######## nios2_c_cpu_oci_dct_ctrl ########
### Power grid, nios2_c_cpu_oci_dct_ctrl

Bar = 20 um. Pins as bars on the die edge. Tap cells in gray.
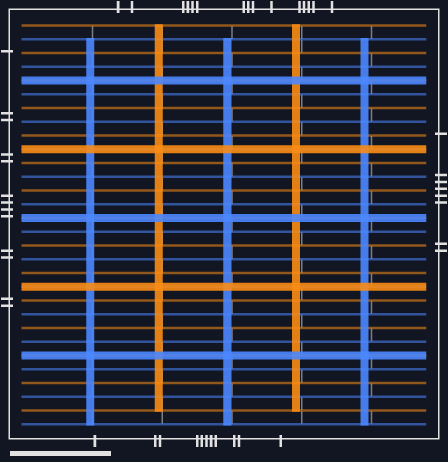

File: config.mk
export PLATFORM = sky130hd
export DESIGN_NAME = nios2_c_cpu_oci_dct_ctrl
export DESIGN_NICKNAME = d
export VERILOG_FILES = /design/src/rtl/nios2_c_cpu_oci_dct_ctrl.sv
export SDC_FILE = /design/constraint.sdc
export NUM_CORES = 1
export LEC_CHECK = 0
export ABC_AREA = 0
export CAP_MARGIN = 5
export CORE_MARGIN = 2
export CORE_UTILIZATION = 36
export DETAILED_ROUTE_END_ITERATION = 6
export GPL_ROUTABILITY_DRIVEN = 0
export PLACE_DENSITY = 0.73
export SLEW_MARGIN = 15
export SYNTH_ARGS = -nofsm -noshare
export SYNTH_HDL_FRONTEND = slang
export SYNTH_SLANG_ARGS = --single-unit
File: constraint.sdc
create_clock -name clk -period 2.17 [get_ports clk]
set_input_delay 0.3255 -clock clk [delete_from_list [all_inputs] [get_ports clk]]
set_output_delay 0.3255 -clock clk [all_outputs]
set_load 0.05 [all_outputs]
File: src/rtl/nios2_c_cpu_oci_dct_ctrl.sv
// -----------------------------------------------------------------------------
// nios2_c_cpu_oci_dct_ctrl
//
// Debug-trace capture sequencer for the OCI. It packs 2-bit trace atoms into a
// 30-bit frame (dct_buffer) with a fill count (dct_count) and offers each frame
// downstream over a valid/ready handshake. A partial frame is flushed on idle
// timeout, on trace disable, or when test_ending is seen. After the last frame
// is handed over, test_has_ended is raised and capture stops until reset.
//
// Handshakes (both directions use the same rule):
//   A transfer happens on a rising clk edge where valid and ready are both 1.
//   The receiver may change ready freely. Once frame_valid is raised it stays
//   high, with dct_buffer/dct_count stable, until the cycle frame_ready=1.
//   An atom is taken on any edge where atom_valid & atom_ready.
//
// Parameters:
//   ATOMS_PER_FRAME  atoms per full frame (1..15)
//   FLUSH_TIMEOUT    idle cycles with a non-empty partial frame before a
//                    forced flush (2..255)
//
// Optional build macro:
//   DCT_LOSSY_MODE_EN  atom_ready stays high while a frame is waiting to be
//                      taken; atoms arriving then are dropped and counted on
//                      the extra drop_count port (saturating at 0xFFFF).
//
// Ports:
//   clk            system clock, rising edge
//   reset          asynchronous, active-high reset
//   trace_en       capture enable
//   atom_valid     atom presented
//   atom[1:0]      trace atom
//   atom_ready     atom accepted this cycle when atom_valid=1
//   test_ending    level request for a final flush and stop
//   frame_valid    dct_buffer/dct_count hold a frame for downstream
//   frame_ready    downstream accepts the frame
//   dct_buffer     packed atoms, atom k in bits [2k+1:2k]
//   dct_count      number of valid atoms in dct_buffer
//   test_has_ended capture finished, sticky until reset
//   drop_count     (lossy build only) atoms dropped while a frame was pending
//   dbg_state      current sequencer state (0=PACK, 1=FLUSH, 2=DONE)
// -----------------------------------------------------------------------------
module nios2_c_cpu_oci_dct_ctrl #(
  parameter int ATOMS_PER_FRAME = 15,
  parameter int FLUSH_TIMEOUT   = 64
) (
  input  logic        clk,
  input  logic        reset,
  input  logic        trace_en,
  input  logic        atom_valid,
  input  logic [1:0]  atom,
  output logic        atom_ready,
  input  logic        test_ending,
  output logic        frame_valid,
  input  logic        frame_ready,
  output logic [29:0] dct_buffer,
  output logic [3:0]  dct_count,
  output logic        test_has_ended,
`ifdef DCT_LOSSY_MODE_EN
  output logic [15:0] drop_count,
`endif
  output logic [1:0]  dbg_state
);

  typedef enum logic [1:0] {
    PACK  = 2'd0,
    FLUSH = 2'd1,
    DONE  = 2'd2
  } state_t;

  localparam logic [3:0] FRAME_ATOMS = 4'(ATOMS_PER_FRAME);
  localparam logic [7:0] TMO_MAX     = 8'(FLUSH_TIMEOUT);
  localparam logic [7:0] TMO_LAST    = 8'(FLUSH_TIMEOUT - 1);

  state_t      state_q, state_d;
  logic [29:0] buf_q, buf_d;
  logic [3:0]  cnt_q, cnt_d;
  logic [7:0]  idle_q, idle_d;
  logic        final_q, final_d;

  logic        accept;
  logic [3:0]  cnt_inc;
  logic        non_empty_after;
  logic        timeout_hit;

  // ---------------------------------------------------------------------------
  // Handshake-facing outputs
  // ---------------------------------------------------------------------------
  assign test_has_ended = (state_q == DONE);
  assign frame_valid    = (state_q == FLUSH);
  assign dct_buffer     = buf_q;
  assign dct_count      = cnt_q;
  assign dbg_state      = state_q;

`ifdef DCT_LOSSY_MODE_EN
  // Ready is kept high during FLUSH as well; those atoms are discarded below.
  assign atom_ready = trace_en & ~test_has_ended;
`else
  assign atom_ready = trace_en & (state_q == PACK);
`endif

  // Only PACK actually stores an atom, whatever atom_ready says.
  assign accept          = atom_valid & atom_ready & (state_q == PACK);
  assign cnt_inc         = cnt_q + 4'd1;
  assign non_empty_after = accept | (cnt_q != 4'd0);

  // The cycle in which the idle counter would reach FLUSH_TIMEOUT is the
  // timeout cycle; an atom accepted in that same cycle still joins the frame.
  assign timeout_hit = (cnt_q != 4'd0) && (idle_q >= TMO_LAST);

  // ---------------------------------------------------------------------------
  // Next-state and datapath logic
  // ---------------------------------------------------------------------------
  always_comb begin
    state_d = state_q;
    buf_d   = buf_q;
    cnt_d   = cnt_q;
    idle_d  = idle_q;
    final_d = final_q;

    unique case (state_q)
      PACK: begin
        if (accept) begin
          buf_d[{cnt_q, 1'b0} +: 2] = atom;
          cnt_d                     = cnt_inc;
          idle_d                    = 8'd0;
        end else if ((cnt_q != 4'd0) && (idle_q < TMO_MAX)) begin
          idle_d = idle_q + 8'd1;
        end

        if (test_ending) begin
          if (non_empty_after) begin
            state_d = FLUSH;
            final_d = 1'b1;
          end else begin
            state_d = DONE;
          end
        end else if (accept && (cnt_inc == FRAME_ATOMS)) begin
          state_d = FLUSH;
        end else if (!trace_en && (cnt_q != 4'd0)) begin
          state_d = FLUSH;
        end else if (timeout_hit) begin
          state_d = FLUSH;
        end

        if (state_d != PACK) begin
          idle_d = 8'd0;
        end
      end

      FLUSH: begin
        if (frame_ready) begin
          buf_d   = 30'd0;
          cnt_d   = 4'd0;
          state_d = (final_q || test_ending) ? DONE : PACK;
        end else if (test_ending) begin
          // Remember the stop request; the pending handshake still completes.
          final_d = 1'b1;
        end
      end

      DONE: begin
        // Terminal until reset.
      end

      default: begin
        state_d = PACK;
      end
    endcase
  end

  // ---------------------------------------------------------------------------
  // State registers
  // ---------------------------------------------------------------------------
  always_ff @(posedge clk or posedge reset) begin
    if (reset) begin
      state_q <= PACK;
      buf_q   <= 30'd0;
      cnt_q   <= 4'd0;
      idle_q  <= 8'd0;
      final_q <= 1'b0;
    end else begin
      state_q <= state_d;
      buf_q   <= buf_d;
      cnt_q   <= cnt_d;
      idle_q  <= idle_d;
      final_q <= final_d;
    end
  end

`ifdef DCT_LOSSY_MODE_EN
  // ---------------------------------------------------------------------------
  // Dropped-atom counter (saturating)
  // ---------------------------------------------------------------------------
  logic drop_event;
  assign drop_event = (state_q == FLUSH) & atom_valid & atom_ready;

  always_ff @(posedge clk or posedge reset) begin
    if (reset) begin
      drop_count <= 16'd0;
    end else if (drop_event && (drop_count != 16'hFFFF)) begin
      drop_count <= drop_count + 16'd1;
    end
  end
`endif

endmodule

######## bus_arb_regfile ########
===== config.mk =====
export PLATFORM = sky130hd
export DESIGN_NAME = bus_arb_regfile
export DESIGN_NICKNAME = d
export VERILOG_FILES = /design/src/rtl/bus_arb_regfile.sv
export SDC_FILE = /design/constraint.sdc
export NUM_CORES = 1
export LEC_CHECK = 0
export CAP_MARGIN = 25
export CORE_UTILIZATION = 35
export DETAILED_ROUTE_END_ITERATION = 8
export PLACE_DENSITY_LB_ADDON = 0.1
export SETUP_SLACK_MARGIN = 0.05
export SLEW_MARGIN = 5
export SYNTH_ARGS = -nofsm -noshare
export SYNTH_HDL_FRONTEND = slang
export SYNTH_SLANG_ARGS = --single-unit

===== constraint.sdc =====
create_clock -name clk -period 4.6 [get_ports clk]
set_input_delay 0.92 -clock clk [delete_from_list [all_inputs] [get_ports clk]]
set_output_delay 0.92 -clock clk [all_outputs]
set_load 0.02 [all_outputs]

===== src/rtl/bus_arb_regfile.sv =====
// bus_arb_regfile: round-robin arbiter in front of a small shared register file.
// Each accepted request is served with a fixed number of wait states and is
// answered with a registered one-cycle response strobe on the granted channel.
module bus_arb_regfile #(
   parameter int NUM_CH      = 4,
   parameter int DATA_WIDTH  = 32,
   parameter int ADDR_WIDTH  = 8,
   parameter int DEPTH       = 16,
   parameter int WAIT_CYCLES = 2
) (
   input  logic                                  clk,
   input  logic                                  rst,
   input  logic [NUM_CH-1:0]                     req_valid,
   output logic [NUM_CH-1:0]                     req_ready,
   input  logic [NUM_CH-1:0]                     req_write,
   input  logic [NUM_CH-1:0][ADDR_WIDTH-1:0]     req_addr,
   input  logic [NUM_CH-1:0][DATA_WIDTH-1:0]     req_wdata,
   output logic [NUM_CH-1:0]                     rsp_valid,
   output logic [DATA_WIDTH-1:0]                 rsp_rdata,
   output logic                                  rsp_err,
   output logic                                  busy,
   output logic [31:0]                           txn_count
);

   localparam int CH_W  = (NUM_CH > 1) ? $clog2(NUM_CH) : 1;
   // counter only ever holds WAIT_CYCLES-1 down to 0
   localparam int CNT_W = (WAIT_CYCLES > 1) ? $clog2(WAIT_CYCLES) : 1;
   localparam int IDX_W = (DEPTH > 1) ? $clog2(DEPTH) : 1;
   localparam logic [CNT_W-1:0]    CNT_LOAD = (WAIT_CYCLES > 0) ? CNT_W'(WAIT_CYCLES - 1) : '0;
   // one extra bit so DEPTH == 2^ADDR_WIDTH still compares correctly
   localparam logic [ADDR_WIDTH:0] DEPTH_L  = (ADDR_WIDTH + 1)'(DEPTH);

   typedef enum logic [1:0] {S_IDLE, S_WAIT, S_RESP} state_t;

   state_t                  state_q, state_d;
   logic [CH_W-1:0]         last_q;
   logic                    write_q;
   logic [ADDR_WIDTH-1:0]   addr_q;
   logic [DATA_WIDTH-1:0]   wdata_q;
   logic [CNT_W-1:0]        cnt_q;
   logic [DATA_WIDTH-1:0]   mem_q [DEPTH];
   logic [NUM_CH-1:0]       rsp_valid_q;
   logic [DATA_WIDTH-1:0]   rsp_rdata_q;
   logic                    rsp_err_q;
   logic [31:0]             txn_q;

   logic                    found;
   logic [CH_W-1:0]         grant;
   int                      rr_idx;
   logic                    accept;
   logic                    fire;
   logic                    op_write;
   logic [ADDR_WIDTH-1:0]   op_addr;
   logic [DATA_WIDTH-1:0]   op_wdata;
   logic [CH_W-1:0]         op_ch;
   logic [IDX_W-1:0]        op_idx;
   logic                    in_range;

   // round-robin search starting one past the last granted channel
   always_comb begin
      found  = 1'b0;
      grant  = last_q;
      rr_idx = 0;
      for (int i = 1; i <= NUM_CH; i++) begin
         rr_idx = int'(last_q) + i;
         if (rr_idx >= NUM_CH) rr_idx = rr_idx - NUM_CH;
         if (!found && req_valid[CH_W'(rr_idx)]) begin
            found = 1'b1;
            grant = CH_W'(rr_idx);
         end
      end
   end

   // FSM state register
   always_ff @(posedge clk) begin
      if (rst) state_q <= S_IDLE;
      else     state_q <= state_d;
   end

   // FSM next state
   always_comb begin
      state_d = state_q;
      case (state_q)
         S_IDLE:  if (found) state_d = (WAIT_CYCLES > 0) ? S_WAIT : S_RESP;
         S_WAIT:  if (cnt_q == '0) state_d = S_RESP;
         S_RESP:  state_d = S_IDLE;
         default: state_d = S_IDLE;
      endcase
   end

   // FSM outputs: accept strobe is combinational, only offered from IDLE
   always_comb begin
      req_ready = '0;
      accept    = (state_q == S_IDLE) && found;
      if (accept) req_ready[grant] = 1'b1;
      busy      = (state_q != S_IDLE);
   end

   // operation seen at the RESP-entry edge: live request when wait is zero,
   // otherwise the captured one
   always_comb begin
      op_write = accept ? req_write[grant] : write_q;
      op_addr  = accept ? req_addr[grant]  : addr_q;
      op_wdata = accept ? req_wdata[grant] : wdata_q;
      op_ch    = accept ? grant            : last_q;
      op_idx   = op_addr[IDX_W-1:0];
      in_range = ({1'b0, op_addr} < DEPTH_L);
      fire     = (state_d == S_RESP);
   end

   // capture the accepted request and run the wait-state counter
   always_ff @(posedge clk) begin
      if (rst) begin
         last_q  <= CH_W'(NUM_CH - 1);
         write_q <= 1'b0;
         addr_q  <= '0;
         wdata_q <= '0;
         cnt_q   <= '0;
      end else if (accept) begin
         last_q  <= grant;
         write_q <= req_write[grant];
         addr_q  <= req_addr[grant];
         wdata_q <= req_wdata[grant];
         cnt_q   <= CNT_LOAD;
      end else if (state_q == S_WAIT && cnt_q != '0) begin
         cnt_q   <= cnt_q - 1'b1;
      end
   end

   // storage: written on RESP entry for in-range writes only
   always_ff @(posedge clk) begin
      if (rst) begin
         for (int i = 0; i < DEPTH; i++) mem_q[i] <= '0;
      end else if (fire && op_write && in_range) begin
         mem_q[op_idx] <= op_wdata;
      end
   end

   // registered response, visible during the RESP cycle
   always_ff @(posedge clk) begin
      if (rst) begin
         rsp_valid_q <= '0;
         rsp_rdata_q <= '0;
         rsp_err_q   <= 1'b0;
         txn_q       <= '0;
      end else begin
         rsp_valid_q <= '0;
         rsp_rdata_q <= '0;
         rsp_err_q   <= 1'b0;
         if (fire) begin
            rsp_valid_q[op_ch] <= 1'b1;
            rsp_err_q          <= !in_range;
            rsp_rdata_q        <= (!op_write && in_range) ? mem_q[op_idx] : '0;
            txn_q              <= txn_q + 32'd1;
         end
      end
   end

   assign rsp_valid = rsp_valid_q;
   assign rsp_rdata = rsp_rdata_q;
   assign rsp_err   = rsp_err_q;
   assign txn_count = txn_q;

endmodule

######## mem_access_unit_flat ########
<file path="config.mk">
export PLATFORM = sky130hd
export DESIGN_NAME = mem_access_unit_flat
export DESIGN_NICKNAME = d
export VERILOG_FILES = /design/src/rtl/mem_access_unit_if.sv /design/src/rtl/mem_access_unit.sv /design/src/flat_wrapper.sv
export SDC_FILE = /design/constraint.sdc
export NUM_CORES = 1
export LEC_CHECK = 0
export ABC_AREA = 1
export CORE_ASPECT_RATIO = 1.2
export CORE_MARGIN = 2
export CORE_UTILIZATION = 34
export CTS_CLUSTER_SIZE = 25
export DETAILED_ROUTE_END_ITERATION = 16
export GPL_TIMING_DRIVEN = 1
export PLACE_DENSITY = 0.61
export SLEW_MARGIN = 20
export SYNTH_ARGS = -nofsm -noshare
export SYNTH_HDL_FRONTEND = slang
export SYNTH_SLANG_ARGS = --single-unit
</file>
<file path="constraint.sdc">
create_clock -name clk -period 4.5 [get_ports clk]
set_input_delay 0.9 -clock clk [delete_from_list [all_inputs] [get_ports clk]]
set_output_delay 0.9 -clock clk [all_outputs]
set_load 0.01 [all_outputs]
</file>
<file path="src/rtl/mem_access_unit_if.sv">
// mem_access_unit_if: request/response and data-memory bus for the load/store responder
interface mem_access_unit_if;
  logic req, we, busy, done, err, mem_wr;
  logic [2:0] func3;
  logic [63:0] addr, wdata, rdata, mem_addr, mem_wdata, mem_rdata;
  modport master (output req, we, func3, addr, wdata, mem_rdata,
                  input busy, done, err, rdata, mem_addr, mem_wr, mem_wdata);
  modport slave (input req, we, func3, addr, wdata, mem_rdata,
                 output busy, done, err, rdata, mem_addr, mem_wr, mem_wdata);
endinterface

</file>
<file path="src/rtl/mem_access_unit.sv">
// mem_access_unit: multi-cycle RV64 load/store responder with read-modify-write narrow stores
module mem_access_unit #(
  parameter int READ_LAT = 1
) (
  input logic clk,
  input logic reset,
  mem_access_unit_if.slave bus
);
  typedef enum logic [2:0] {IDLE, RD_WAIT, WRITE, DONE, ERR} state_t;
  state_t r_state, w_next;
  logic [2:0] r_cnt, r_f3;
  logic r_we;
  logic [63:0] r_addr, r_mwdata, r_rdata;
  logic w_bad, w_sd, w_last;
  logic [5:0] w_sh;
  logic [63:0] w_lane, w_ext, w_mask, w_merged;
  assign w_bad = (bus.we ? bus.func3[2] : &bus.func3)
               | (bus.func3[1:0] == 2'd1 & bus.addr[0])
               | (bus.func3[1:0] == 2'd2 & |bus.addr[1:0])
               | (bus.func3[1:0] == 2'd3 & |bus.addr[2:0]);
  assign w_sd = bus.we & (bus.func3 == 3'b011);
  assign w_last = (r_cnt == 3'd0);
  assign w_sh = {r_addr[2:0], 3'b000};
  assign w_lane = bus.mem_rdata >> w_sh;
  assign w_ext = r_f3 == 3'd0 ? {{56{w_lane[7]}}, w_lane[7:0]}
               : r_f3 == 3'd1 ? {{48{w_lane[15]}}, w_lane[15:0]}
               : r_f3 == 3'd2 ? {{32{w_lane[31]}}, w_lane[31:0]}
               : r_f3 == 3'd4 ? {56'd0, w_lane[7:0]}
               : r_f3 == 3'd5 ? {48'd0, w_lane[15:0]}
               : r_f3 == 3'd6 ? {32'd0, w_lane[31:0]}
               : w_lane;
  assign w_mask = (r_f3[1:0] == 2'd0 ? 64'hFF : r_f3[1:0] == 2'd1 ? 64'hFFFF : 64'hFFFF_FFFF) << w_sh;
  // r_mwdata holds the captured store data until it is replaced by the merged doubleword
  assign w_merged = (bus.mem_rdata & ~w_mask) | ((r_mwdata << w_sh) & w_mask);
  always_comb begin
    w_next = r_state;
    unique case (r_state)
      IDLE:    w_next = !bus.req ? IDLE : w_bad ? ERR : w_sd ? WRITE : RD_WAIT;
      RD_WAIT: w_next = !w_last ? RD_WAIT : r_we ? WRITE : DONE;
      WRITE:   w_next = DONE;
      default: w_next = IDLE;
    endcase
  end
  always_ff @(posedge clk) begin
    if (reset) begin
      r_state <= IDLE;
      r_cnt <= 3'd0;
      r_we <= 1'b0;
      r_f3 <= 3'd0;
      r_addr <= 64'd0;
      r_mwdata <= 64'd0;
      r_rdata <= 64'd0;
    end else begin
      r_state <= w_next;
      if (r_state == IDLE && bus.req) begin
        r_we <= bus.we;
        r_f3 <= bus.func3;
        r_addr <= bus.addr;
        r_mwdata <= bus.wdata;
        r_cnt <= 3'(READ_LAT);
      end else if (r_state == RD_WAIT) begin
        if (!w_last) r_cnt <= r_cnt - 3'd1;
        else if (r_we) r_mwdata <= w_merged;
        else r_rdata <= w_ext;
      end
    end
  end
  assign bus.busy = (r_state != IDLE);
  assign bus.done = (r_state == DONE) | (r_state == ERR);
  assign bus.err = (r_state == ERR);
  assign bus.mem_wr = (r_state == WRITE);
  assign bus.mem_addr = {r_addr[63:3], 3'b000};
  assign bus.mem_wdata = r_mwdata;
  assign bus.rdata = r_rdata;
endmodule

</file>
<file path="src/flat_wrapper.sv">
// flat-port wrapper written by rule: the top's interface ports become plain ports
module mem_access_unit_flat 
#(
  parameter int READ_LAT = 1
)
  (clk, reset, bus_req, bus_we, bus_func3, bus_addr, bus_wdata, bus_mem_rdata, bus_busy, bus_done, bus_err, bus_rdata, bus_mem_addr, bus_mem_wr, bus_mem_wdata);
  mem_access_unit_if bus_i ();
  input logic clk;
  input logic reset;
  input wire logic [$bits(bus_i.req)-1:0] bus_req;
  input wire logic [$bits(bus_i.we)-1:0] bus_we;
  input wire logic [$bits(bus_i.func3)-1:0] bus_func3;
  input wire logic [$bits(bus_i.addr)-1:0] bus_addr;
  input wire logic [$bits(bus_i.wdata)-1:0] bus_wdata;
  input wire logic [$bits(bus_i.mem_rdata)-1:0] bus_mem_rdata;
  output wire logic [$bits(bus_i.busy)-1:0] bus_busy;
  output wire logic [$bits(bus_i.done)-1:0] bus_done;
  output wire logic [$bits(bus_i.err)-1:0] bus_err;
  output wire logic [$bits(bus_i.rdata)-1:0] bus_rdata;
  output wire logic [$bits(bus_i.mem_addr)-1:0] bus_mem_addr;
  output wire logic [$bits(bus_i.mem_wr)-1:0] bus_mem_wr;
  output wire logic [$bits(bus_i.mem_wdata)-1:0] bus_mem_wdata;
  assign bus_i.req = bus_req;
  assign bus_i.we = bus_we;
  assign bus_i.func3 = bus_func3;
  assign bus_i.addr = bus_addr;
  assign bus_i.wdata = bus_wdata;
  assign bus_i.mem_rdata = bus_mem_rdata;
  assign bus_busy = bus_i.busy;
  assign bus_done = bus_i.done;
  assign bus_err = bus_i.err;
  assign bus_rdata = bus_i.rdata;
  assign bus_mem_addr = bus_i.mem_addr;
  assign bus_mem_wr = bus_i.mem_wr;
  assign bus_mem_wdata = bus_i.mem_wdata;
  mem_access_unit #(.READ_LAT(READ_LAT)) u_core (.clk(clk), .reset(reset), .bus(bus_i));
endmodule
</file>

==> notes/layouts.md <==
Pictures saved along the way, in no particular order.

Cells colored by class.
Plate I
Bar = 20 um.
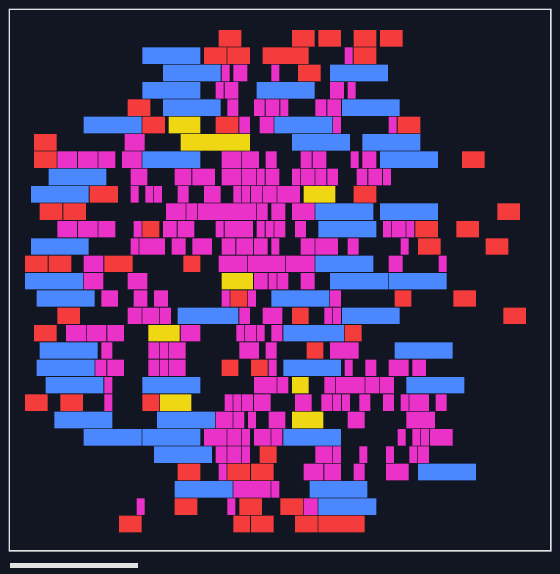
Plate II
Bar = 50 um.
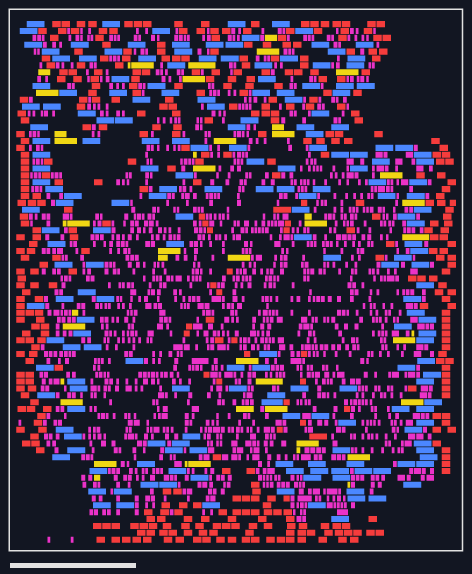
Plate III
Bar = 100 um.
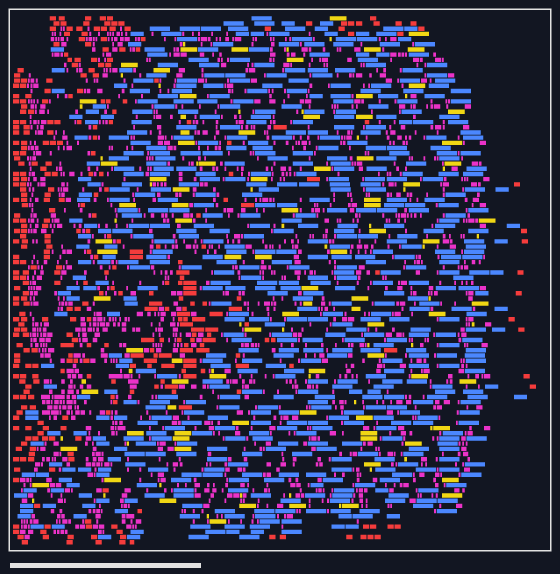
Plate II comes from mem_access_unit_flat.
Plate I comes from nios2_c_cpu_oci_dct_ctrl.
Plate III comes from bus_arb_regfile.

Key to Plate I:
Key: clock drivers and dummy loads = yellow [cells 8]; other buffers and delay cells = red [cells 57]; flops = blue [cells 45]; all other logic = magenta [cells 192]

### Clock network drawn from the DEF, bus_arb_regfile

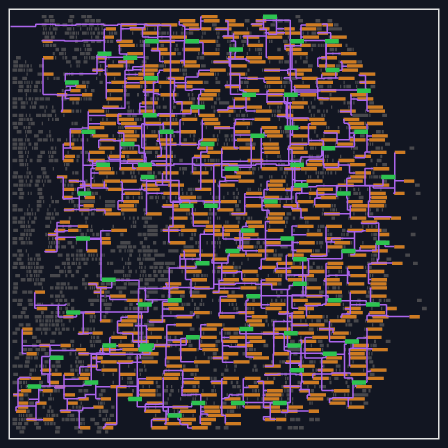
Key: flip-flops = orange [count 627]; clock wires = purple [length 8340 um]; cells driving clock nets = green [count 71]
Position of the flops: widely spread. There are 72 routed clock nets.

==> Changelog: implementation, bus_arb_regfile <==
## Implementation

- Outcome: completed
- GRT met1 Usage: between 30 and 40%
- Mux share: 2.46%
- Sink Count: around 630
- Number of enable flip-flop cells: between 500 and 600
- Max-cap viol count: 0
- Logic area: just over 9000 um2
- Overall routing resource usage: 22.2%
- Fin. Hold Viols: 0
- TritonCTS Buffers: between 70 and 80
- Met2 usage: a little over a third
- Top Layout Cells: nor2_1 (578), edfxtp_1 (512), nand2_1 (441), clkdlybuf4s50_1 (242), a21oi_1 (190)
- Crit Path Max Fanout: 10
- Async set-reset flop share out of synthesis: 0%
- Pwr dens: roughly 460 nW/um2
- Die W: about 280 um
- Synth Seq Share: between 60% and 70%
- DP Worst Slack: ~0.12 ns
- Die Size: ~80000 um2
- Buf+Inv Stages, Crit Path: 3
- Port Buf Inserts: between 200 and 250
- Filler cells: roughly 7300
- Number of cells in Yosys stat: roughly 2600
- Adder Area Share: less than 1%
- DRC: 0
- Distinct lib cells: between 50 and 60
- Yosys stat chip area: around 28000 um2
- Resized Gates After CTS: 0
- Number of global-route vias before repair: roughly 21000
- Max-area cell share: a little under three fifths
- Comb pwr: 3.55 mW
- GR Util met3: under 10%
- WHS: 0.483 ns
- CP most frequent cell: clkdlybuf4s50_1
- Routed len/inst: between 20 and 25 um
- I/O pin cnt: ~240
- Commonest Layout Cell: nor2_1
- Clk root buf: clkbuf_16
- CP delay by family, top: buffers and inverters
- Setup ws final: between 0.3 and 0.4 ns
bus_arb_regfile: path summary, 6_finish.rpt:
check	endpoint	slack, ns	depth (start not counted)
setup / recovery	req_ready[1]	0.38	7
hold / removal	addr_q[5]	0.48	2
setup reg to reg	rsp_rdata[4]	1.11	7
hold reg to reg	addr_q[5]	0.48	2
bus_arb_regfile: sequential cells by signal, summed over array words and instances, names as in the netlist:
| register | cells |
|---|---|
| state_q | 2 |
| wdata_q | 32 |
| rsp_err | 1 |
| cnt_q | 1 |
| txn_count | 32 |
| write_q | 1 |
| rsp_valid | 4 |
| mem_q | 512 |
| addr_q | 8 |
| last_q | 2 |
| rsp_rdata | 32 |
bus_arb_regfile: cells in the mapped netlist (all sizes together), types with 15 or more instances:
master  instances
a211oi         28
a21oi         190
a221o          23
a221oi         41
a311oi         40
and3           70
buf           101
clkbuf        125
dfxtp         115
edfxtp        512
mux2i          67
nand2         442
nand2b         25
nand3          50
nor2          608
or4            15
xor2           19
bus_arb_regfile: through the flow:
step | cell area (um2) | std cells
after global routing | 34200 | 3927
final | 34200 | 3927
after detailed placement | 31900 | 3796
after global placement | 31900 | 3796
after floorplan | 27700 | 2616
after CTS | 34200 | 3927
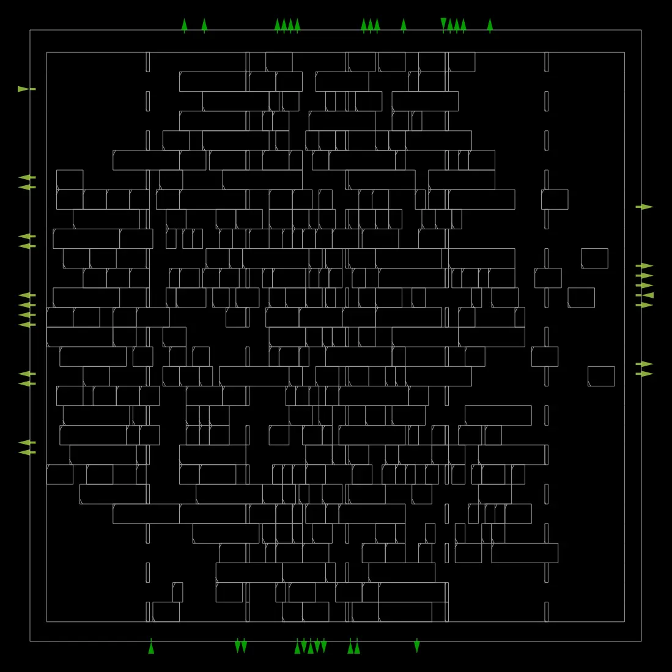
*Cell outlines without signal wires, nios2_c_cpu_oci_dct_ctrl*
Core ar.: 6310 um2
row cnt: 29
n_taps: 77

Notes on 'Power grid' of nios2_c_cpu_oci_dct_ctrl above:
Key: VDD = orange; VSS = blue
47 signal pins sit on the boundary. 5 straps on met5.

==> Changelog: implementation, nios2_c_cpu_oci_dct_ctrl <==
## Implementation

- Drt total wl: approximately 5.7 mm
- Clock buffer depth: 2
- Clk root buf: clkbuf_8
- Simple share: 17.6%
- Yosys stat chip area: 2340 um2
- CP Launch Point: dct_count[0]
- Setup ws final: between 0.1 and 0.15 ns
- Port Buf Inserts: 46
- Diode count: 0
- Clock buf count: 6
- Post-synthesis xor/xnor area fraction: 1.12%
- Routed Antenna Nets: 0
- Inverters: 20
- Die Size: a little over 7000 um2
- Max_slew headroom: between 50% and 60%
- Least-Margin Pin Slew: 0.686 ns
- Worst Path Arrival: between 1.5 and 2 ns
- Pin count of the biggest net entering global routing: 20
- Outcome: completed
- WL met2: about 2.7 mm
- Placed instance area: slightly below 3000 um2
- Design Power: between 4 and 5 mW
- Resized Gates After CTS: 0
- Adder Area Share: about 2.7%
- TritonCTS Buffers: 5
- Number of cells in Yosys stat: around 250
- Synth Cell Area: between 2000 and 2500 um2
- Tmin final: ~2.1 ns
- Area Overhead vs Synth: 32.5%
## nios2_c_cpu_oci_dct_ctrl: cell usage in the layout, fill, tap and decap left out, types with 2 or more instances in the layout
cell	Yosys	layout
dfrtp_1	45	43
clkdlybuf4s50_1	0	41
nand2_1	27	27
o21ai_0	17	17
inv_1	20	17
nor2_1	13	13
o2bb2ai_1	13	13
o22ai_1	13	13
a21oi_1	12	12
buf_4	0	12
nand3_1	10	10
a21o_1	9	9
clkbuf_8	0	6
or3_1	4	4
ha_1	5	4
or2_2	3	3
and3_1	3	3
nand2b_1	3	3
o211ai_1	2	2
o31ai_1	2	2
o31ai_2	2	2
mux2i_1	2	2
a21boi_0	2	2
and2_1	2	2
nand3b_1	2	2
nand4_1	2	2
a32o_1	2	2
xnor2_1	2	2
dfrtp_2	0	2
dlymetal6s2s_1	0	2
buf_12	0	2
## nios2_c_cpu_oci_dct_ctrl: worst max-delay path, stage by stage, from the launching register on
cell and delay, ns:
dfrtp_2 0.37, buf_4 0.23, clkdlybuf4s50_1 0.84
### Power grid, mem_access_unit_flat

Bar = 50 um. Pins as bars on the die edge. Tap cells in gray.
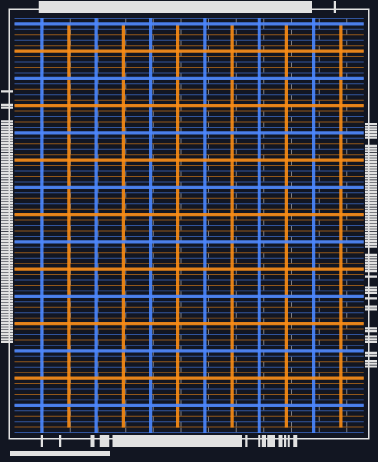
Key: VDD = orange; VSS = blue
77 met1 rails follow the rows. 395 signal pins sit on the boundary. 15 straps on met5. 12 straps on met4.

==> Changelog: implementation, mem_access_unit_flat <==
## Implementation

- Post-synthesis xor/xnor area fraction: less than 1%
- Comb area share: about two fifths
- Clk root buf: clkbuf_16
- Clock buffer depth: 3
- Yosys stat chip area: 12500 um2
- Clk. pwr: 2.12 mW
- I/O pin cnt: between 300 and 400
- Cells on worst reg2reg path: 13
- Initial antenna violation count: 2
- Adder Area Share: less than 1%
- Routed length on met3: about 4.9 mm
- Inverters: between 90 and 100
- Synth Seq Share: 32.5%
- Layout Utilization: a little under half
- Top Layout Cells: nand2_1 (773), clkdlybuf4s50_1 (390), o21ai_0 (208), dfxtp_1 (201), a21oi_1 (200)
- N_taps: about 470
- Area Overhead vs Synth: 35.3%
- Hold depth: 2
- Logic pwr share: between 30% and 40%
- Sink Count: around 200
- TritonCTS Buffers: 25
- Hold Buf Count CTS: 0
- FP Util: about a third
- Metal-1 WL: around 22 mm
- Die W: 179 um
- Outcome: completed
- Tool Warnings: 27
[mem_access_unit_flat: stage by stage]
| stage | hold slack (ns) | setup WS, ns | area [um2] |
|---|---|---|---|
| finish | 0.463 | 1.44 | 16900 |
| global placement | 0.451 | 1.39 | 16000 |
| detailed placement | 0.455 | 1.30 | 16000 |
| CTS | 0.464 | 1.55 | 16800 |
| floorplan | 0.445 | 2.56 | 12500 |
| global route | 0.480 | 1.27 | 16800 |
[mem_access_unit_flat: worst min path at each step]
stage	endpoint	from
6_report	u_core.r_addr[58]	u_core.r_addr[58]
5_1_grt	u_core.r_addr[54]	u_core.r_addr[54]
4_1_cts	u_core.r_addr[58]	u_core.r_addr[58]
3_5_place_dp	u_core.r_addr[58]	u_core.r_addr[58]
3_3_place_gp	u_core.r_addr[59]	u_core.r_addr[59]
2_1_floorplan	u_core.r_addr[60]	u_core.r_addr[60]
[mem_access_unit_flat: sequential cells by signal, indices dropped and copies added (netlist names), named ones only]
| signal | count |
|---|---|
| u_core.bus.rdata | 64 |
| u_core.r_addr | 64 |
| u_core.bus.mem_wdata | 48 |
| u_core.r_cnt | 3 |
| u_core.r_f3 | 3 |
| u_core.r_state | 3 |
| u_core.r_we | 1 |

######## genius_seq_engine_flat ########
### Clock network drawn from the DEF, genius_seq_engine_flat

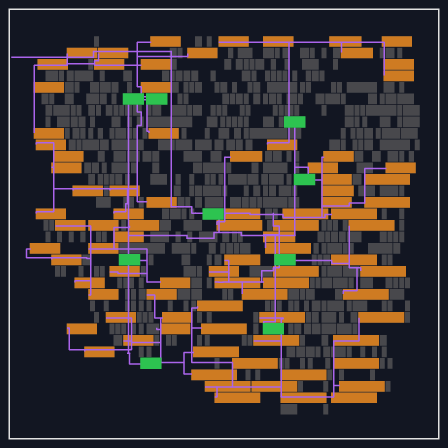

[src/rtl/genius_pkg.sv]
// Shared constants for the Genius memory game: FSM state encoding,
// LFSR feedback taps and the default LFSR seed.
package genius_pkg;

    localparam logic [3:0] INICIAL    = 4'd0;
    localparam logic [3:0] GERA       = 4'd1;
    localparam logic [3:0] MOSTRA     = 4'd2;
    localparam logic [3:0] PAUSA      = 4'd3;
    localparam logic [3:0] ESPERA     = 4'd4;
    localparam logic [3:0] CONFERE    = 4'd5;
    localparam logic [3:0] PROXIMA    = 4'd6;
    localparam logic [3:0] FIM_GANHOU = 4'd7;
    localparam logic [3:0] FIM_PERDEU = 4'd8;

    // Taps 16,14,13,11 counted from 1 at the LSB end, i.e. bits 15,13,12,10.
    localparam logic [15:0] LFSR_TAPS    = 16'hB400;
    localparam logic [15:0] DEFAULT_SEED = 16'hACE1;

    function automatic int max3(input int a, input int b, input int c);
        int m;
        m = (a > b) ? a : b;
        return (m > c) ? m : c;
    endfunction

endpackage

[src/rtl/genius_seq_engine_if.sv]
// Player-facing bundle of the game engine: start/buttons in, LEDs,
// round length, outcome flags and debug state out.
interface genius_seq_engine_if #(
    parameter int NBOT  = 4,
    parameter int DEPTH = 16
);
    localparam int NW = $clog2(DEPTH + 1);

    logic            iniciar;
    logic [NBOT-1:0] botoes;
    logic [NBOT-1:0] leds;
    logic [NW-1:0]   nivel;
    logic            pronto;
    logic            ganhou;
    logic            perdeu;
    logic            timeout;
    logic [3:0]      db_estado;

    modport master (
        output iniciar, botoes,
        input  leds, nivel, pronto, ganhou, perdeu, timeout, db_estado
    );

    modport slave (
        input  iniciar, botoes,
        output leds, nivel, pronto, ganhou, perdeu, timeout, db_estado
    );

endinterface

[src/rtl/genius_lfsr.sv]
// Free-running 16-bit Fibonacci LFSR; exposes only the low OUT_W bits
// the game needs as its random symbol source.
module genius_lfsr
    import genius_pkg::*;
#(
    parameter logic [15:0] SEED  = DEFAULT_SEED,
    parameter int          OUT_W = 2
) (
    input  logic             clock,
    input  logic             reset,
    output logic [OUT_W-1:0] value
);

    logic [15:0] state;

    always_ff @(posedge clock) begin
        if (!reset) begin
            state <= SEED;
        end else begin
            state <= {state[14:0], ^(state & LFSR_TAPS)};
        end
    end

    assign value = state[OUT_W-1:0];

endmodule

[src/rtl/genius_seq_engine.sv]
// Genius (Simon) game engine: grows a random sequence one symbol per round,
// plays it back on the LEDs and checks the player's button echoes.
module genius_seq_engine
    import genius_pkg::*;
#(
    parameter int          NBOT        = 4,
    parameter int          DEPTH       = 16,
    parameter int          SHOW_CYC    = 1000,
    parameter int          GAP_CYC     = 500,
    parameter int          TIMEOUT_CYC = 5000,
    parameter logic [15:0] SEED        = DEFAULT_SEED
) (
    input logic                clock,
    input logic                reset,
    genius_seq_engine_if.slave bus
);

    localparam int BW = $clog2(NBOT);
    localparam int AW = $clog2(DEPTH);
    localparam int NW = $clog2(DEPTH + 1);
    localparam int CW = $clog2(max3(SHOW_CYC, GAP_CYC, TIMEOUT_CYC) + 1);

    localparam logic [CW-1:0] SHOW_LAST    = CW'(SHOW_CYC - 1);
    localparam logic [CW-1:0] GAP_LAST     = CW'(GAP_CYC - 1);
    localparam logic [CW-1:0] TIMEOUT_LAST = CW'(TIMEOUT_CYC - 1);
    localparam logic [NW-1:0] DEPTH_N      = NW'(DEPTH);

    logic [3:0]      state;
    logic [NW-1:0]   nivel;
    logic [NW-1:0]   index;
    logic [NW-1:0]   index_next;
    logic [CW-1:0]   cnt;
    logic [BW-1:0]   ram [DEPTH];
    logic [BW-1:0]   sym_new;
    logic [NBOT-1:0] shown;
    logic [NBOT-1:0] captured;
    logic [NBOT-1:0] leds;
    logic            prev_any;
    logic            press;
    logic            pronto;
    logic            ganhou;
    logic            perdeu;
    logic            timeout;

    genius_lfsr #(
        .SEED  (SEED),
        .OUT_W (BW)
    ) u_lfsr (
        .clock (clock),
        .reset (reset),
        .value (sym_new)
    );

    assign press      = (|bus.botoes) && !prev_any;
    assign index_next = index + 1'b1;
    assign shown      = NBOT'(1) << ram[index[AW-1:0]];

    // Sequence memory is never reset: GERA always fills an address before it is read.
    always_ff @(posedge clock) begin
        if (state == GERA) begin
            ram[nivel[AW-1:0]] <= sym_new;
        end
    end

    always_ff @(posedge clock) begin
        if (!reset) begin
            state    <= INICIAL;
            nivel    <= '0;
            index    <= '0;
            cnt      <= '0;
            captured <= '0;
            prev_any <= 1'b0;
            pronto   <= 1'b0;
            ganhou   <= 1'b0;
            perdeu   <= 1'b0;
            timeout  <= 1'b0;
        end else begin
            prev_any <= |bus.botoes;
            case (state)
                INICIAL, FIM_GANHOU, FIM_PERDEU: begin
                    if (bus.iniciar) begin
                        state   <= GERA;
                        nivel   <= '0;
                        index   <= '0;
                        pronto  <= 1'b0;
                        ganhou  <= 1'b0;
                        perdeu  <= 1'b0;
                        timeout <= 1'b0;
                    end
                end
                GERA: begin
                    nivel <= nivel + 1'b1;
                    index <= '0;
                    cnt   <= '0;
                    state <= MOSTRA;
                end
                MOSTRA: begin
                    if (cnt == SHOW_LAST) begin
                        cnt   <= '0;
                        state <= PAUSA;
                    end else begin
                        cnt <= cnt + 1'b1;
                    end
                end
                PAUSA: begin
                    if (cnt == GAP_LAST) begin
                        cnt <= '0;
                        if (index_next < nivel) begin
                            index <= index_next;
                            state <= MOSTRA;
                        end else begin
                            index <= '0;
                            state <= ESPERA;
                        end
                    end else begin
                        cnt <= cnt + 1'b1;
                    end
                end
                // A press on the final allowed clock still beats the timeout.
                ESPERA: begin
                    if (press) begin
                        captured <= bus.botoes;
                        state    <= CONFERE;
                    end else if (cnt == TIMEOUT_LAST) begin
                        state   <= FIM_PERDEU;
                        pronto  <= 1'b1;
                        perdeu  <= 1'b1;
                        timeout <= 1'b1;
                    end else begin
                        cnt <= cnt + 1'b1;
                    end
                end
                CONFERE: begin
                    if (captured == shown) begin
                        state <= PROXIMA;
                    end else begin
                        state  <= FIM_PERDEU;
                        pronto <= 1'b1;
                        perdeu <= 1'b1;
                    end
                end
                PROXIMA: begin
                    if (index_next < nivel) begin
                        index <= index_next;
                        cnt   <= '0;
                        state <= ESPERA;
                    end else if (nivel == DEPTH_N) begin
                        state  <= FIM_GANHOU;
                        pronto <= 1'b1;
                        ganhou <= 1'b1;
                    end else begin
                        state <= GERA;
                    end
                end
                default: state <= INICIAL;
            endcase
        end
    end

    always_comb begin
        leds = '0;
        if (state == MOSTRA) begin
            leds = shown;
        end else if (state == ESPERA) begin
            leds = bus.botoes;
        end
    end

    assign bus.leds      = leds;
    assign bus.nivel     = nivel;
    assign bus.pronto    = pronto;
    assign bus.ganhou    = ganhou;
    assign bus.perdeu    = perdeu;
    assign bus.timeout   = timeout;
    assign bus.db_estado = state;

endmodule

[src/flat_wrapper.sv]
// flat-port wrapper written by rule: the top's interface ports become plain ports
module genius_seq_engine_flat import genius_pkg::*;
#(
    parameter int          NBOT        = 4,
    parameter int          DEPTH       = 16,
    parameter int          SHOW_CYC    = 1000,
    parameter int          GAP_CYC     = 500,
    parameter int          TIMEOUT_CYC = 5000,
    parameter logic [15:0] SEED        = DEFAULT_SEED
)
  (clock, reset, bus_iniciar, bus_botoes, bus_leds, bus_nivel, bus_pronto, bus_ganhou, bus_perdeu, bus_timeout, bus_db_estado);
  genius_seq_engine_if #(.NBOT(NBOT), .DEPTH(DEPTH)) bus_i ();
  input logic clock;
  input logic reset;
  input wire logic [$bits(bus_i.iniciar)-1:0] bus_iniciar;
  input wire logic [$bits(bus_i.botoes)-1:0] bus_botoes;
  output wire logic [$bits(bus_i.leds)-1:0] bus_leds;
  output wire logic [$bits(bus_i.nivel)-1:0] bus_nivel;
  output wire logic [$bits(bus_i.pronto)-1:0] bus_pronto;
  output wire logic [$bits(bus_i.ganhou)-1:0] bus_ganhou;
  output wire logic [$bits(bus_i.perdeu)-1:0] bus_perdeu;
  output wire logic [$bits(bus_i.timeout)-1:0] bus_timeout;
  output wire logic [$bits(bus_i.db_estado)-1:0] bus_db_estado;
  assign bus_i.iniciar = bus_iniciar;
  assign bus_i.botoes = bus_botoes;
  assign bus_leds = bus_i.leds;
  assign bus_nivel = bus_i.nivel;
  assign bus_pronto = bus_i.pronto;
  assign bus_ganhou = bus_i.ganhou;
  assign bus_perdeu = bus_i.perdeu;
  assign bus_timeout = bus_i.timeout;
  assign bus_db_estado = bus_i.db_estado;
  genius_seq_engine #(.NBOT(NBOT), .DEPTH(DEPTH), .SHOW_CYC(SHOW_CYC), .GAP_CYC(GAP_CYC), .TIMEOUT_CYC(TIMEOUT_CYC), .SEED(SEED)) u_core (.clock(clock), .reset(reset), .bus(bus_i));
endmodule
[config.mk]
export PLATFORM = sky130hd
export DESIGN_NAME = genius_seq_engine_flat
export DESIGN_NICKNAME = d
export VERILOG_FILES = /design/src/rtl/genius_pkg.sv /design/src/rtl/genius_seq_engine_if.sv /design/src/rtl/genius_lfsr.sv /design/src/rtl/genius_seq_engine.sv /design/src/flat_wrapper.sv
export SDC_FILE = /design/constraint.sdc
export NUM_CORES = 1
export LEC_CHECK = 0
export ABC_AREA = 1
export CORE_MARGIN = 4
export CORE_UTILIZATION = 50
export DETAILED_ROUTE_END_ITERATION = 10
export DONT_BUFFER_PORTS = 1
export PLACE_DENSITY_LB_ADDON = 0.25
export SLEW_MARGIN = 5
export SYNTH_ARGS = -nofsm -noshare
export SYNTH_HDL_FRONTEND = slang
export SYNTH_HIERARCHICAL = 1
export SYNTH_SLANG_ARGS = --single-unit
[constraint.sdc]
create_clock -name clock -period 2.8 [get_ports clock]
set_clock_uncertainty 0.15 [all_clocks]
set_input_delay 0.84 -clock clock [delete_from_list [all_inputs] [get_ports clock]]
set_output_delay 0.84 -clock clock [all_outputs]
set_load 0.02 [all_outputs]
######## reg_write_decoder_pipe ########
<file path="src/rtl/reg_write_decoder_pkg.sv">
// Shared sizing helpers and defaults for the register-file write-enable decoder.
package reg_write_decoder_pkg;
    localparam int CONFLICT_CNT_W    = 16;
    localparam int DEFAULT_ADDR_W    = 5;
    localparam int DEFAULT_NUM_PORTS = 2;
    localparam int DEFAULT_ZERO_REG  = 31;

    function automatic int num_regs(input int addr_w);
        return 1 << addr_w;
    endfunction

    typedef logic [DEFAULT_NUM_PORTS-1:0][DEFAULT_ADDR_W-1:0] port_addr_t;
endpackage

</file>
<file path="src/rtl/reg_write_decoder_pipe_onehot_decoder.sv">
// Combinational enable + address to one-hot decoder of width 2**ADDR_W.
module onehot_decoder #(
    parameter int ADDR_W = 5
) (
    input  logic                     en,
    input  logic [ADDR_W-1:0]        addr,
    output logic [(1<<ADDR_W)-1:0]   onehot
);
    // Address is only looked at when enabled, so an unknown address on an idle port stays contained.
    always_comb begin
        onehot = '0;
        if (en) onehot[addr] = 1'b1;
    end
endmodule

</file>
<file path="src/rtl/reg_write_decoder_pipe.sv">
// Registered multi-port register-file write-enable decoder with fixed port priority,
// zero-register suppression, sticky dirty bits and a saturating conflict counter.
module reg_write_decoder_pipe
    import reg_write_decoder_pkg::*;
#(
    parameter int ADDR_W      = DEFAULT_ADDR_W,
    parameter int NUM_PORTS   = DEFAULT_NUM_PORTS,
    parameter int ZERO_REG_EN = 1,
    parameter int ZERO_REG    = DEFAULT_ZERO_REG,
    localparam int NUM_REGS   = num_regs(ADDR_W)
) (
    input  logic                               clk,
    input  logic                               reset_n,
    input  logic                               flush,
    input  logic [NUM_PORTS-1:0]               regWrite,
    input  logic [NUM_PORTS-1:0][ADDR_W-1:0]   writeRegister,
    input  logic                               clearDirty,
    output logic [NUM_REGS-1:0]                out,
    output logic [NUM_PORTS-1:0]               grant,
    output logic                               conflict,
    output logic [CONFLICT_CNT_W-1:0]          conflictCount,
    output logic [NUM_REGS-1:0]                dirty
);
    logic [NUM_PORTS-1:0]               elig;
    logic [NUM_PORTS-1:0]               granted;
    logic [NUM_PORTS-1:0][NUM_REGS-1:0] dec;
    logic [NUM_REGS-1:0]                out_nxt;
    logic                               conflict_nxt;

    always_comb begin
        elig    = '0;
        granted = '0;
        for (int p = 0; p < NUM_PORTS; p++) begin
            elig[p] = regWrite[p] &&
                      !((ZERO_REG_EN != 0) && (32'(writeRegister[p]) == ZERO_REG));
        end
        // A lower-numbered eligible port to the same register shadows this one.
        for (int p = 0; p < NUM_PORTS; p++) begin
            granted[p] = elig[p];
            for (int q = 0; q < p; q++) begin
                if (elig[q] && (writeRegister[q] == writeRegister[p])) granted[p] = 1'b0;
            end
        end
        conflict_nxt = |(elig & ~granted);
    end

    for (genvar p = 0; p < NUM_PORTS; p++) begin : g_dec
        onehot_decoder #(.ADDR_W(ADDR_W)) u_dec (
            .en     (granted[p]),
            .addr   (writeRegister[p]),
            .onehot (dec[p])
        );
    end

    always_comb begin
        out_nxt = '0;
        for (int p = 0; p < NUM_PORTS; p++) out_nxt = out_nxt | dec[p];
    end

    always_ff @(posedge clk or negedge reset_n) begin
        if (!reset_n) begin
            out           <= '0;
            grant         <= '0;
            conflict      <= 1'b0;
            conflictCount <= '0;
            dirty         <= '0;
        end else if (flush) begin
            out      <= '0;
            grant    <= '0;
            conflict <= 1'b0;
        end else begin
            out      <= out_nxt;
            grant    <= granted;
            conflict <= conflict_nxt;
            if (conflict_nxt && (conflictCount != '1)) conflictCount <= conflictCount + 1'b1;
            // Set beats clear so a write in the clearing cycle is not lost.
            dirty <= (clearDirty ? '0 : dirty) | out_nxt;
        end
    end
endmodule

</file>
<file path="config.mk">
export PLATFORM = sky130hd
export DESIGN_NAME = reg_write_decoder_pipe
export DESIGN_NICKNAME = d
export VERILOG_FILES = /design/src/rtl/reg_write_decoder_pkg.sv /design/src/rtl/reg_write_decoder_pipe_onehot_decoder.sv /design/src/rtl/reg_write_decoder_pipe.sv
export SDC_FILE = /design/constraint.sdc
export NUM_CORES = 1
export LEC_CHECK = 0
export ABC_AREA = 1
export CORE_MARGIN = 4
export CORE_UTILIZATION = 42
export DETAILED_ROUTE_END_ITERATION = 12
export GPL_ROUTABILITY_DRIVEN = 0
export GPL_TIMING_DRIVEN = 0
export PLACE_DENSITY = 0.83
export SYNTH_ARGS = -nofsm -noshare
export SYNTH_HDL_FRONTEND = slang
export SYNTH_SLANG_ARGS = --single-unit
</file>
<file path="constraint.sdc">
create_clock -name clk -period 1.4 [get_ports clk]
set_clock_uncertainty 0.1 [all_clocks]
set_input_delay 0.14 -clock clk [delete_from_list [all_inputs] [get_ports clk]]
set_output_delay 0.14 -clock clk [all_outputs]
set_load 0.01 [all_outputs]
</file>
######## seg_scan_ctrl ########
File: config.mk
export PLATFORM = sky130hd
export DESIGN_NAME = seg_scan_ctrl
export DESIGN_NICKNAME = d
export VERILOG_FILES = /design/src/rtl/seg_pkg.sv /design/src/rtl/seg_hex_decode.sv /design/src/rtl/seg_scan_ctrl.sv
export SDC_FILE = /design/constraint.sdc
export NUM_CORES = 1
export LEC_CHECK = 0
export CAP_MARGIN = 0
export CORE_MARGIN = 2
export CORE_UTILIZATION = 55
export CTS_CLUSTER_SIZE = 10
export DETAILED_ROUTE_END_ITERATION = 8
export GPL_TIMING_DRIVEN = 0
export PLACE_DENSITY = 0.81
export SLEW_MARGIN = 20
export SYNTH_ARGS = -nofsm -noshare
export SYNTH_HDL_FRONTEND = slang
export SYNTH_SLANG_ARGS = --single-unit
export TNS_END_PERCENT = 10
File: constraint.sdc
create_clock -name clk -period 2.6 [get_ports clk]
set_clock_uncertainty 0.1 [all_clocks]
set_input_delay 0.39 -clock clk [delete_from_list [all_inputs] [get_ports clk]]
set_output_delay 0.39 -clock clk [all_outputs]
set_load 0.1 [all_outputs]
File: src/rtl/seg_pkg.sv
// Shared types and constants for the 4-digit multiplexed 7-segment scan controller.
package seg_pkg;

    localparam logic [7:0] SEG_BLANK = 8'hFF;

    // Active-low patterns indexed by nibble; bit 7 (dp) is off in every entry.
    localparam logic [15:0][7:0] SEG_TABLE = {
        8'h8E, 8'h86, 8'hA1, 8'hC6, 8'h83, 8'h88, 8'h90, 8'h80,
        8'hF8, 8'h82, 8'h92, 8'h99, 8'hB0, 8'hA4, 8'hF9, 8'hC0
    };

    typedef enum logic {
        ST_BLANK = 1'b0,
        ST_DRIVE = 1'b1
    } slot_state_t;

    typedef struct packed {
        logic       dp;
        logic [3:0] value;
    } digit_t;

    function automatic logic [7:0] seg_pattern(input logic [3:0] value, input logic dp);
        logic [7:0] seg;
        seg = SEG_TABLE[value];
        return {~dp, seg[6:0]};
    endfunction

endpackage

File: src/rtl/seg_hex_decode.sv
// Combinational nibble + decimal point to active-low segment pattern.
module seg_hex_decode
    import seg_pkg::*;
(
    input  logic [3:0] value,
    input  logic       dp,
    output logic [7:0] pattern
);

    // Table lookup with dp folded into bit 7.
    always_comb begin
        pattern = seg_pattern(value, dp);
    end

endmodule

File: src/rtl/seg_scan_ctrl.sv
// Scan scheduler and double-buffered frame controller for a 4-digit 7-segment display.
// Optional build macro SEG_LEADING_ZERO_BLANK_EN blanks leading zero digits (digit 0 never blanked).
module seg_scan_ctrl
    import seg_pkg::*;
#(
    parameter int SCAN_DIV = 50000,
    parameter int DEAD_CYC = 500
) (
    input  logic       clk,
    input  logic       rst_n,
    input  logic       wr_valid,
    output logic       wr_ready,
    input  logic [1:0] wr_digit,
    input  logic [3:0] wr_value,
    input  logic       wr_dp,
    input  logic       commit,
    output logic       frame_tick,
    output logic [7:0] HEX,
    output logic [3:0] HEX_DIGIT
);

    localparam int CW = $clog2(SCAN_DIV);
    localparam logic [CW-1:0] CNT_MAX  = CW'(SCAN_DIV - 1);
    localparam logic [CW-1:0] CNT_DEAD = CW'(DEAD_CYC);

    logic [CW-1:0] cnt_r;
    logic [1:0]    slot_r;
    slot_state_t   state_r;
    logic [7:0]    hex_r;
    logic [3:0]    hex_digit_r;
    logic          frame_tick_r;
    logic          pending_r;
    logic          wr_ready_r;
    digit_t [3:0]  shadow_r;
    digit_t [3:0]  active_r;
    digit_t [3:0]  shadow_next_s;
    digit_t        act_sel_s;
    logic [7:0]    pattern_s;
    logic [7:0]    drive_hex_s;
    logic          fb_s;
    logic          accept_s;

    assign fb_s       = (slot_r == 2'd3) && (cnt_r == CNT_MAX);
    assign accept_s   = wr_valid && wr_ready_r;
    assign act_sel_s  = active_r[slot_r];
    assign wr_ready   = wr_ready_r;
    assign frame_tick = frame_tick_r;
    assign HEX        = hex_r;
    assign HEX_DIGIT  = hex_digit_r;

    seg_hex_decode u_decode (
        .value   (act_sel_s.value),
        .dp      (act_sel_s.dp),
        .pattern (pattern_s)
    );

`ifdef SEG_LEADING_ZERO_BLANK_EN
    logic [3:0] lead_zero_s;

    // lead_zero_s[k] is set when digit k and every digit above it are zero with dp off.
    always_comb begin
        lead_zero_s[3] = (active_r[3] == 5'd0);
        lead_zero_s[2] = lead_zero_s[3] && (active_r[2] == 5'd0);
        lead_zero_s[1] = lead_zero_s[2] && (active_r[1] == 5'd0);
        lead_zero_s[0] = 1'b0;
        if (lead_zero_s[slot_r]) begin
            drive_hex_s = SEG_BLANK;
        end else begin
            drive_hex_s = pattern_s;
        end
    end
`else
    // All digits decoded unconditionally.
    always_comb begin
        drive_hex_s = pattern_s;
    end
`endif

    // Shadow image after this cycle's accepted write, also the source of a commit copy.
    always_comb begin
        shadow_next_s = shadow_r;
        if (accept_s) begin
            shadow_next_s[wr_digit] = '{dp: wr_dp, value: wr_value};
        end else begin
            shadow_next_s = shadow_r;
        end
    end

    // Slot counter: cnt wraps every SCAN_DIV cycles and advances the slot.
    always_ff @(posedge clk or negedge rst_n) begin
        if (!rst_n) begin
            cnt_r  <= '0;
            slot_r <= 2'd0;
        end else if (cnt_r == CNT_MAX) begin
            cnt_r  <= '0;
            slot_r <= slot_r + 2'd1;
        end else begin
            cnt_r  <= cnt_r + CW'(1);
        end
    end

    // Shadow writes and frame-boundary publish; a pending commit blocks the write port.
    always_ff @(posedge clk or negedge rst_n) begin
        if (!rst_n) begin
            shadow_r   <= '0;
            active_r   <= '0;
            pending_r  <= 1'b0;
            wr_ready_r <= 1'b1;
        end else begin
            shadow_r <= shadow_next_s;
            if (fb_s && (pending_r || commit)) begin
                active_r   <= shadow_next_s;
                pending_r  <= 1'b0;
                wr_ready_r <= 1'b1;
            end else if (commit) begin
                pending_r  <= 1'b1;
                wr_ready_r <= 1'b0;
            end else begin
                pending_r  <= pending_r;
                wr_ready_r <= wr_ready_r;
            end
        end
    end

    // Slot FSM: segment bus and enables change together, only on BLANK/DRIVE edges.
    always_ff @(posedge clk or negedge rst_n) begin
        if (!rst_n) begin
            state_r      <= ST_BLANK;
            hex_r        <= SEG_BLANK;
            hex_digit_r  <= 4'hF;
            frame_tick_r <= 1'b0;
        end else begin
            frame_tick_r <= fb_s;
            case (state_r)
                ST_BLANK: begin
                    if (cnt_r == CNT_DEAD) begin
                        state_r     <= ST_DRIVE;
                        hex_r       <= drive_hex_s;
                        hex_digit_r <= ~(4'b0001 << slot_r);
                    end else begin
                        state_r <= ST_BLANK;
                    end
                end
                ST_DRIVE: begin
                    if (cnt_r == '0) begin
                        state_r     <= ST_BLANK;
                        hex_r       <= SEG_BLANK;
                        hex_digit_r <= 4'hF;
                    end else begin
                        state_r <= ST_DRIVE;
                    end
                end
                default: begin
                    state_r     <= ST_BLANK;
                    hex_r       <= SEG_BLANK;
                    hex_digit_r <= 4'hF;
                end
            endcase
        end
    end

endmodule

######## fp_to_fix_pipe ########
**config.mk**
```make
export PLATFORM = sky130hd
export DESIGN_NAME = fp_to_fix_pipe
export DESIGN_NICKNAME = d
export VERILOG_FILES = /design/src/rtl/fp_to_fix_pipe.sv
export SDC_FILE = /design/constraint.sdc
export NUM_CORES = 1
export LEC_CHECK = 0
export CORE_MARGIN = 3
export CORE_UTILIZATION = 27
export CTS_CLUSTER_SIZE = 28
export DETAILED_ROUTE_END_ITERATION = 10
export REMOVE_ABC_BUFFERS = 1
export SLEW_MARGIN = 20
export SYNTH_ARGS = -nofsm -noshare
export SYNTH_HDL_FRONTEND = slang
export SYNTH_SLANG_ARGS = --single-unit
```
**constraint.sdc**
```tcl
create_clock -name clk -period 8.1 [get_ports clk]
set_input_delay 1.62 -clock clk [delete_from_list [all_inputs] [get_ports clk]]
set_output_delay 1.62 -clock clk [all_outputs]
set_load 0.005 [all_outputs]
```
**src/rtl/fp_to_fix_pipe.sv**
```systemverilog
// fp_to_fix_pipe: 3-stage float to signed fixed-point converter with selectable rounding,
// saturation, per-result flags and a saturating overflow counter.
module fp_to_fix_pipe #(
    parameter int EXP_W     = 8,
    parameter int MAN_W     = 23,
    parameter int INT_W     = 32,
    parameter int FRAC_BITS = 12
) (
    input  logic                   clk,
    input  logic                   rst_n,
    input  logic                   in_valid,
    output logic                   in_ready,
    input  logic [EXP_W+MAN_W:0]   flt_value,
    input  logic [1:0]             rnd_mode,
    output logic                   out_valid,
    input  logic                   out_ready,
    output logic [INT_W-1:0]       int_val,
    output logic                   pos,
    output logic [3:0]             flags,
    output logic [15:0]            sat_cnt
);
    localparam int BIAS = 2 ** (EXP_W - 1) - 1;
    localparam int SH_W = EXP_W + $clog2(MAN_W + FRAC_BITS + 2) + 2;
    localparam int OFS  = BIAS + MAN_W - FRAC_BITS;
    localparam int XW   = 2 * MAN_W + 3;
    localparam int LW   = MAN_W + INT_W + 2;
    localparam logic [INT_W:0]   NEG_LIM = {2'b01, {(INT_W-1){1'b0}}};
    localparam logic [INT_W:0]   POS_LIM = NEG_LIM - 1'b1;
    localparam logic [INT_W-1:0] MAX_V   = {1'b0, {(INT_W-1){1'b1}}};
    localparam logic [INT_W-1:0] MIN_V   = {1'b1, {(INT_W-1){1'b0}}};

    logic en;
    logic v1_q, sgn1_q, nan1_q, inf1_q;
    logic [MAN_W:0] mant1_q;
    logic signed [SH_W-1:0] sh1_q;
    logic [1:0] rnd1_q;
    logic v2_q, sgn2_q, nan2_q, inf2_q, big2_q, g2_q, s2_q;
    logic [INT_W:0] mag2_q;
    logic [1:0] rnd2_q;
    logic v3_q, pos_q;
    logic [INT_W-1:0] val_q;
    logic [3:0] flags_q;
    logic [15:0] sat_q;

    assign en        = ~v3_q | out_ready;
    assign in_ready  = en;
    assign out_valid = v3_q;
    assign int_val   = val_q;
    assign pos       = pos_q;
    assign flags     = flags_q;
    assign sat_cnt   = sat_q;

    // S1: decode and classify; shift = unbiased exponent + FRAC_BITS - MAN_W
    logic [EXP_W-1:0] exp_f;
    logic exp_max, exp_zero, nan1_d, inf1_d;
    logic [MAN_W:0] mant1_d;
    logic signed [SH_W-1:0] sh1_d;
    always_comb begin
        exp_f    = flt_value[MAN_W +: EXP_W];
        exp_max  = &exp_f;
        exp_zero = ~|exp_f;
        nan1_d   = exp_max & |flt_value[MAN_W-1:0];
        inf1_d   = exp_max & ~|flt_value[MAN_W-1:0];
        mant1_d  = {~exp_zero, flt_value[MAN_W-1:0]};
        sh1_d    = $signed(SH_W'(exp_zero ? EXP_W'(1) : exp_f)) - SH_W'(OFS);
    end

    // S2: align; right shifts keep a guard bit and OR the rest into sticky
    logic left, far, ovl, big2_d, g2_d, s2_d;
    logic [SH_W-1:0] rs;
    logic [LW-1:0] lsh_w, mag_w;
    logic [XW-1:0] xr;
    always_comb begin
        left   = ~sh1_q[SH_W-1];
        rs     = -sh1_q;
        far    = rs >= SH_W'(MAN_W + 2);
        ovl    = sh1_q > SH_W'(INT_W);
        lsh_w  = LW'(mant1_q) << sh1_q;
        xr     = {mant1_q, {(MAN_W+2){1'b0}}} >> rs;
        mag_w  = left ? lsh_w : far ? '0 : LW'(xr[XW-1:MAN_W+2]);
        big2_d = (left & ovl & |mant1_q) | |mag_w[LW-1:INT_W];
        g2_d   = ~left & ~far & xr[MAN_W+1];
        s2_d   = ~left & (far ? |mant1_q : |xr[MAN_W:0]);
    end

    // S3: round by mode and sign, then saturate and negate
    logic inx, inc, ovf, zero;
    logic [INT_W:0] magr;
    logic [INT_W-1:0] res;
    always_comb begin
        inx  = g2_q | s2_q;
        inc  = rnd2_q[1] ? (rnd2_q[0] ^ sgn2_q) & inx : rnd2_q[0] & g2_q & (s2_q | mag2_q[0]);
        magr = mag2_q + (INT_W+1)'(inc);
        ovf  = ~nan2_q & (inf2_q | big2_q | (magr > (sgn2_q ? NEG_LIM : POS_LIM)));
        res  = nan2_q ? '0 : ovf ? (sgn2_q ? MIN_V : MAX_V) :
               sgn2_q ? -magr[INT_W-1:0] : magr[INT_W-1:0];
        zero = ~nan2_q & ~|res;
    end

    always_ff @(posedge clk or negedge rst_n) begin
        if (!rst_n) begin
            {v1_q, sgn1_q, nan1_q, inf1_q, mant1_q, sh1_q, rnd1_q} <= '0;
            {v2_q, sgn2_q, nan2_q, inf2_q, big2_q, g2_q, s2_q, mag2_q, rnd2_q} <= '0;
            {v3_q, pos_q, val_q, flags_q, sat_q} <= '0;
        end else begin
            if (en) begin
                v1_q    <= in_valid;
                sgn1_q  <= flt_value[EXP_W+MAN_W];
                nan1_q  <= nan1_d;
                inf1_q  <= inf1_d;
                mant1_q <= mant1_d;
                sh1_q   <= sh1_d;
                rnd1_q  <= rnd_mode;
                v2_q    <= v1_q;
                sgn2_q  <= sgn1_q;
                nan2_q  <= nan1_q;
                inf2_q  <= inf1_q;
                big2_q  <= big2_d;
                g2_q    <= g2_d;
                s2_q    <= s2_d;
                mag2_q  <= mag_w[INT_W:0];
                rnd2_q  <= rnd1_q;
                v3_q    <= v2_q;
                pos_q   <= ~sgn2_q;
                val_q   <= res;
                flags_q <= {nan2_q, ovf, ~nan2_q & ~inf2_q & inx, zero};
            end
            if (v3_q & out_ready & flags_q[2] & ~&sat_q)
                sat_q <= sat_q + 16'd1;
        end
    end
endmodule

```
### Clock network drawn from the DEF, seg_scan_ctrl

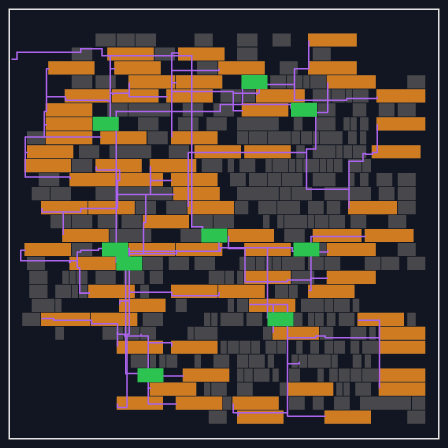
Key: flip-flops = orange [count 74]; clock wires = purple [length 880 um]; cells driving clock nets = green [count 9]
There are 10 routed clock nets. Position of the flops: widely spread.

==> Changelog: implementation, seg_scan_ctrl <==
## Implementation

- Outcome: completed
- Switching Share: between 20% and 30%
- Global placement routability congestion: 0.848
- Fmax: approximately 400 MHz
- Mux share: a little under a fifth
- Flip-flop and latch area: roughly 1900 um2
- WL met2: 3.20 mm
- Routed length on met3: 199 um
- CP delay by family, top: buffers and inverters
- Synth Seq Share: ~54%
- Clk. pwr: 0.909 mW
- GRT met1 Usage: around 28%
- Gr ovfl total: 0
- Die Size: ~6900 um2
- Design Power: 2.14 mW
- Setup bufs post-CTS: 0
- Gr busiest metal: met2
- Highest routed layer: met4
- Comb pwr: around 0.062 mW
- Biggest area cells: dfrtp_1 (44%), dfstp_2 (9.9%), mux2_2 (7.5%)
- Routed Antenna Nets: 0
- Critical path, cell by cell: clkdlybuf4s50_1
- Buf+Inv Stages, Crit Path: 1
- Hold Crit Class: input pin to asynchronous set/reset pin
- Synth Area per Inst: approximately 13 um2
- Clock buffer depth: 2
- Total sequential power: 1.16 mW
- Resized Gates After CTS: 0
==> seg_scan_ctrl: layout make-up <==
| cell class | count | share of cell area (%) |
|---|---|---|
| flip-flops and latches | 74 | 45.8 |
| multi-input cells | 179 | 37.0 |
| repair buffers | 30 | 7.54 |
| clock buffers | 9 | 3.04 |
| well taps | 75 | 2.30 |
| clock inverters | 7 | 1.90 |
| plain buffers | 11 | 1.44 |
| inverters | 11 | 1.01 |
==> seg_scan_ctrl: cells by family after synthesis <==
kind of cell    after synthesis
mux                          52
buf+inv                      22
flops                        74
compound gates               29
simple gates                 70
xor+xnor                     17
fa+ha+maj                    11
==> seg_scan_ctrl: metrics by stage <==
step	hold slack [ns]	setup TNS, ns	util [%]	area [um2]	setup WS (ns)
after CTS	0.376	0	67.4	4040	0.0232
final	0.379	0	68.1	4080	0.0887
after floorplan	-0.00559	0	-	3460	0.264
after detailed placement	0.217	0	63.8	3820	0.0443
after global routing	0.407	-0.00628	68.1	4080	-0.00628
after global placement	0.367	-88.83	63.4	3800	-1.35
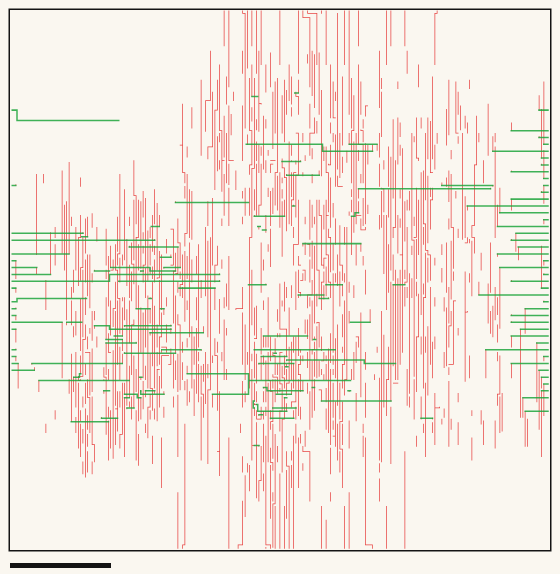
*Signal wires by layer, reg_write_decoder_pipe*
Bar = 20 um. Two of the layers only.
Key: met2 = red [wire length 5800 um]; met3 = green [wire length 863 um]

==> Changelog: implementation, reg_write_decoder_pipe <==
## Implementation

- Logic area: about 2000 um2
- Routed len/inst: ~16 um
- Critical path launch point type: flip-flop
- Yosys stat chip area: slightly above 4000 um2
- First-pass GRT wire length: 19.3 mm
- Fin. Hold Viols: 0
- Least-Margin Pin Slew: slightly below 0.7 ns
- CP most frequent cell: nand2_2
- Worst Path Arrival: ~1.8 ns
- Sequential share of cell area: around 36%
- Largest regs: dirty (32), out (32), conflictCount (16)
- Layout Utilization: 61.9%
- Final std cell area, no fill: just under 6000 um2
- Fmax: 622 MHz
- Setup Viol. Count Final: 16
- P_int: 3.87 mW
- TritonCTS Buffers: 9
- Failing checks: setup timing
- Setup ws final: -0.209 ns
- Hold endpoint: out[28]
- Number of cells in Yosys stat: between 400 and 500
- Initial antenna violation count: 1
- Starting DRT DRC Count: 237
- Filler cells: approximately 800
- Buf+Inv Stages, Crit Path: 1
- Final net count: between 600 and 700
- Outcome: finished, violations left
- Post-synth regs: 83
- CP max stage cell: dfrtp_1
- Largest cell class by area: sequential cells
- Synth cell count leaders: nand2_1 (168), dfrtp_1 (83), nand3_1 (51), nor2_1 (51), inv_1 (34)
- Hold Crit Class: input pin to flip-flop
- Count leader, synth: nand2_1
- Crit path kind: flip-flop to flip-flop
- Signal buffers: about 130
[reg_write_decoder_pipe: cells in the final DEF (no fill, tap or decap), types with 4 or more instances in the layout]
cell,n
dlygate4sd2_1,82
nor3_4,4
buf_4,26
clkbuf_8,9
nand4_1,13
nand2_1,161
nand3_2,32
clkbuf_1,4
nand3_1,37
dfrtp_1,74
nand2_4,21
clkbuf_2,8
inv_1,30
nand2_2,6
dfrtp_2,9
nor2_4,5
nor3_1,6
buf_12,4
nor2_1,47
inv_2,16
xor2_1,6
[reg_write_decoder_pipe: cell families (layout without fill, tap and decap cells)]
group / after synthesis / count (layout) / synth area share, %
buf+inv: 53 / 195 / 5.62
xor+xnor: 9 / 9 / 1.90
simple gates: 340 / 340 / 41.3
fa+ha+maj: 1 / 1 / 0.302
compound gates: 3 / 3 / 0.605
other cells: 1 / 1 / 0.0906
flops: 83 / 83 / 50.2
[reg_write_decoder_pipe: routing by layer]
| layer | wire (um) | track usage (%) |
|---|---|---|
| met1 | 4770 | 26.9 |
| met4 | 390 | 8.13 |
| met2 | 5800 | 34.9 |
| met5 | 18 | 0 |
| met3 | 862 | 5.46 |
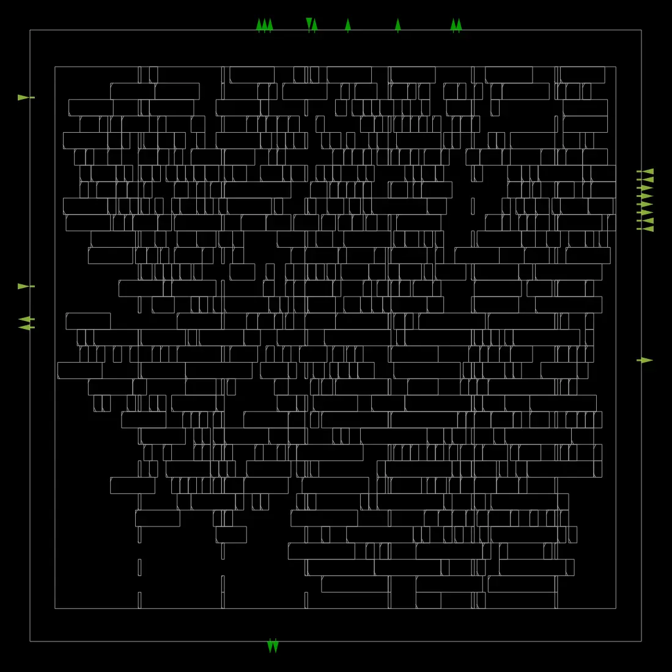
*Cell outlines without signal wires, genius_seq_engine_flat*
sequential share of cell area: 42.1%
Core ar.: 8340 um2
fin cells: 671
n_taps: 105
FF+latch count: 88

## Picture notes: 'Clock network drawn from the DEF' of genius_seq_engine_flat
Key: flip-flops = orange [count 88]; clock wires = purple [length 1000 um]; cells driving clock nets = green [count 9]
There are 10 routed clock nets. Position of the flops: widely spread.

==> Changelog: implementation, genius_seq_engine_flat <==
## Implementation

- Outcome: completed
- Clock network area share: between 4 and 5%
- Count leader, synth: nand2_1
- CTS tree: built
- Drt total wl: between 9 and 10 mm
- Pin count of the biggest net entering global routing: 23
- Commonest Layout Cell: nand2_1
- Metal-1 WL: between 4 and 5 mm
- Hold Crit Start: u_core/u_lfsr/state[14]
- CP max stage cell: dfxtp_4
- Number of enable flip-flop cells: 32
- Top Layout Cells: nand2_1 (111), inv_1 (85), nor2_1 (54), dfxtp_1 (49), edfxtp_1 (32)
- Initial antenna violation count: 0
- Row cnt: 33
- WL met2: 4.47 mm
- Logic area: approximately 2000 um2
- Met2 usage: between 20 and 30%
- Critical path launch point type: flip-flop
- Buf+Inv Stages, Crit Path: 4
- Floorplan Nets: between 500 and 600
- Vias per cell: roughly 5.3
- CP delay by family, top: simple AND/OR/NAND/NOR gates
- Crit path kind: flip-flop to primary output
- Hold Crit Class: flip-flop to flip-flop
- Clock buf count: 9
- Max-area cell share: between 20% and 30%
- I/O pin cnt: 24
- Gr ovfl total: 0
- Die W: around 100 um
- Number of flip-flops in the largest register: 32
- GRT met1 Usage: about 25%
- Starting DRT DRC Count: roughly 210
- Number of cells in Yosys stat: roughly 540
- Largest cell class by area: sequential cells
- Least-Margin Pin Slew: slightly above 0.6 ns
- Leak: 2.16 nW
- First-pass GRT wire length: around 15 mm
- Global placement routability congestion: approximately 0.89
- DRC: 0
- Inverters: 104
- Max-cap viol count: 0
- Cells after synthesis: around 540
- Final worst path period share: between 90 and 100%
- Worst setup EP type: primary output
- Commonest flop: dfxtp_1
[genius_seq_engine_flat: worst paths after layout]
kind              cells past startpoint                      end  slack [ns]
setup / recovery                     12              bus_leds[2]        0.03
hold / removal                        2  u_core/u_lfsr/state[15]        0.25
setup reg to reg                     16           u_core/cnt[12]        0.21
hold reg to reg                       2  u_core/u_lfsr/state[15]        0.25
[genius_seq_engine_flat: stage by stage]
step	area, um2	setup slack, ns	hold slack [ns]	util (%)
2_1_floorplan	4350	0.284	0.230	-
3_3_place_gp	4490	0.248	0.232	53.8
3_5_place_dp	4490	0.150	0.237	53.8
4_1_cts	4730	0.00658	0.257	56.7
5_1_grt	4980	-0.106	0.290	59.7
6_report	4980	0.0328	0.251	59.7
[genius_seq_engine_flat: timing repair]
item,CTS,global route
endpoints found under the setup margin,4,21
gates cloned,2,1
setup buffers,0,3
pin swaps,0,13
resized,7,51
[genius_seq_engine_flat: power breakdown]
| part | switching [mW] | total [mW] | internal, mW |
|---|---|---|---|
| clock network | 0.443 | 0.947 | 0.504 |
| logic | 1.34 | 2.12 | 0.776 |
| registers | 0.201 | 1.70 | 1.49 |
| total | 1.99 | 4.76 | 2.77 |
### Signal wires by layer, fp_to_fix_pipe

Bar = 50 um. Two of the layers only.
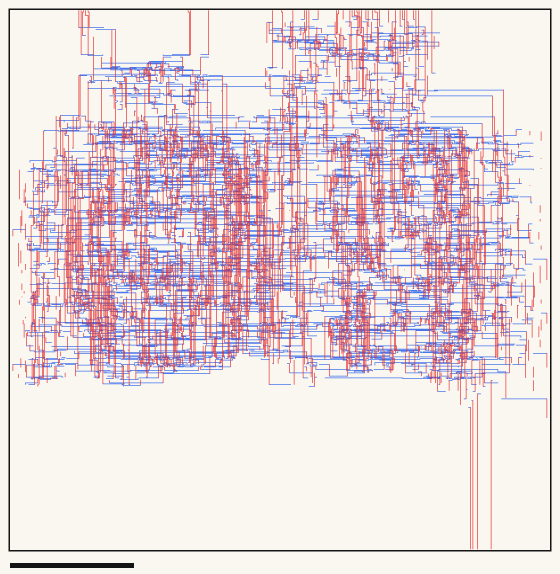
Key: met2 = red [wire length 17900 um]; met1 = blue [wire length 18100 um]

### Clock network drawn from the DEF, fp_to_fix_pipe

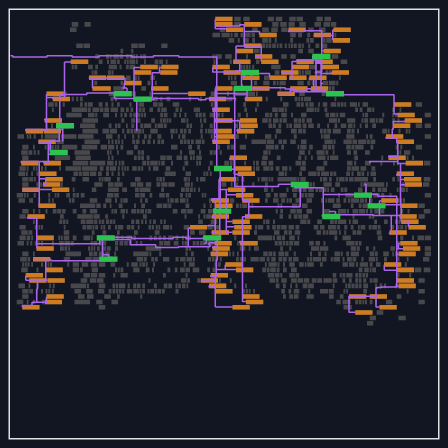
Key: cells driving clock nets = green [count 17]; flip-flops = orange [count 135]; clock wires = purple [length 2160 um]
There are 18 routed clock nets.

==> Changelog: implementation, fp_to_fix_pipe <==
## Implementation

- Setup Viol. Count Final: 0
- Leak: 5.83 nW
- RSZ-0062 raised after global routing: no
- Hold Crit Class: flip-flop to flip-flop
- Met2 usage: about 26%
- Worst Path Arrival: roughly 7.6 ns
- Internal reg-to-reg setup slack: around 0.9 ns
- I/O pin cnt: about 93
- First-pass GRT wire length: ~62 mm
- Setup ws final: about 0.9 ns
- Distinct lib cells: just under 80
- Port Buf Inserts: ~90
- Least-Margin Pin Slew: around 0.95 ns
- Late-Pin Clk Latency: roughly 0.45 ns
- Hold Crit Start: v2_q
- Clk root buf: clkbuf_16
- Share of layout cells above drive strength 1: ~7.3%
- Fmax: about 140 MHz
- Count leader, synth: nand2_1
- Crit Reg-Reg Startpoint: rnd2_q[1]
- CTS tree: built
- Drt total wl: 38.8 mm
- Layout Utilization: a little under a third
- Global placement routability congestion: around 0.91
- Synth area leader: dfrtp_1
- Filler cells: between 4000 and 5000
- Fin. Hold Viols: 0
- Synth cell count leaders: nand2_1 (297), dfrtp_1 (135), nor2_1 (135)
- Worst r2r dst: flags[0]
- Outcome: completed
- Yosys stat chip area: ~12000 um2
- Simple share: 27.5%
- Tmin final: roughly 7.2 ns
## fp_to_fix_pipe: where the power goes
part           internal [mW]  leakage (nW)  switching, mW
clock network          0.468         0.295          0.352
registers              0.849          1.71          0.219
logic                  0.981          3.83           1.43
## fp_to_fix_pipe: worst max-delay path, delay by kind of cell, from the launching register on
kind,cells,cell delay [ns]
adders and majority gates,3,0.98
and+or+nand+nor,12,3.66
DFF,1,0.39
xor gates and xnor gates,2,0.55
AOI/OAI and AO/OA,5,1.52
## fp_to_fix_pipe: metal layers
metal | up-vias | part of all wire [%]
met4 | 0 | 2.0
met1 | 5646 | 47
met2 | 376 | 46
met3 | 56 | 5.4
li1 | 5801 | -
met5 | - | 0
## fp_to_fix_pipe: state kept, by name (all words and copies together) (netlist names), 2 cells and up
register,flops
mag2_q,33
int_val,32
mant1_q,24
sat_cnt,16
sh1_q,9
flags,4
rnd1_q,2
rnd2_q,2
## fp_to_fix_pipe: layout make-up
type                       count  area [um2]  share of cell area (%)
timing repair buffer         111        1060                    7.53
inverter                      42         158                    1.11
sequential                   135        3380                    23.9
multi-input combinational   1295        8190                    57.9
clock buffer                  17         425                    3.01
clock inverter                15         189                    1.34
tap                          592         741                    5.24

######## lif_layer ########
### Clock network drawn from the DEF, lif_layer

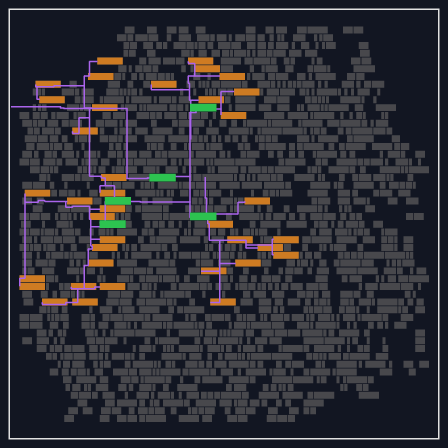

--- src/rtl/lif_pkg.sv ---
// Shared constants, types and helpers for the leaky integrate-and-fire layer.
package lif_pkg;

   localparam int unsigned BETA_W   = 8;
   localparam int unsigned REFRAC_W = 4;
   // Widest supported WIDTH; the saturating adder is sized for it.
   localparam int unsigned SAT_W    = 16;

   typedef enum logic [0:0] {
      RESET_ZERO = 1'b0,
      RESET_SUB  = 1'b1
   } reset_mode_e;

   // Unsigned add clamped to 2^width-1 (width <= SAT_W).
   function automatic logic [SAT_W-1:0] sat_add(input logic [SAT_W-1:0] a,
                                                input logic [SAT_W-1:0] b,
                                                input int unsigned width);
      logic [SAT_W:0] s;
      logic [SAT_W:0] lim;
      s   = {1'b0, a} + {1'b0, b};
      lim = ((SAT_W+1)'(1) << width) - (SAT_W+1)'(1);
      return (s > lim) ? lim[SAT_W-1:0] : s[SAT_W-1:0];
   endfunction

endpackage

--- src/rtl/lif_cell.sv ---
// One leaky integrate-and-fire neuron: membrane register, spike flag and,
// when LIF_REFRACTORY_EN is defined, a refractory counter.
module lif_cell
   import lif_pkg::*;
#(
   parameter int unsigned WIDTH        = 8,
   parameter int unsigned RESET_MODE   = 0,
   parameter int unsigned REFRAC_STEPS = 2
) (
   input  logic              clk,
   input  logic              rst,
   input  logic              step,
   input  logic [WIDTH-1:0]  current,
   input  logic [BETA_W-1:0] beta,
   input  logic [WIDTH-1:0]  threshold,
   output logic [WIDTH-1:0]  state,
   output logic              spike
);

   localparam reset_mode_e Mode = (RESET_MODE == 1) ? RESET_SUB : RESET_ZERO;
   localparam int unsigned ProdW = WIDTH + BETA_W;

   logic [WIDTH-1:0] v_q, v_d;
   logic             spike_q, spike_d;
   logic [ProdW-1:0] prod;
   logic [WIDTH-1:0] leak;
   logic [WIDTH-1:0] sum;
   logic             fire;
   logic [WIDTH-1:0] v_fire;
   logic             unused_bits;

   assign prod = ProdW'(v_q) * ProdW'(beta);
   assign leak = prod[ProdW-1:BETA_W];
   assign sum  = WIDTH'(sat_add(SAT_W'(leak), SAT_W'(current), WIDTH));
   assign fire = (sum >= threshold);

   always_comb begin
      v_fire = '0;
      if (Mode == RESET_SUB) begin
         v_fire = sum - threshold;
      end
   end

`ifdef LIF_REFRACTORY_EN
   logic [REFRAC_W-1:0] cnt_q, cnt_d;

   always_comb begin
      v_d     = v_q;
      spike_d = spike_q;
      cnt_d   = cnt_q;
      if (step) begin
         if (cnt_q != '0) begin
            // Refractory: v frozen at its post-spike value, no spike.
            cnt_d   = cnt_q - REFRAC_W'(1);
            spike_d = 1'b0;
         end else if (fire) begin
            cnt_d   = REFRAC_W'(REFRAC_STEPS);
            spike_d = 1'b1;
            v_d     = v_fire;
         end else begin
            spike_d = 1'b0;
            v_d     = sum;
         end
      end
   end

   always_ff @(posedge clk or posedge rst) begin
      if (rst) begin
         cnt_q <= '0;
      end else begin
         cnt_q <= cnt_d;
      end
   end

   assign unused_bits = ^prod[BETA_W-1:0];
`else
   always_comb begin
      v_d     = v_q;
      spike_d = spike_q;
      if (step) begin
         spike_d = fire;
         v_d     = fire ? v_fire : sum;
      end
   end

   assign unused_bits = ^{prod[BETA_W-1:0], REFRAC_W'(REFRAC_STEPS)};
`endif

   always_ff @(posedge clk or posedge rst) begin
      if (rst) begin
         v_q     <= '0;
         spike_q <= 1'b0;
      end else begin
         v_q     <= v_d;
         spike_q <= spike_d;
      end
   end

   assign state = v_q;
   assign spike = spike_q;

endmodule

--- src/rtl/lif_layer.sv ---
// Layer of N_NEURONS independent LIF neurons sharing beta and threshold.
// Optional refractory behaviour is enabled by defining LIF_REFRACTORY_EN.
module lif_layer
   import lif_pkg::*;
#(
   parameter int unsigned N_NEURONS    = 4,
   parameter int unsigned WIDTH        = 8,
   parameter int unsigned RESET_MODE   = 0,
   parameter int unsigned REFRAC_STEPS = 2
) (
   input  logic                       clk,
   input  logic                       rst,
   input  logic                       step,
   input  logic [N_NEURONS*WIDTH-1:0] current,
   input  logic [BETA_W-1:0]          beta,
   input  logic [WIDTH-1:0]           threshold,
   output logic [N_NEURONS-1:0]       spike,
   output logic [N_NEURONS*WIDTH-1:0] state,
   output logic                       out_valid
);

   logic out_valid_q;

   for (genvar i = 0; i < N_NEURONS; i++) begin : g_cell
      lif_cell #(
         .WIDTH        (WIDTH),
         .RESET_MODE   (RESET_MODE),
         .REFRAC_STEPS (REFRAC_STEPS)
      ) u_cell (
         .clk       (clk),
         .rst       (rst),
         .step      (step),
         .current   (current[i*WIDTH +: WIDTH]),
         .beta      (beta),
         .threshold (threshold),
         .state     (state[i*WIDTH +: WIDTH]),
         .spike     (spike[i])
      );
   end

   always_ff @(posedge clk or posedge rst) begin
      if (rst) begin
         out_valid_q <= 1'b0;
      end else begin
         out_valid_q <= step;
      end
   end

   assign out_valid = out_valid_q;

endmodule

--- config.mk ---
export PLATFORM = sky130hd
export DESIGN_NAME = lif_layer
export DESIGN_NICKNAME = d
export VERILOG_FILES = /design/src/rtl/lif_pkg.sv /design/src/rtl/lif_cell.sv /design/src/rtl/lif_layer.sv
export SDC_FILE = /design/constraint.sdc
export NUM_CORES = 1
export LEC_CHECK = 0
export CORE_MARGIN = 3
export CORE_UTILIZATION = 55
export CTS_CLUSTER_SIZE = 30
export DETAILED_ROUTE_END_ITERATION = 10
export PLACE_DENSITY = 0.76
export SYNTH_ARGS = -nofsm -noshare
export SYNTH_HDL_FRONTEND = slang
export SYNTH_SLANG_ARGS = --single-unit
--- constraint.sdc ---
create_clock -name clk -period 12.4 [get_ports clk]
set_input_delay 1.86 -clock clk [delete_from_list [all_inputs] [get_ports clk]]
set_output_delay 1.86 -clock clk [all_outputs]
set_load 0.02 [all_outputs]
######## trap_redirect_ctrl ########
`config.mk`:
```
export PLATFORM = sky130hd
export DESIGN_NAME = trap_redirect_ctrl
export DESIGN_NICKNAME = d
export VERILOG_FILES = /design/src/rtl/trap_redirect_ctrl_pkg.sv /design/src/rtl/trap_redirect_ctrl_drain_timer.sv /design/src/rtl/trap_redirect_ctrl.sv
export SDC_FILE = /design/constraint.sdc
export NUM_CORES = 1
export LEC_CHECK = 0
export ABC_AREA = 1
export CAP_MARGIN = 25
export CORE_ASPECT_RATIO = 0.7
export CORE_UTILIZATION = 40
export DETAILED_ROUTE_END_ITERATION = 16
export GPL_ROUTABILITY_DRIVEN = 0
export MAX_ROUTING_LAYER = met4
export PLACE_DENSITY = 0.86
export REMOVE_ABC_BUFFERS = 1
export SLEW_MARGIN = 20
export SYNTH_ARGS = -nofsm -noshare
export SYNTH_HDL_FRONTEND = slang
export SYNTH_SLANG_ARGS = --single-unit
```
`constraint.sdc`:
```
create_clock -name clk -period 1.4 [get_ports clk]
set_input_delay 0.28 -clock clk [delete_from_list [all_inputs] [get_ports clk]]
set_output_delay 0.28 -clock clk [all_outputs]
set_load 0.005 [all_outputs]
```
`src/rtl/trap_redirect_ctrl_pkg.sv`:
```
// trap_redirect_ctrl_pkg: state and event-kind encodings shared by the trap redirect sequencer.
package trap_redirect_ctrl_pkg;
  typedef enum logic [1:0] {
    TRAP_ST_IDLE     = 2'd0,
    TRAP_ST_DRAIN    = 2'd1,
    TRAP_ST_REDIRECT = 2'd2
  } trap_st_e;
  typedef enum logic [1:0] {
    TRAP_KIND_ILLEGAL = 2'd0,
    TRAP_KIND_ECALL   = 2'd1,
    TRAP_KIND_MRET    = 2'd2
  } trap_kind_e;
  function automatic logic [31:0] word_align(input logic [31:0] a);
    return a & 32'hFFFF_FFFC;
  endfunction
endpackage

```
`src/rtl/trap_redirect_ctrl_drain_timer.sv`:
```
// trap_redirect_ctrl_drain_timer: clear/enable cycle counter that expires at DRAIN_MAX-1.
module trap_redirect_ctrl_drain_timer #(
  parameter int unsigned DRAIN_MAX = 8
) (
  input  logic clk,
  input  logic rst,
  input  logic clr_i,
  input  logic en_i,
  output logic expired_o
);
  localparam int unsigned W = $clog2(DRAIN_MAX) + 1;
  logic [W-1:0] cnt_q;
  assign expired_o = cnt_q == W'(DRAIN_MAX - 1);
  always_ff @(posedge clk)
    if (rst || clr_i) cnt_q <= '0;
    else if (en_i) cnt_q <= cnt_q + 1'b1;
endmodule

```
`src/rtl/trap_redirect_ctrl.sv`:
```
// trap_redirect_ctrl: sequences stall/drain/flush/redirect for traps and mret; TRAP_MISALIGN_CHECK_EN word-aligns mret targets and flags misalignment.
module trap_redirect_ctrl
  import trap_redirect_ctrl_pkg::*;
#(
  parameter int unsigned CNT_W     = 16,
  parameter int unsigned DRAIN_MAX = 8
) (
  input  logic             clk,
  input  logic             rst,
  input  logic             illegal_inst,
  input  logic             ecall,
  input  logic             mret,
  input  logic [31:0]      csr_rdata,
  input  logic             lsu_busy,
  input  logic             fetch_ready,
  output logic             redirect_valid,
  output logic [31:0]      redirect_pc,
  output logic             flush,
  output logic             stall,
  output logic             trap_taken,
  output logic             mret_taken,
  output logic             drain_timeout,
  output logic             misalign,
  output logic [CNT_W-1:0] trap_count
);
  trap_st_e   state_q;
  trap_kind_e kind_q, kind_d;
  logic [31:0] pc_q, target_d, mret_tgt;
  logic [CNT_W-1:0] count_q;
  logic flush_q, timeout_q, mis_q, mis_d, evt, hs, expired;
`ifdef TRAP_MISALIGN_CHECK_EN
  assign mret_tgt = word_align(csr_rdata);
  assign mis_d    = |csr_rdata[1:0];
`else
  assign mret_tgt = csr_rdata & 32'hFFFF_FFFE;
  assign mis_d    = 1'b0;
`endif
  assign evt      = illegal_inst | ecall | mret;
  assign kind_d   = illegal_inst ? TRAP_KIND_ILLEGAL : ecall ? TRAP_KIND_ECALL : TRAP_KIND_MRET;
  assign target_d = kind_d == TRAP_KIND_MRET ? mret_tgt : word_align(csr_rdata);
  assign hs       = state_q == TRAP_ST_REDIRECT && fetch_ready;
  assign redirect_valid = state_q == TRAP_ST_REDIRECT;
  assign redirect_pc    = pc_q;
  assign flush          = flush_q;
  assign stall          = state_q != TRAP_ST_IDLE || evt;
  assign trap_taken     = hs && kind_q != TRAP_KIND_MRET;
  assign mret_taken     = hs && kind_q == TRAP_KIND_MRET;
  assign misalign       = mret_taken && mis_q;
  assign drain_timeout  = timeout_q;
  assign trap_count     = count_q;
  trap_redirect_ctrl_drain_timer #(.DRAIN_MAX(DRAIN_MAX)) u_timer (
    .clk       (clk),
    .rst       (rst),
    .clr_i     (state_q != TRAP_ST_DRAIN),
    .en_i      (state_q == TRAP_ST_DRAIN),
    .expired_o (expired)
  );
  always_ff @(posedge clk)
    if (rst) begin
      state_q   <= TRAP_ST_IDLE;
      kind_q    <= TRAP_KIND_ILLEGAL;
      pc_q      <= '0;
      mis_q     <= 1'b0;
      flush_q   <= 1'b0;
      timeout_q <= 1'b0;
      count_q   <= '0;
    end else begin
      flush_q <= state_q == TRAP_ST_IDLE && evt;
      case (state_q)
        TRAP_ST_IDLE: if (evt) begin
          kind_q  <= kind_d;
          pc_q    <= target_d;
          mis_q   <= mis_d;
          state_q <= lsu_busy ? TRAP_ST_DRAIN : TRAP_ST_REDIRECT;
        end
        TRAP_ST_DRAIN: if (!lsu_busy || expired) begin
          state_q <= TRAP_ST_REDIRECT;
          if (lsu_busy) timeout_q <= 1'b1;
        end
        TRAP_ST_REDIRECT: if (fetch_ready) begin
          state_q <= TRAP_ST_IDLE;
          if (kind_q != TRAP_KIND_MRET && !(&count_q)) count_q <= count_q + 1'b1;
        end
        default: state_q <= TRAP_ST_IDLE;
      endcase
    end
endmodule

```
######## fp_norm_round ########
### config.mk
export PLATFORM = sky130hd
export DESIGN_NAME = fp_norm_round
export DESIGN_NICKNAME = d
export VERILOG_FILES = /design/src/rtl/fp_norm_round.sv
export SDC_FILE = /design/constraint.sdc
export NUM_CORES = 1
export LEC_CHECK = 0
export ABC_AREA = 1
export CAP_MARGIN = 25
export CORE_ASPECT_RATIO = 1.25
export CORE_MARGIN = 5
export CORE_UTILIZATION = 55
export CTS_CLUSTER_SIZE = 28
export DETAILED_ROUTE_END_ITERATION = 7
export GPL_TIMING_DRIVEN = 0
export MAX_ROUTING_LAYER = met4
export PLACE_DENSITY = 0.82
export SLEW_MARGIN = 20
export SYNTH_ARGS = -nofsm -noshare
export SYNTH_HDL_FRONTEND = slang
export SYNTH_SLANG_ARGS = --single-unit
### constraint.sdc
create_clock -name clk -period 3.3 [get_ports clk]
set_clock_uncertainty 0.05 [all_clocks]
set_input_delay 0.66 -clock clk [delete_from_list [all_inputs] [get_ports clk]]
set_output_delay 0.66 -clock clk [all_outputs]
set_load 0.01 [all_outputs]
### src/rtl/fp_norm_round.sv
// fp_norm_round: post-exponent stage of the FP mult/div datapath.
// Normalizes the raw mantissa one shift per cycle, rounds to nearest-even,
// and packs an IEEE-754 single with exception flags behind valid/ready.
module fp_norm_round #(
  parameter int EXP_W  = 10,
  parameter int MAN_W  = 48,
  parameter int FRAC_W = 23
) (
  input  logic             clk,
  input  logic             arst,
  input  logic             in_valid,
  output logic             in_ready,
  input  logic             sign,
  input  logic [EXP_W-1:0] e,
  input  logic [MAN_W-1:0] man,
  output logic             out_valid,
  input  logic             out_ready,
  output logic [31:0]      result,
  output logic             ovf,
  output logic             unf,
  output logic             inexact,
  output logic             zero
);
  localparam int XW = EXP_W + 1;
  localparam int GB = MAN_W - 3 - FRAC_W;
  localparam logic signed [XW-1:0] EX_ONE   = XW'(1);
  localparam logic signed [XW-1:0] EX_FLUSH = XW'(-24);
  localparam logic signed [XW-1:0] EX_INF   = XW'(255);

  typedef enum logic [1:0] {IDLE, NORM, ROUND, OUT} state_t;
  state_t r_state, w_state_nxt;

  logic                 r_s;
  logic signed [XW-1:0] r_ex;
  logic [MAN_W-1:0]     r_m;
  logic                 r_sticky;
  logic [31:0]          r_result;
  logic                 r_ovf, r_unf, r_inexact, r_zero;

  logic                 w_zero_hit, w_flush, w_rshift, w_lshift;
  logic                 w_g, w_rs, w_incr, w_hid_r, w_inexact;
  logic [FRAC_W+1:0]    w_sum;
  logic signed [XW-1:0] w_ex_r;
  logic [31:0]          w_res;
  logic                 w_ovf, w_unf, w_zero;

  // NORM decisions; priority is resolved where they are consumed
  always_comb begin
    w_zero_hit = (r_m == '0);
    w_flush    = (r_ex < EX_FLUSH);
    w_rshift   = r_m[MAN_W-1] | (r_ex < EX_ONE);
    w_lshift   = ~r_m[MAN_W-2] & (r_ex > EX_ONE);
  end

  // Round-to-nearest-even and result packing from the normalized mantissa
  always_comb begin
    w_g       = r_m[GB];
    w_rs      = (|r_m[GB-1:0]) | r_sticky;
    w_incr    = w_g & (w_rs | r_m[GB+1]);
    w_sum     = {1'b0, r_m[MAN_W-2:GB+1]} + {{(FRAC_W+1){1'b0}}, w_incr};
    w_ex_r    = w_sum[FRAC_W+1] ? r_ex + EX_ONE : r_ex;
    // a carry into the hidden position also promotes a subnormal to exp field 1
    w_hid_r   = |w_sum[FRAC_W+1:FRAC_W];
    w_inexact = w_g | w_rs;
    w_res     = {r_s, w_ex_r[7:0], w_sum[FRAC_W-1:0]};
    w_ovf     = 1'b0;
    w_unf     = 1'b0;
    if (w_ex_r >= EX_INF) begin
      w_res = {r_s, 8'hFF, {FRAC_W{1'b0}}};
      w_ovf = 1'b1;
    end else if (!w_hid_r) begin
      w_res[30:FRAC_W] = '0;
      w_unf            = w_inexact;
    end
    w_zero = ~w_ovf & (w_res[30:0] == '0);
  end

  // Next-state and handshake outputs
  always_comb begin
    w_state_nxt = r_state;
    in_ready    = 1'b0;
    out_valid   = 1'b0;
    unique case (r_state)
      IDLE: begin
        in_ready = 1'b1;
        if (in_valid) w_state_nxt = NORM;
      end
      NORM: begin
        if (w_zero_hit || w_flush)       w_state_nxt = OUT;
        else if (!w_rshift && !w_lshift) w_state_nxt = ROUND;
      end
      ROUND: w_state_nxt = OUT;
      OUT: begin
        out_valid = 1'b1;
        if (out_ready) w_state_nxt = IDLE;
      end
      default: w_state_nxt = IDLE;
    endcase
  end

  // State register
  always_ff @(posedge clk) begin
    if (arst) r_state <= IDLE;
    else      r_state <= w_state_nxt;
  end

  // Operand capture, shift datapath and registered result/flags
  always_ff @(posedge clk) begin
    if (arst) begin
      r_s       <= 1'b0;
      r_ex      <= '0;
      r_m       <= '0;
      r_sticky  <= 1'b0;
      r_result  <= '0;
      r_ovf     <= 1'b0;
      r_unf     <= 1'b0;
      r_inexact <= 1'b0;
      r_zero    <= 1'b0;
    end else begin
      unique case (r_state)
        IDLE: begin
          if (in_valid) begin
            r_s      <= sign;
            r_ex     <= XW'($signed(e));
            r_m      <= man;
            r_sticky <= 1'b0;
          end
        end
        NORM: begin
          if (w_zero_hit) begin
            r_result  <= {r_s, 31'b0};
            r_zero    <= 1'b1;
            r_ovf     <= 1'b0;
            r_unf     <= 1'b0;
            r_inexact <= 1'b0;
          end else if (w_flush) begin
            r_result  <= {r_s, 31'b0};
            r_zero    <= 1'b1;
            r_ovf     <= 1'b0;
            r_unf     <= 1'b1;
            r_inexact <= 1'b1;
          end else if (w_rshift) begin
            r_m      <= r_m >> 1;
            r_sticky <= r_sticky | r_m[0];
            r_ex     <= r_ex + EX_ONE;
          end else if (w_lshift) begin
            r_m  <= r_m << 1;
            r_ex <= r_ex - EX_ONE;
          end
        end
        ROUND: begin
          r_result  <= w_res;
          r_ovf     <= w_ovf;
          r_unf     <= w_unf;
          r_inexact <= w_ovf | w_inexact;
          r_zero    <= w_zero;
        end
        default: ;
      endcase
    end
  end

  assign result  = r_result;
  assign ovf     = r_ovf;
  assign unf     = r_unf;
  assign inexact = r_inexact;
  assign zero    = r_zero;

endmodule
######## alu_muldiv_seq ########
## src/rtl/alu_muldiv_seq.sv

```systemverilog
// alu_muldiv_seq: iterative RV32M/RV64M multiply/divide unit with valid/ready handshakes
module alu_muldiv_seq #(
  parameter int XLEN = 32,
  parameter int BITS_PER_CYCLE = 1
) (
  input  logic            clk,
  input  logic            rst_n,
  input  logic            flush,
  input  logic            in_valid,
  output logic            in_ready,
  input  logic [2:0]      funct3,
  input  logic [XLEN-1:0] op_a,
  input  logic [XLEN-1:0] op_b,
  output logic            out_valid,
  input  logic            out_ready,
  output logic [XLEN-1:0] result,
  output logic            busy
);
  localparam int N = XLEN / BITS_PER_CYCLE;
  localparam int CW = $clog2(N + 1);
  localparam logic [XLEN-1:0] MIN = {1'b1, {(XLEN-1){1'b0}}};
  if (!(XLEN == 32 || XLEN == 64) || !(BITS_PER_CYCLE == 1 || BITS_PER_CYCLE == 2 || BITS_PER_CYCLE == 4) || (XLEN % BITS_PER_CYCLE) != 0) begin : g_bad_param
    $error("alu_muldiv_seq: unsupported XLEN/BITS_PER_CYCLE combination");
  end
  typedef enum logic [1:0] {IDLE, CALC, DONE} state_e;
  state_e            state_q;
  logic [2:0]        f3_q;
  logic              sa_q, sb_q;
  logic [XLEN-1:0]   opnd_q, result_q;
  logic [2*XLEN-1:0] acc_q, acc_d, prod_s;
  logic [CW-1:0]     cnt_q;
  logic              sgn_a, sgn_b, sa, sb, ovf, special;
  logic [XLEN-1:0]   ma, mb, spec_res, calc_res;
  logic [XLEN:0]     rp, diff, sum;
  assign in_ready  = state_q == IDLE;
  assign out_valid = state_q == DONE;
  assign busy      = state_q != IDLE;
  assign result    = result_q;
  // Operand decode at acceptance: signedness, magnitudes and the divide corner cases
  always_comb begin
    sgn_a    = funct3[2] ? !funct3[0] : (funct3[1:0] != 2'b11);
    sgn_b    = funct3[2] ? !funct3[0] : !funct3[1];
    sa       = sgn_a & op_a[XLEN-1];
    sb       = sgn_b & op_b[XLEN-1];
    ma       = sa ? -op_a : op_a;
    mb       = sb ? -op_b : op_b;
    ovf      = funct3[2] & !funct3[0] & (op_a == MIN) & (&op_b);
    special  = funct3[2] & ((op_b == '0) | ovf);
    spec_res = (op_b == '0) ? (funct3[1] ? op_a : '1) : (funct3[1] ? '0 : MIN);
  end
  // One CALC edge worth of shift-add multiply or restoring divide steps, then sign fix-up
  always_comb begin
    acc_d = acc_q;
    rp    = '0;
    diff  = '0;
    sum   = '0;
    for (int i = 0; i < BITS_PER_CYCLE; i++) begin
      rp    = acc_d[2*XLEN-1:XLEN-1];
      diff  = rp - {1'b0, opnd_q};
      sum   = {1'b0, acc_d[2*XLEN-1:XLEN]} + ({(XLEN+1){acc_d[0]}} & {1'b0, opnd_q});
      acc_d = f3_q[2] ? {diff[XLEN] ? rp[XLEN-1:0] : diff[XLEN-1:0], acc_d[XLEN-2:0], !diff[XLEN]}
                      : {sum, acc_d[XLEN-1:1]};
    end
    prod_s   = (sa_q ^ sb_q) ? -acc_d : acc_d;
    calc_res = f3_q[2] ? (f3_q[1] ? (sa_q ? -acc_d[2*XLEN-1:XLEN] : acc_d[2*XLEN-1:XLEN])
                                  : ((sa_q ^ sb_q) ? -acc_d[XLEN-1:0] : acc_d[XLEN-1:0]))
                       : (f3_q[1:0] == 2'b00 ? prod_s[XLEN-1:0] : prod_s[2*XLEN-1:XLEN]);
  end
  // Control FSM and datapath registers; flush aborts to IDLE keeping the last result
  always_ff @(posedge clk or negedge rst_n) begin
    if (!rst_n) begin
      state_q  <= IDLE;
      f3_q     <= '0;
      sa_q     <= 1'b0;
      sb_q     <= 1'b0;
      opnd_q   <= '0;
      acc_q    <= '0;
      cnt_q    <= '0;
      result_q <= '0;
    end else if (flush) begin
      state_q <= IDLE;
    end else begin
      case (state_q)
        IDLE: if (in_valid) begin
          f3_q    <= funct3;
          sa_q    <= sa;
          sb_q    <= sb;
          opnd_q  <= funct3[2] ? mb : ma;
          acc_q   <= {{XLEN{1'b0}}, funct3[2] ? ma : mb};
          cnt_q   <= CW'(N);
          state_q <= special ? DONE : CALC;
          if (special) result_q <= spec_res;
        end
        CALC: begin
          acc_q <= acc_d;
          cnt_q <= cnt_q - CW'(1);
          if (cnt_q == CW'(1)) begin
            state_q  <= DONE;
            result_q <= calc_res;
          end
        end
        DONE: if (out_ready) state_q <= IDLE;
        default: state_q <= IDLE;
      endcase
    end
  end
endmodule

```

## config.mk

```make
export PLATFORM = sky130hd
export DESIGN_NAME = alu_muldiv_seq
export DESIGN_NICKNAME = d
export VERILOG_FILES = /design/src/rtl/alu_muldiv_seq.sv
export SDC_FILE = /design/constraint.sdc
export NUM_CORES = 1
export LEC_CHECK = 0
export ABC_AREA = 1
export CAP_MARGIN = 20
export CELL_PAD_IN_SITES_DETAIL_PLACEMENT = 1
export CELL_PAD_IN_SITES_GLOBAL_PLACEMENT = 1
export CORE_UTILIZATION = 46
export CTS_CLUSTER_DIAMETER = 200
export DETAILED_ROUTE_END_ITERATION = 10
export DONT_BUFFER_PORTS = 1
export PLACE_DENSITY_LB_ADDON = 0.05
export SLEW_MARGIN = 20
export SYNTH_ARGS = -nofsm -noshare
export SYNTH_HDL_FRONTEND = slang
export SYNTH_SLANG_ARGS = --single-unit
```

## constraint.sdc

```tcl
create_clock -name clk -period 5.2 [get_ports clk]
set_input_delay 0.52 -clock clk [delete_from_list [all_inputs] [get_ports clk]]
set_output_delay 0.52 -clock clk [all_outputs]
set_load 0.01 [all_outputs]
```


==> layout pictures side by side <==
Cells colored by class.
(a)
Bar = 20 um.
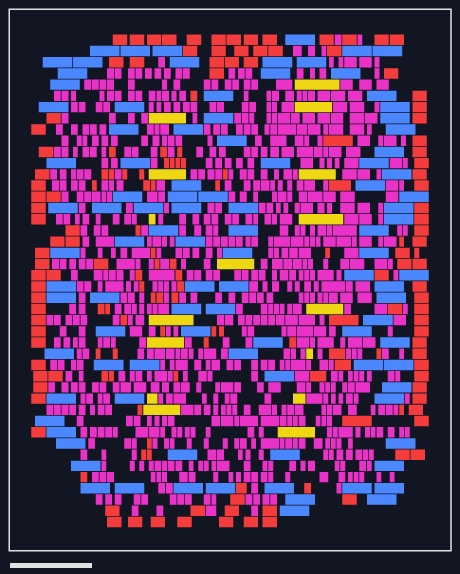
(b)
Bar = 50 um.
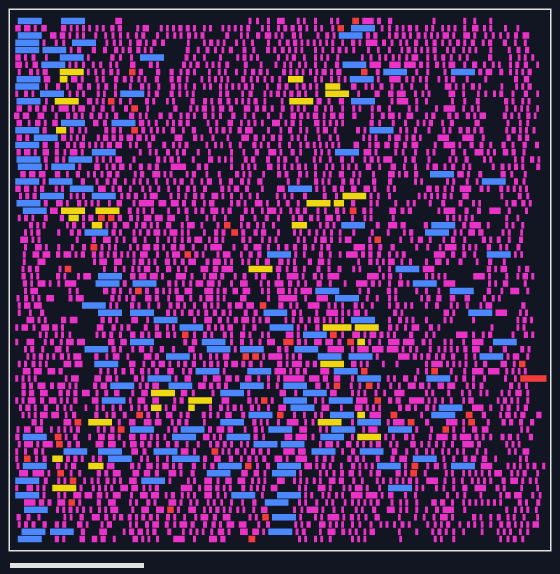
(c)
Bar = 20 um.
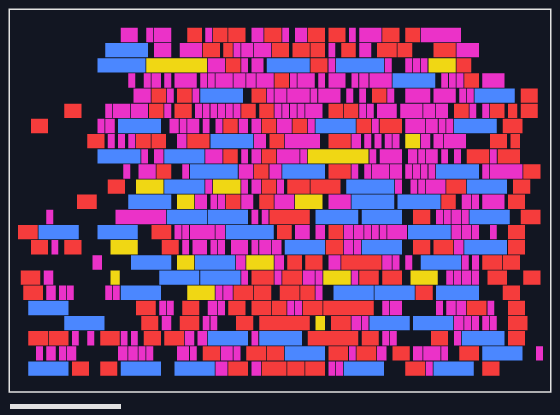
(d)
Bar = 50 um.
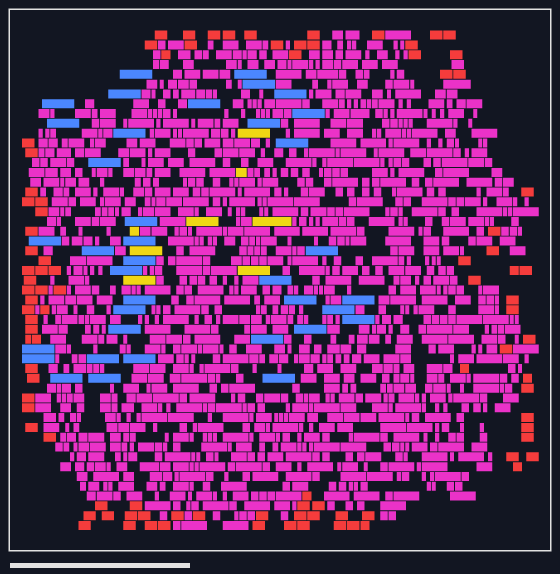
- trap_redirect_ctrl = (c)
- lif_layer = (d)
- fp_norm_round = (a)
- alu_muldiv_seq = (b)
Of these, lowest utilization: (b)

### Power grid, alu_muldiv_seq

Bar = 50 um. Pins as bars on the die edge. Tap cells in gray.
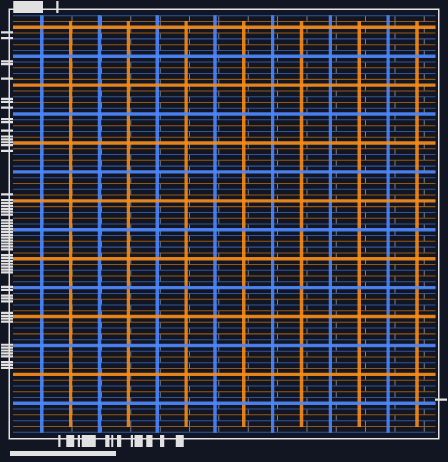
Key: VDD = orange; VSS = blue
73 met1 rails follow the rows. 14 straps on met5. 14 straps on met4. 518 tap cells. The core has 72 rows.

### Cell outlines without signal wires, alu_muldiv_seq

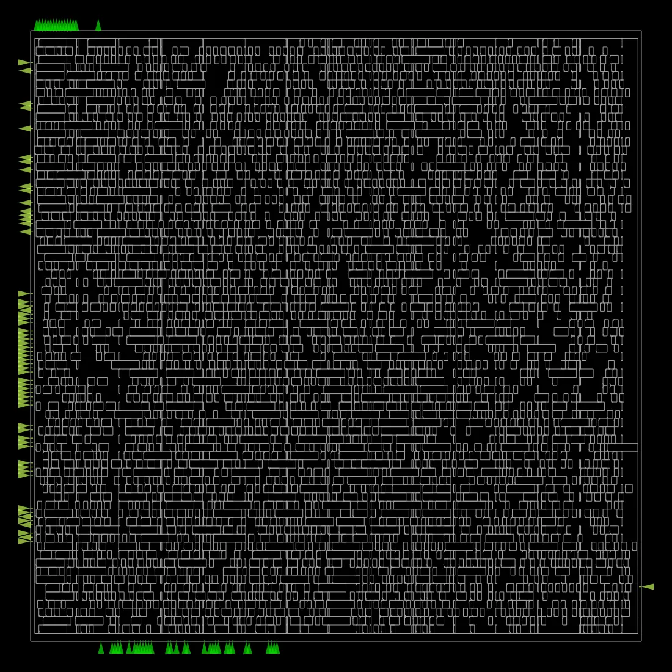
fin cells: 3676
n_taps: 518
FF+latch count: 141
sequential share of cell area: 18.1%
Layout Utilization: 50.1%

==> Changelog: implementation, alu_muldiv_seq <==
## Implementation

- Highest routed layer: met5
- Initial antenna violation count: 3
- Fin. Hold Viols: 4
- Max-area cell share: 21.0%
- Resized Gates After CTS: 0
- Placed instance area: around 19000 um2
- Die Size: 40500 um2
- Post-synth regs: roughly 140
- Worst clock skew: between 0.015 and 0.02 ns
- GR Util met3: 9.90%
- Die W: just over 200 um
- Clock network area share: under 10%
- Drt total wl: between 90 and 100 mm
- Final net count: 3289
- Die H: between 200 and 250 um
- Synth Warn #: 0
- Cells after synthesis: ~3200
- Failing checks: hold timing
- Adder Area Share: between 5 and 6%
- Buf+Inv Stages, Crit Path: 1
- Worst Path Arrival: roughly 5.4 ns
- CP max stage cell: dfrtp_1
- Share of layout cells above drive strength 1: about 6.7%
- Simple share: between 40% and 50%
- I/O pin cnt: approximately 110
- Flip-flop and latch area: 3530 um2
- Gr busiest metal: met2
- Clock transition at the registers of the reported paths: around 0.08 ns
- CP Launch Point: acc_q[0]
- Outcome: finished, violations left
- CTS tree: built
- TritonCTS Buffers: 17
- CP endpoint: result[31]
- WHS: -0.0101 ns
- Synth Area per Inst: 5.73 um2
-- alu_muldiv_seq: Yosys cell counts (14+ instances only) --
cell type	number
nand2_1	1020
inv_1	429
nor2_1	293
nand3_1	253
o21ai_0	191
a21oi_1	172
dfrtp_1	141
xor2_1	93
clkbuf_1	74
ha_1	71
or2_2	34
nor3_1	30
nand4_1	29
nand2_2	28
a22oi_1	26
o22ai_1	24
o221ai_1	21
nand3b_1	18
nor2_2	18
buf_2	17
o211ai_1	17
xnor2_1	16
a21boi_1	15
o21bai_1	15
buf_1	14
-- alu_muldiv_seq: cell usage in the layout (no fill, tap or decap), types with 21 or more instances in the layout --
cell	synthesis	final
a21oi_1	172	172
a22oi_1	26	26
buf_4	5	52
dfrtp_1	141	140
ha_1	71	70
inv_1	429	428
nand2_1	1020	1019
nand2_2	28	28
nand3_1	253	251
nand4_1	29	29
nor2_1	293	289
nor3_1	30	29
o21ai_0	191	191
o221ai_1	21	21
o22ai_1	24	24
or2_2	34	34
xor2_1	93	93
-- alu_muldiv_seq: flip-flops by register name, indices dropped and copies added, names as in the netlist --
register	cells
f3_q	3
acc_q	64
sb_q	1
state_q	2
result	32
opnd_q	32
sa_q	1
cnt_q	6
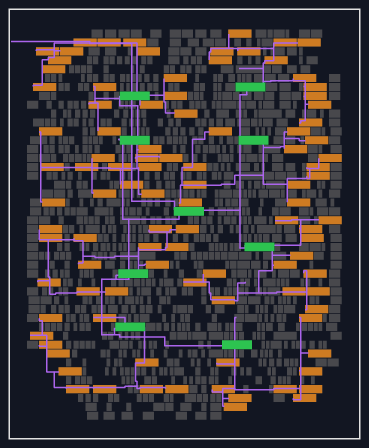
*Clock network drawn from the DEF, fp_norm_round*
Key: clock wires = purple [length 1220 um]; cells driving clock nets = green [count 9]; flip-flops = orange [count 99]
There are 10 routed clock nets.

==> Changelog: implementation, fp_norm_round <==
## Implementation

- Outcome: completed
- Flip-flop and latch area: approximately 2000 um2
- First-pass GRT wire length: between 30 and 40 mm
- Distinct lib cells: ~40
- Area Overhead vs Synth: 23.5%
- FP Util: a little under three fifths
- DRC: 0
- Logic area: approximately 3800 um2
- Number of enable flip-flop cells: 0
- Worst setup EP type: flip-flop
- Synth Cell Area: between 6000 and 7000 um2
- Synth area leader: dfxtp_1
- Fmax: approximately 340 MHz
- I/O pin cnt: slightly above 100
- Tmin final: between 2 and 3 ns
- Row cnt: around 44
- Tool Warnings: 31
==> fp_norm_round: registers in the layout, summed over array words and instances, names as in the netlist <==
signal	cells
r_m	48
ovf	1
result	32
zero	1
r_s	1
r_ex	11
r_sticky	1
unf	1
r_state	2
inexact	1
==> fp_norm_round: kinds of logic (layout without fill, tap and decap cells) <==
kind of cell	Yosys count	count (layout)	share of synthesized area [%]
adders and majority gates	8	8	1.55
buffers and inverters	157	273	10.8
DFF	99	99	30.8
and+or+nand+nor	306	306	23.8
AOI/OAI and AO/OA	349	349	29.4
xor gates and xnor gates	27	27	3.67
==> fp_norm_round: routing by layer <==
layer | track usage [%] | share of wire, %
met1 | 35.2 | 43
met2 | 48.4 | 49
met3 | 3.24 | 6.0
met4 | 10.0 | 1.9
met5 | - | 0
==> fp_norm_round: layout make-up <==
class	instances	area share (%)
multi-input cells	690	47.3
flip-flops and latches	99	24.9
repair buffers	100	12.6
inverters	97	4.58
plain buffers	60	4.18
clock buffers	9	2.83
well taps	138	2.17
clock inverters	7	1.46
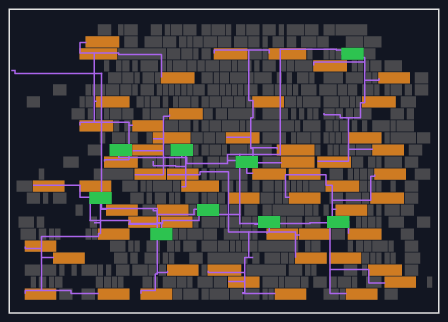
*Clock network drawn from the DEF, trap_redirect_ctrl*
Key: cells driving clock nets = green [count 9]; clock wires = purple [length 788 um]; flip-flops = orange [count 57]
Position of the flops: widely spread. There are 10 routed clock nets.

### Power grid, trap_redirect_ctrl

Bar = 20 um. Pins as bars on the die edge. Tap cells in gray.
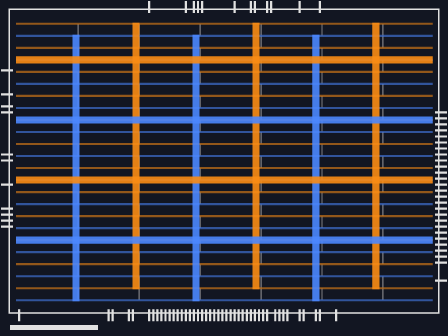
Key: VDD = orange; VSS = blue
75 tap cells. 94 signal pins sit on the boundary. 4 straps on met5. 24 met1 rails follow the rows.

==> Changelog: implementation, trap_redirect_ctrl <==
## Implementation

- Failing checks: setup timing
- Highest routed layer: met4
- Final net count: 535
- CP Launch Point: state_q[1]
- Die W: ~97 um
- Port Buf Inserts: around 90
- Post-synthesis xor/xnor area fraction: 1.74%
- Tmin final: around 1.5 ns
- Setup ws final: -0.109 ns
- First-pass GRT wire length: between 10 and 15 mm
- Synth area leader: dfxtp_1
- Flip-flop and latch area: roughly 1200 um2
- Core ar.: ~5900 um2
- Die H: about 70 um
- Setup Viol. Count Final: 7
- Synth Seq Share: a little under half
- Routed len/inst: around 16 um
- Gr ovfl total: 0
- CP max stage cell: dfxtp_4
- Late-Pin Clk Latency: between 0.3 and 0.4 ns
- Row cnt: 23
- Synth Cell Area: 2520 um2
- Worst r2r dst: redirect_pc[1]
- Resized Gates After CTS: roughly 110
- Fin cells: about 570
- Routed Antenna Nets: 0
- AND-OR/OR-AND Cells, Area Fraction: between 10 and 15%
- DRC: 0
- Crit path DRT: about 1.1 ns
- Crit path kind: flip-flop to primary output
- Final slew viol count: 0
- Outcome: finished, violations left
- Hold depth: 3
- Critical path launch point type: flip-flop
- Max-area cell share: between 40% and 50%
- Mux share: 0%
- Fin. Hold Viols: 0
- I/O pin cnt: ~94
trap_redirect_ctrl: worst min-delay path: cells and delay by family:
| kind | cells | cell delay [ns] |
|---|---|---|
| AOI/OAI and AO/OA | 1 | 0.06 |
| buffers and inverters | 1 | 0.15 |
| and+or+nand+nor | 1 | 0.09 |
trap_redirect_ctrl: area by class of cell:
type	instances	share of cell area, %
multi-input combinational	256	32.2
timing repair buffer	145	31.1
sequential	57	27.2
clock buffer	9	2.84
inverter	25	2.38
clock inverter	7	2.18
tap	75	2.15
trap_redirect_ctrl: registers in the layout (all words and copies together), names as in the netlist:
| name | flops |
|---|---|
| flush | 1 |
| u_timer.cnt_q | 4 |
| state_q | 2 |
| kind_q | 2 |
| trap_count | 16 |
| drain_timeout | 1 |
| redirect_pc | 31 |
trap_redirect_ctrl: cells in the mapped netlist (2+ instances only):
library cell,number
inv_1,22
nand2_1,64
buf_2,6
dfxtp_1,57
nor2_4,2
ha_1,2
nand2_2,3
buf_6,2
xnor2_1,2
o21ai_0,33
nor3_1,6
xor2_1,3
nand3b_1,2
nor3b_1,3
nor2_2,4
buf_4,2
a21oi_1,5
nor2_1,93
a21oi_2,9
nand3_1,14
nand4_1,4
clkbuf_1,5
inv_2,2
or2_2,2
### Signal wires by layer, lif_layer

Bar = 50 um. Two of the layers only.
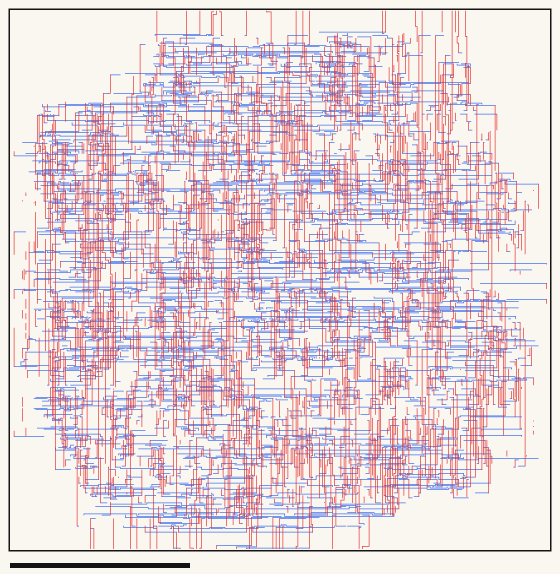
Key: met1 = blue [wire length 12800 um]; met2 = red [wire length 12900 um]

### Cell outlines without signal wires, lif_layer

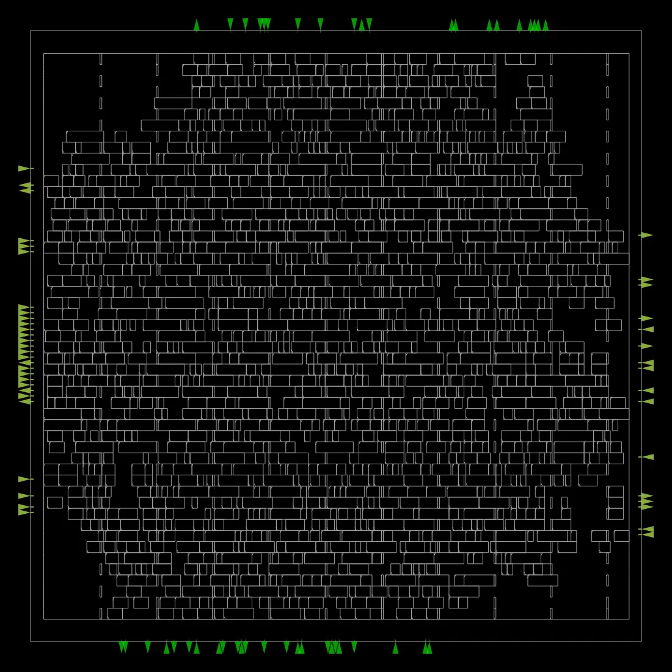
n_taps: 265
fin cells: 1619
row cnt: 51
sequential share of cell area: 7.32%

About 'Clock network drawn from the DEF' of lif_layer:
Key: cells driving clock nets = green [count 5]; flip-flops = orange [count 37]; clock wires = purple [length 605 um]
There are 6 routed clock nets.

==> Changelog: implementation, lif_layer <==
## Implementation

- Number of global-route vias before repair: 9515
- Cells on worst reg2reg path: 27
- GRT met1 Usage: a little over a third
- Crit Path Max Fanout: 32
- RSZ-0062 raised after global routing: no
- Synth Area per Inst: a little under 9 um2
- Commonest flop: dfrtp_1
- TritonCTS Buffers: 5
- Share of layout cells above drive strength 1: under 10%
- CP most frequent cell: fa_1
- CTS H-tree depth: 2
- First-pass GRT wire length: 46.8 mm
- Outcome: completed
- Number of enable flip-flop cells: 0
- Starting DRT DRC Count: about 460
- Hold Crit Start: g_cell[2].u_cell.spike
- Synth cell count leaders: inv_1 (217), and2_1 (207), ha_1 (200)
- Final worst path period share: between 70% and 80%
- Pin count of the biggest net entering global routing: 61
- Crit Reg-Reg Startpoint: g_cell[2].u_cell.state[5]
- Clock buf count: 5
- Non-clk buf share: 7.38%
- Final slew viol count: 0
- GR Util met3: roughly 3.3%
- Detailed Routing Iterations Pass 1: 5
- TNS Setup: 0 ns
- Synth Warn #: 0
- MI comb cells: 996
- Tmin final: just under 10 ns
- Floorplan Nets: roughly 1700
- Diode count: 0
- Clock buffer depth: 2
- Number of flip-flops in the largest register: 32
- Async set-reset flop share out of synthesis: 100%
- Inverters: 217
- Gr ovfl total: 0
- Number of cells in Yosys stat: 1285
- CP Launch Point: beta[4]
- Worst r2r dst: g_cell[2].u_cell.state[1]
- Least-Margin Pin Slew: 1.27 ns
-- lif_layer: placed cells by master (no fill, tap or decap), types with 3 or more instances in the layout --
cell type / n
inv_1: 217
nand4b_1: 4
a311oi_1: 15
o21ai_0: 24
a221o_1: 3
o21ai_1: 4
o22ai_1: 3
ha_1: 200
nand3_1: 9
nor2b_1: 14
o21a_1: 13
nand2_1: 68
a211oi_2: 5
a31oi_1: 3
a211o_1: 3
or2_2: 6
a211oi_1: 17
nand4_1: 9
nand2b_1: 9
xor2_1: 14
nor2_1: 58
o211ai_1: 3
a21oi_1: 42
and2_1: 207
a2111oi_0: 6
o21bai_1: 3
fa_1: 144
buf_4: 9
clkbuf_16: 5
xnor2_1: 32
nor3_1: 15
a21o_1: 20
clkdlybuf4s50_1: 86
o211a_1: 4
dfrtp_1: 37
o22a_1: 4
-- lif_layer: logic make-up (layout without fill, tap and decap cells) --
group,Yosys count,count (layout),share of synthesized area [%]
flip-flops,37,37,8.15
buffers and inverters,252,321,8.46
AND/OR/NAND/NOR,406,406,19.4
adder cells (fa/ha/maj),344,344,47.4
AND-OR/OR-AND,197,197,12.7
multiplexers,3,3,0.275
XOR/XNOR,46,46,3.54


## Gallery

Signal wires by layer.
shot_01.png
Bar = 20 um. Two of the layers only.
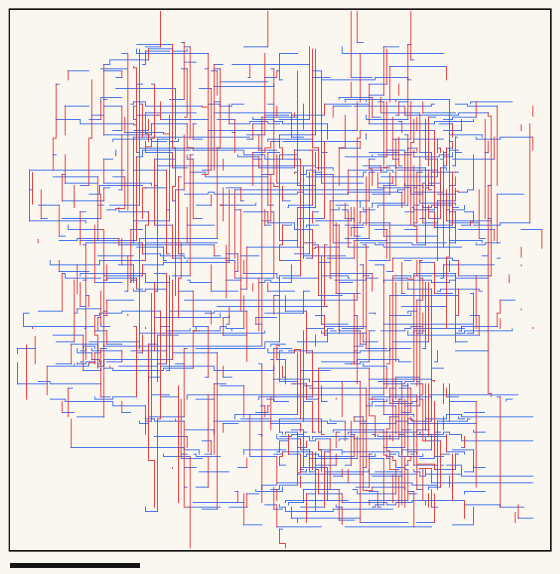
shot_02.png
Bar = 20 um. Two of the layers only.
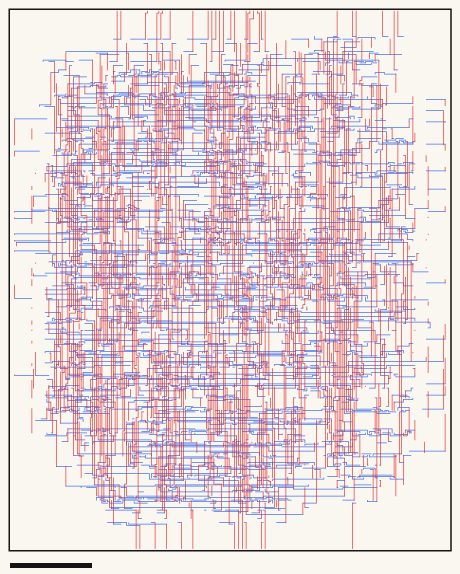
shot_03.png
Bar = 20 um. Two of the layers only.
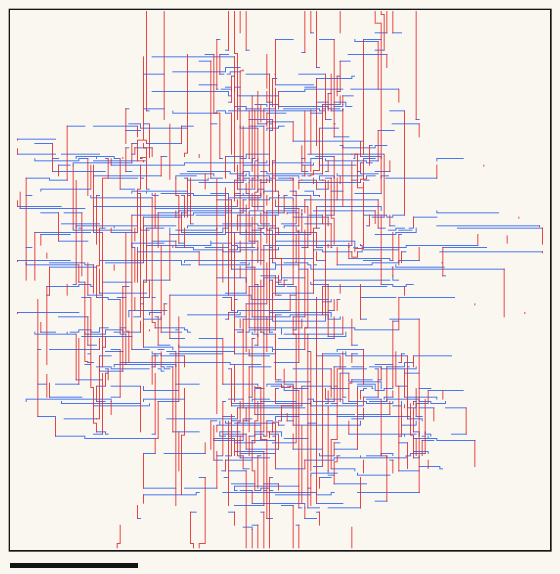
shot_04.png
Bar = 20 um. Two of the layers only.
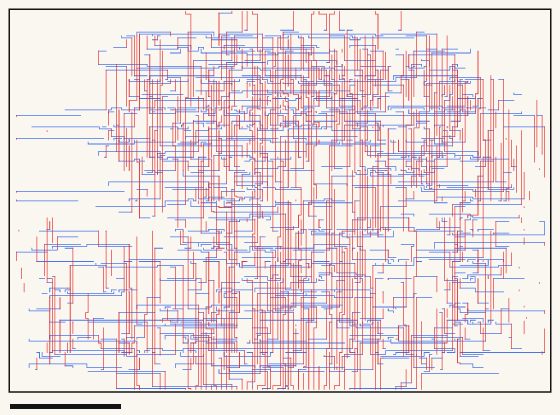
shot_05.png
Bar = 50 um. Two of the layers only.
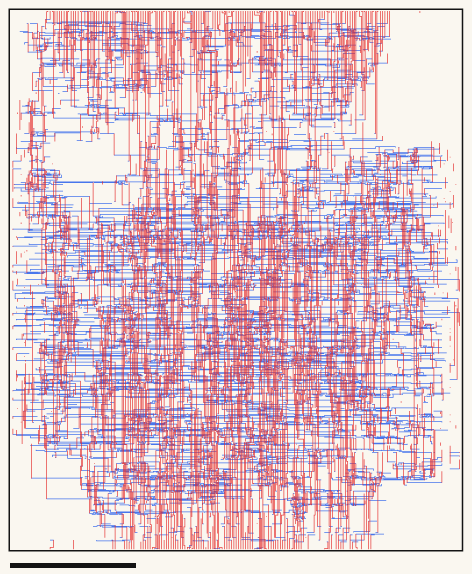
shot_06.png
Bar = 50 um. Two of the layers only.
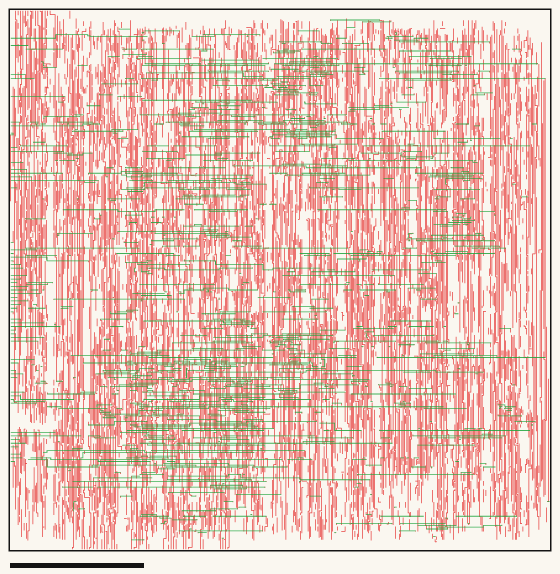
- seg_scan_ctrl = shot_01.png
- mem_access_unit_flat = shot_05.png
- nios2_c_cpu_oci_dct_ctrl = shot_03.png
- fp_norm_round = shot_02.png
- alu_muldiv_seq = shot_06.png
- trap_redirect_ctrl = shot_04.png
Of these, most wire: shot_06.png

Key to shot_02.png:
Key: met1 = blue [wire length 8410 um]; met2 = red [wire length 9680 um]


==> gallery <==
Cells colored by class.
image #1
Bar = 20 um.
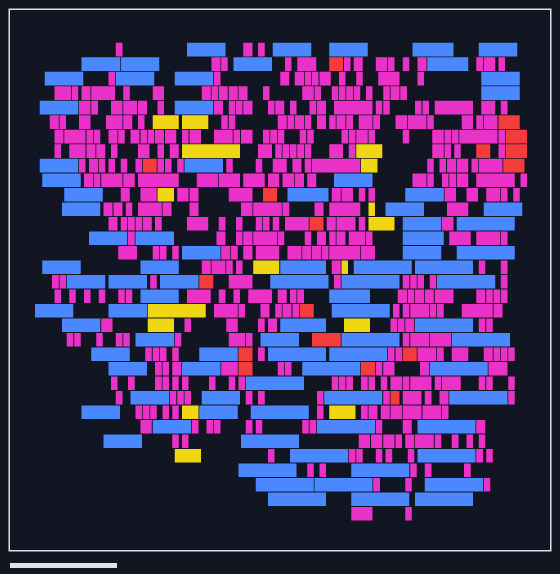
image #2
Bar = 20 um.
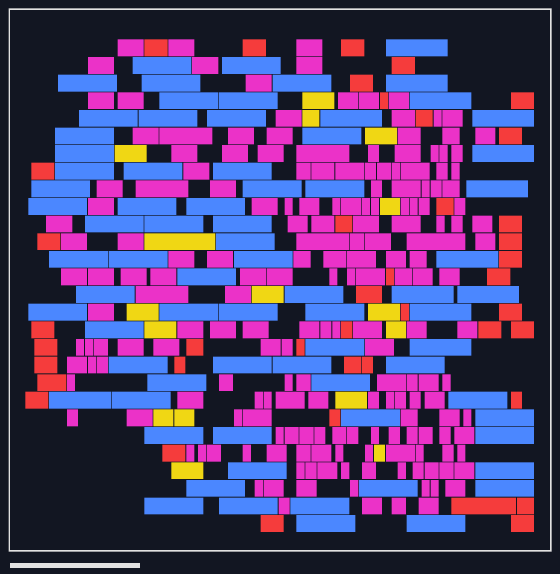
image #3
Bar = 50 um.
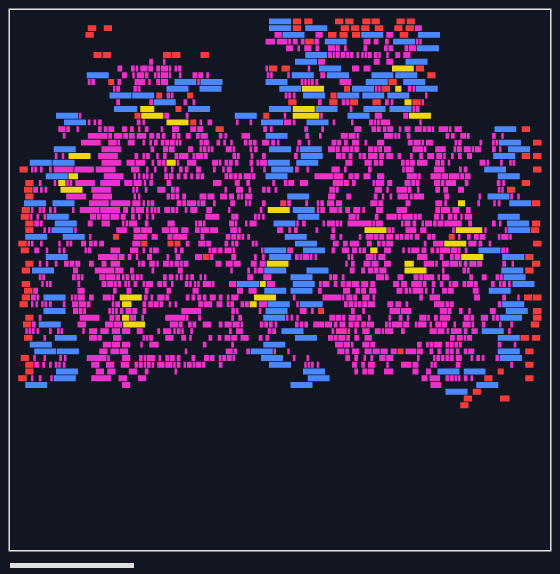
image #4
Bar = 20 um.
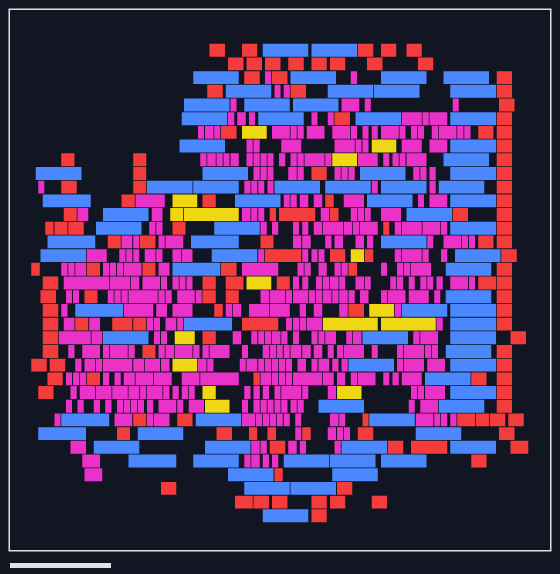
| from | picture |
|---|---|
| reg_write_decoder_pipe | image #4 |
| seg_scan_ctrl | image #2 |
| fp_to_fix_pipe | image #3 |
| genius_seq_engine_flat | image #1 |

Key to image #1:
Key: clock drivers and dummy loads = yellow [cells 16]; flops = blue [cells 88]; other buffers and delay cells = red [cells 17]; all other logic = magenta [cells 445]

No activity file was given, so power comes from the tool's default toggle rates.
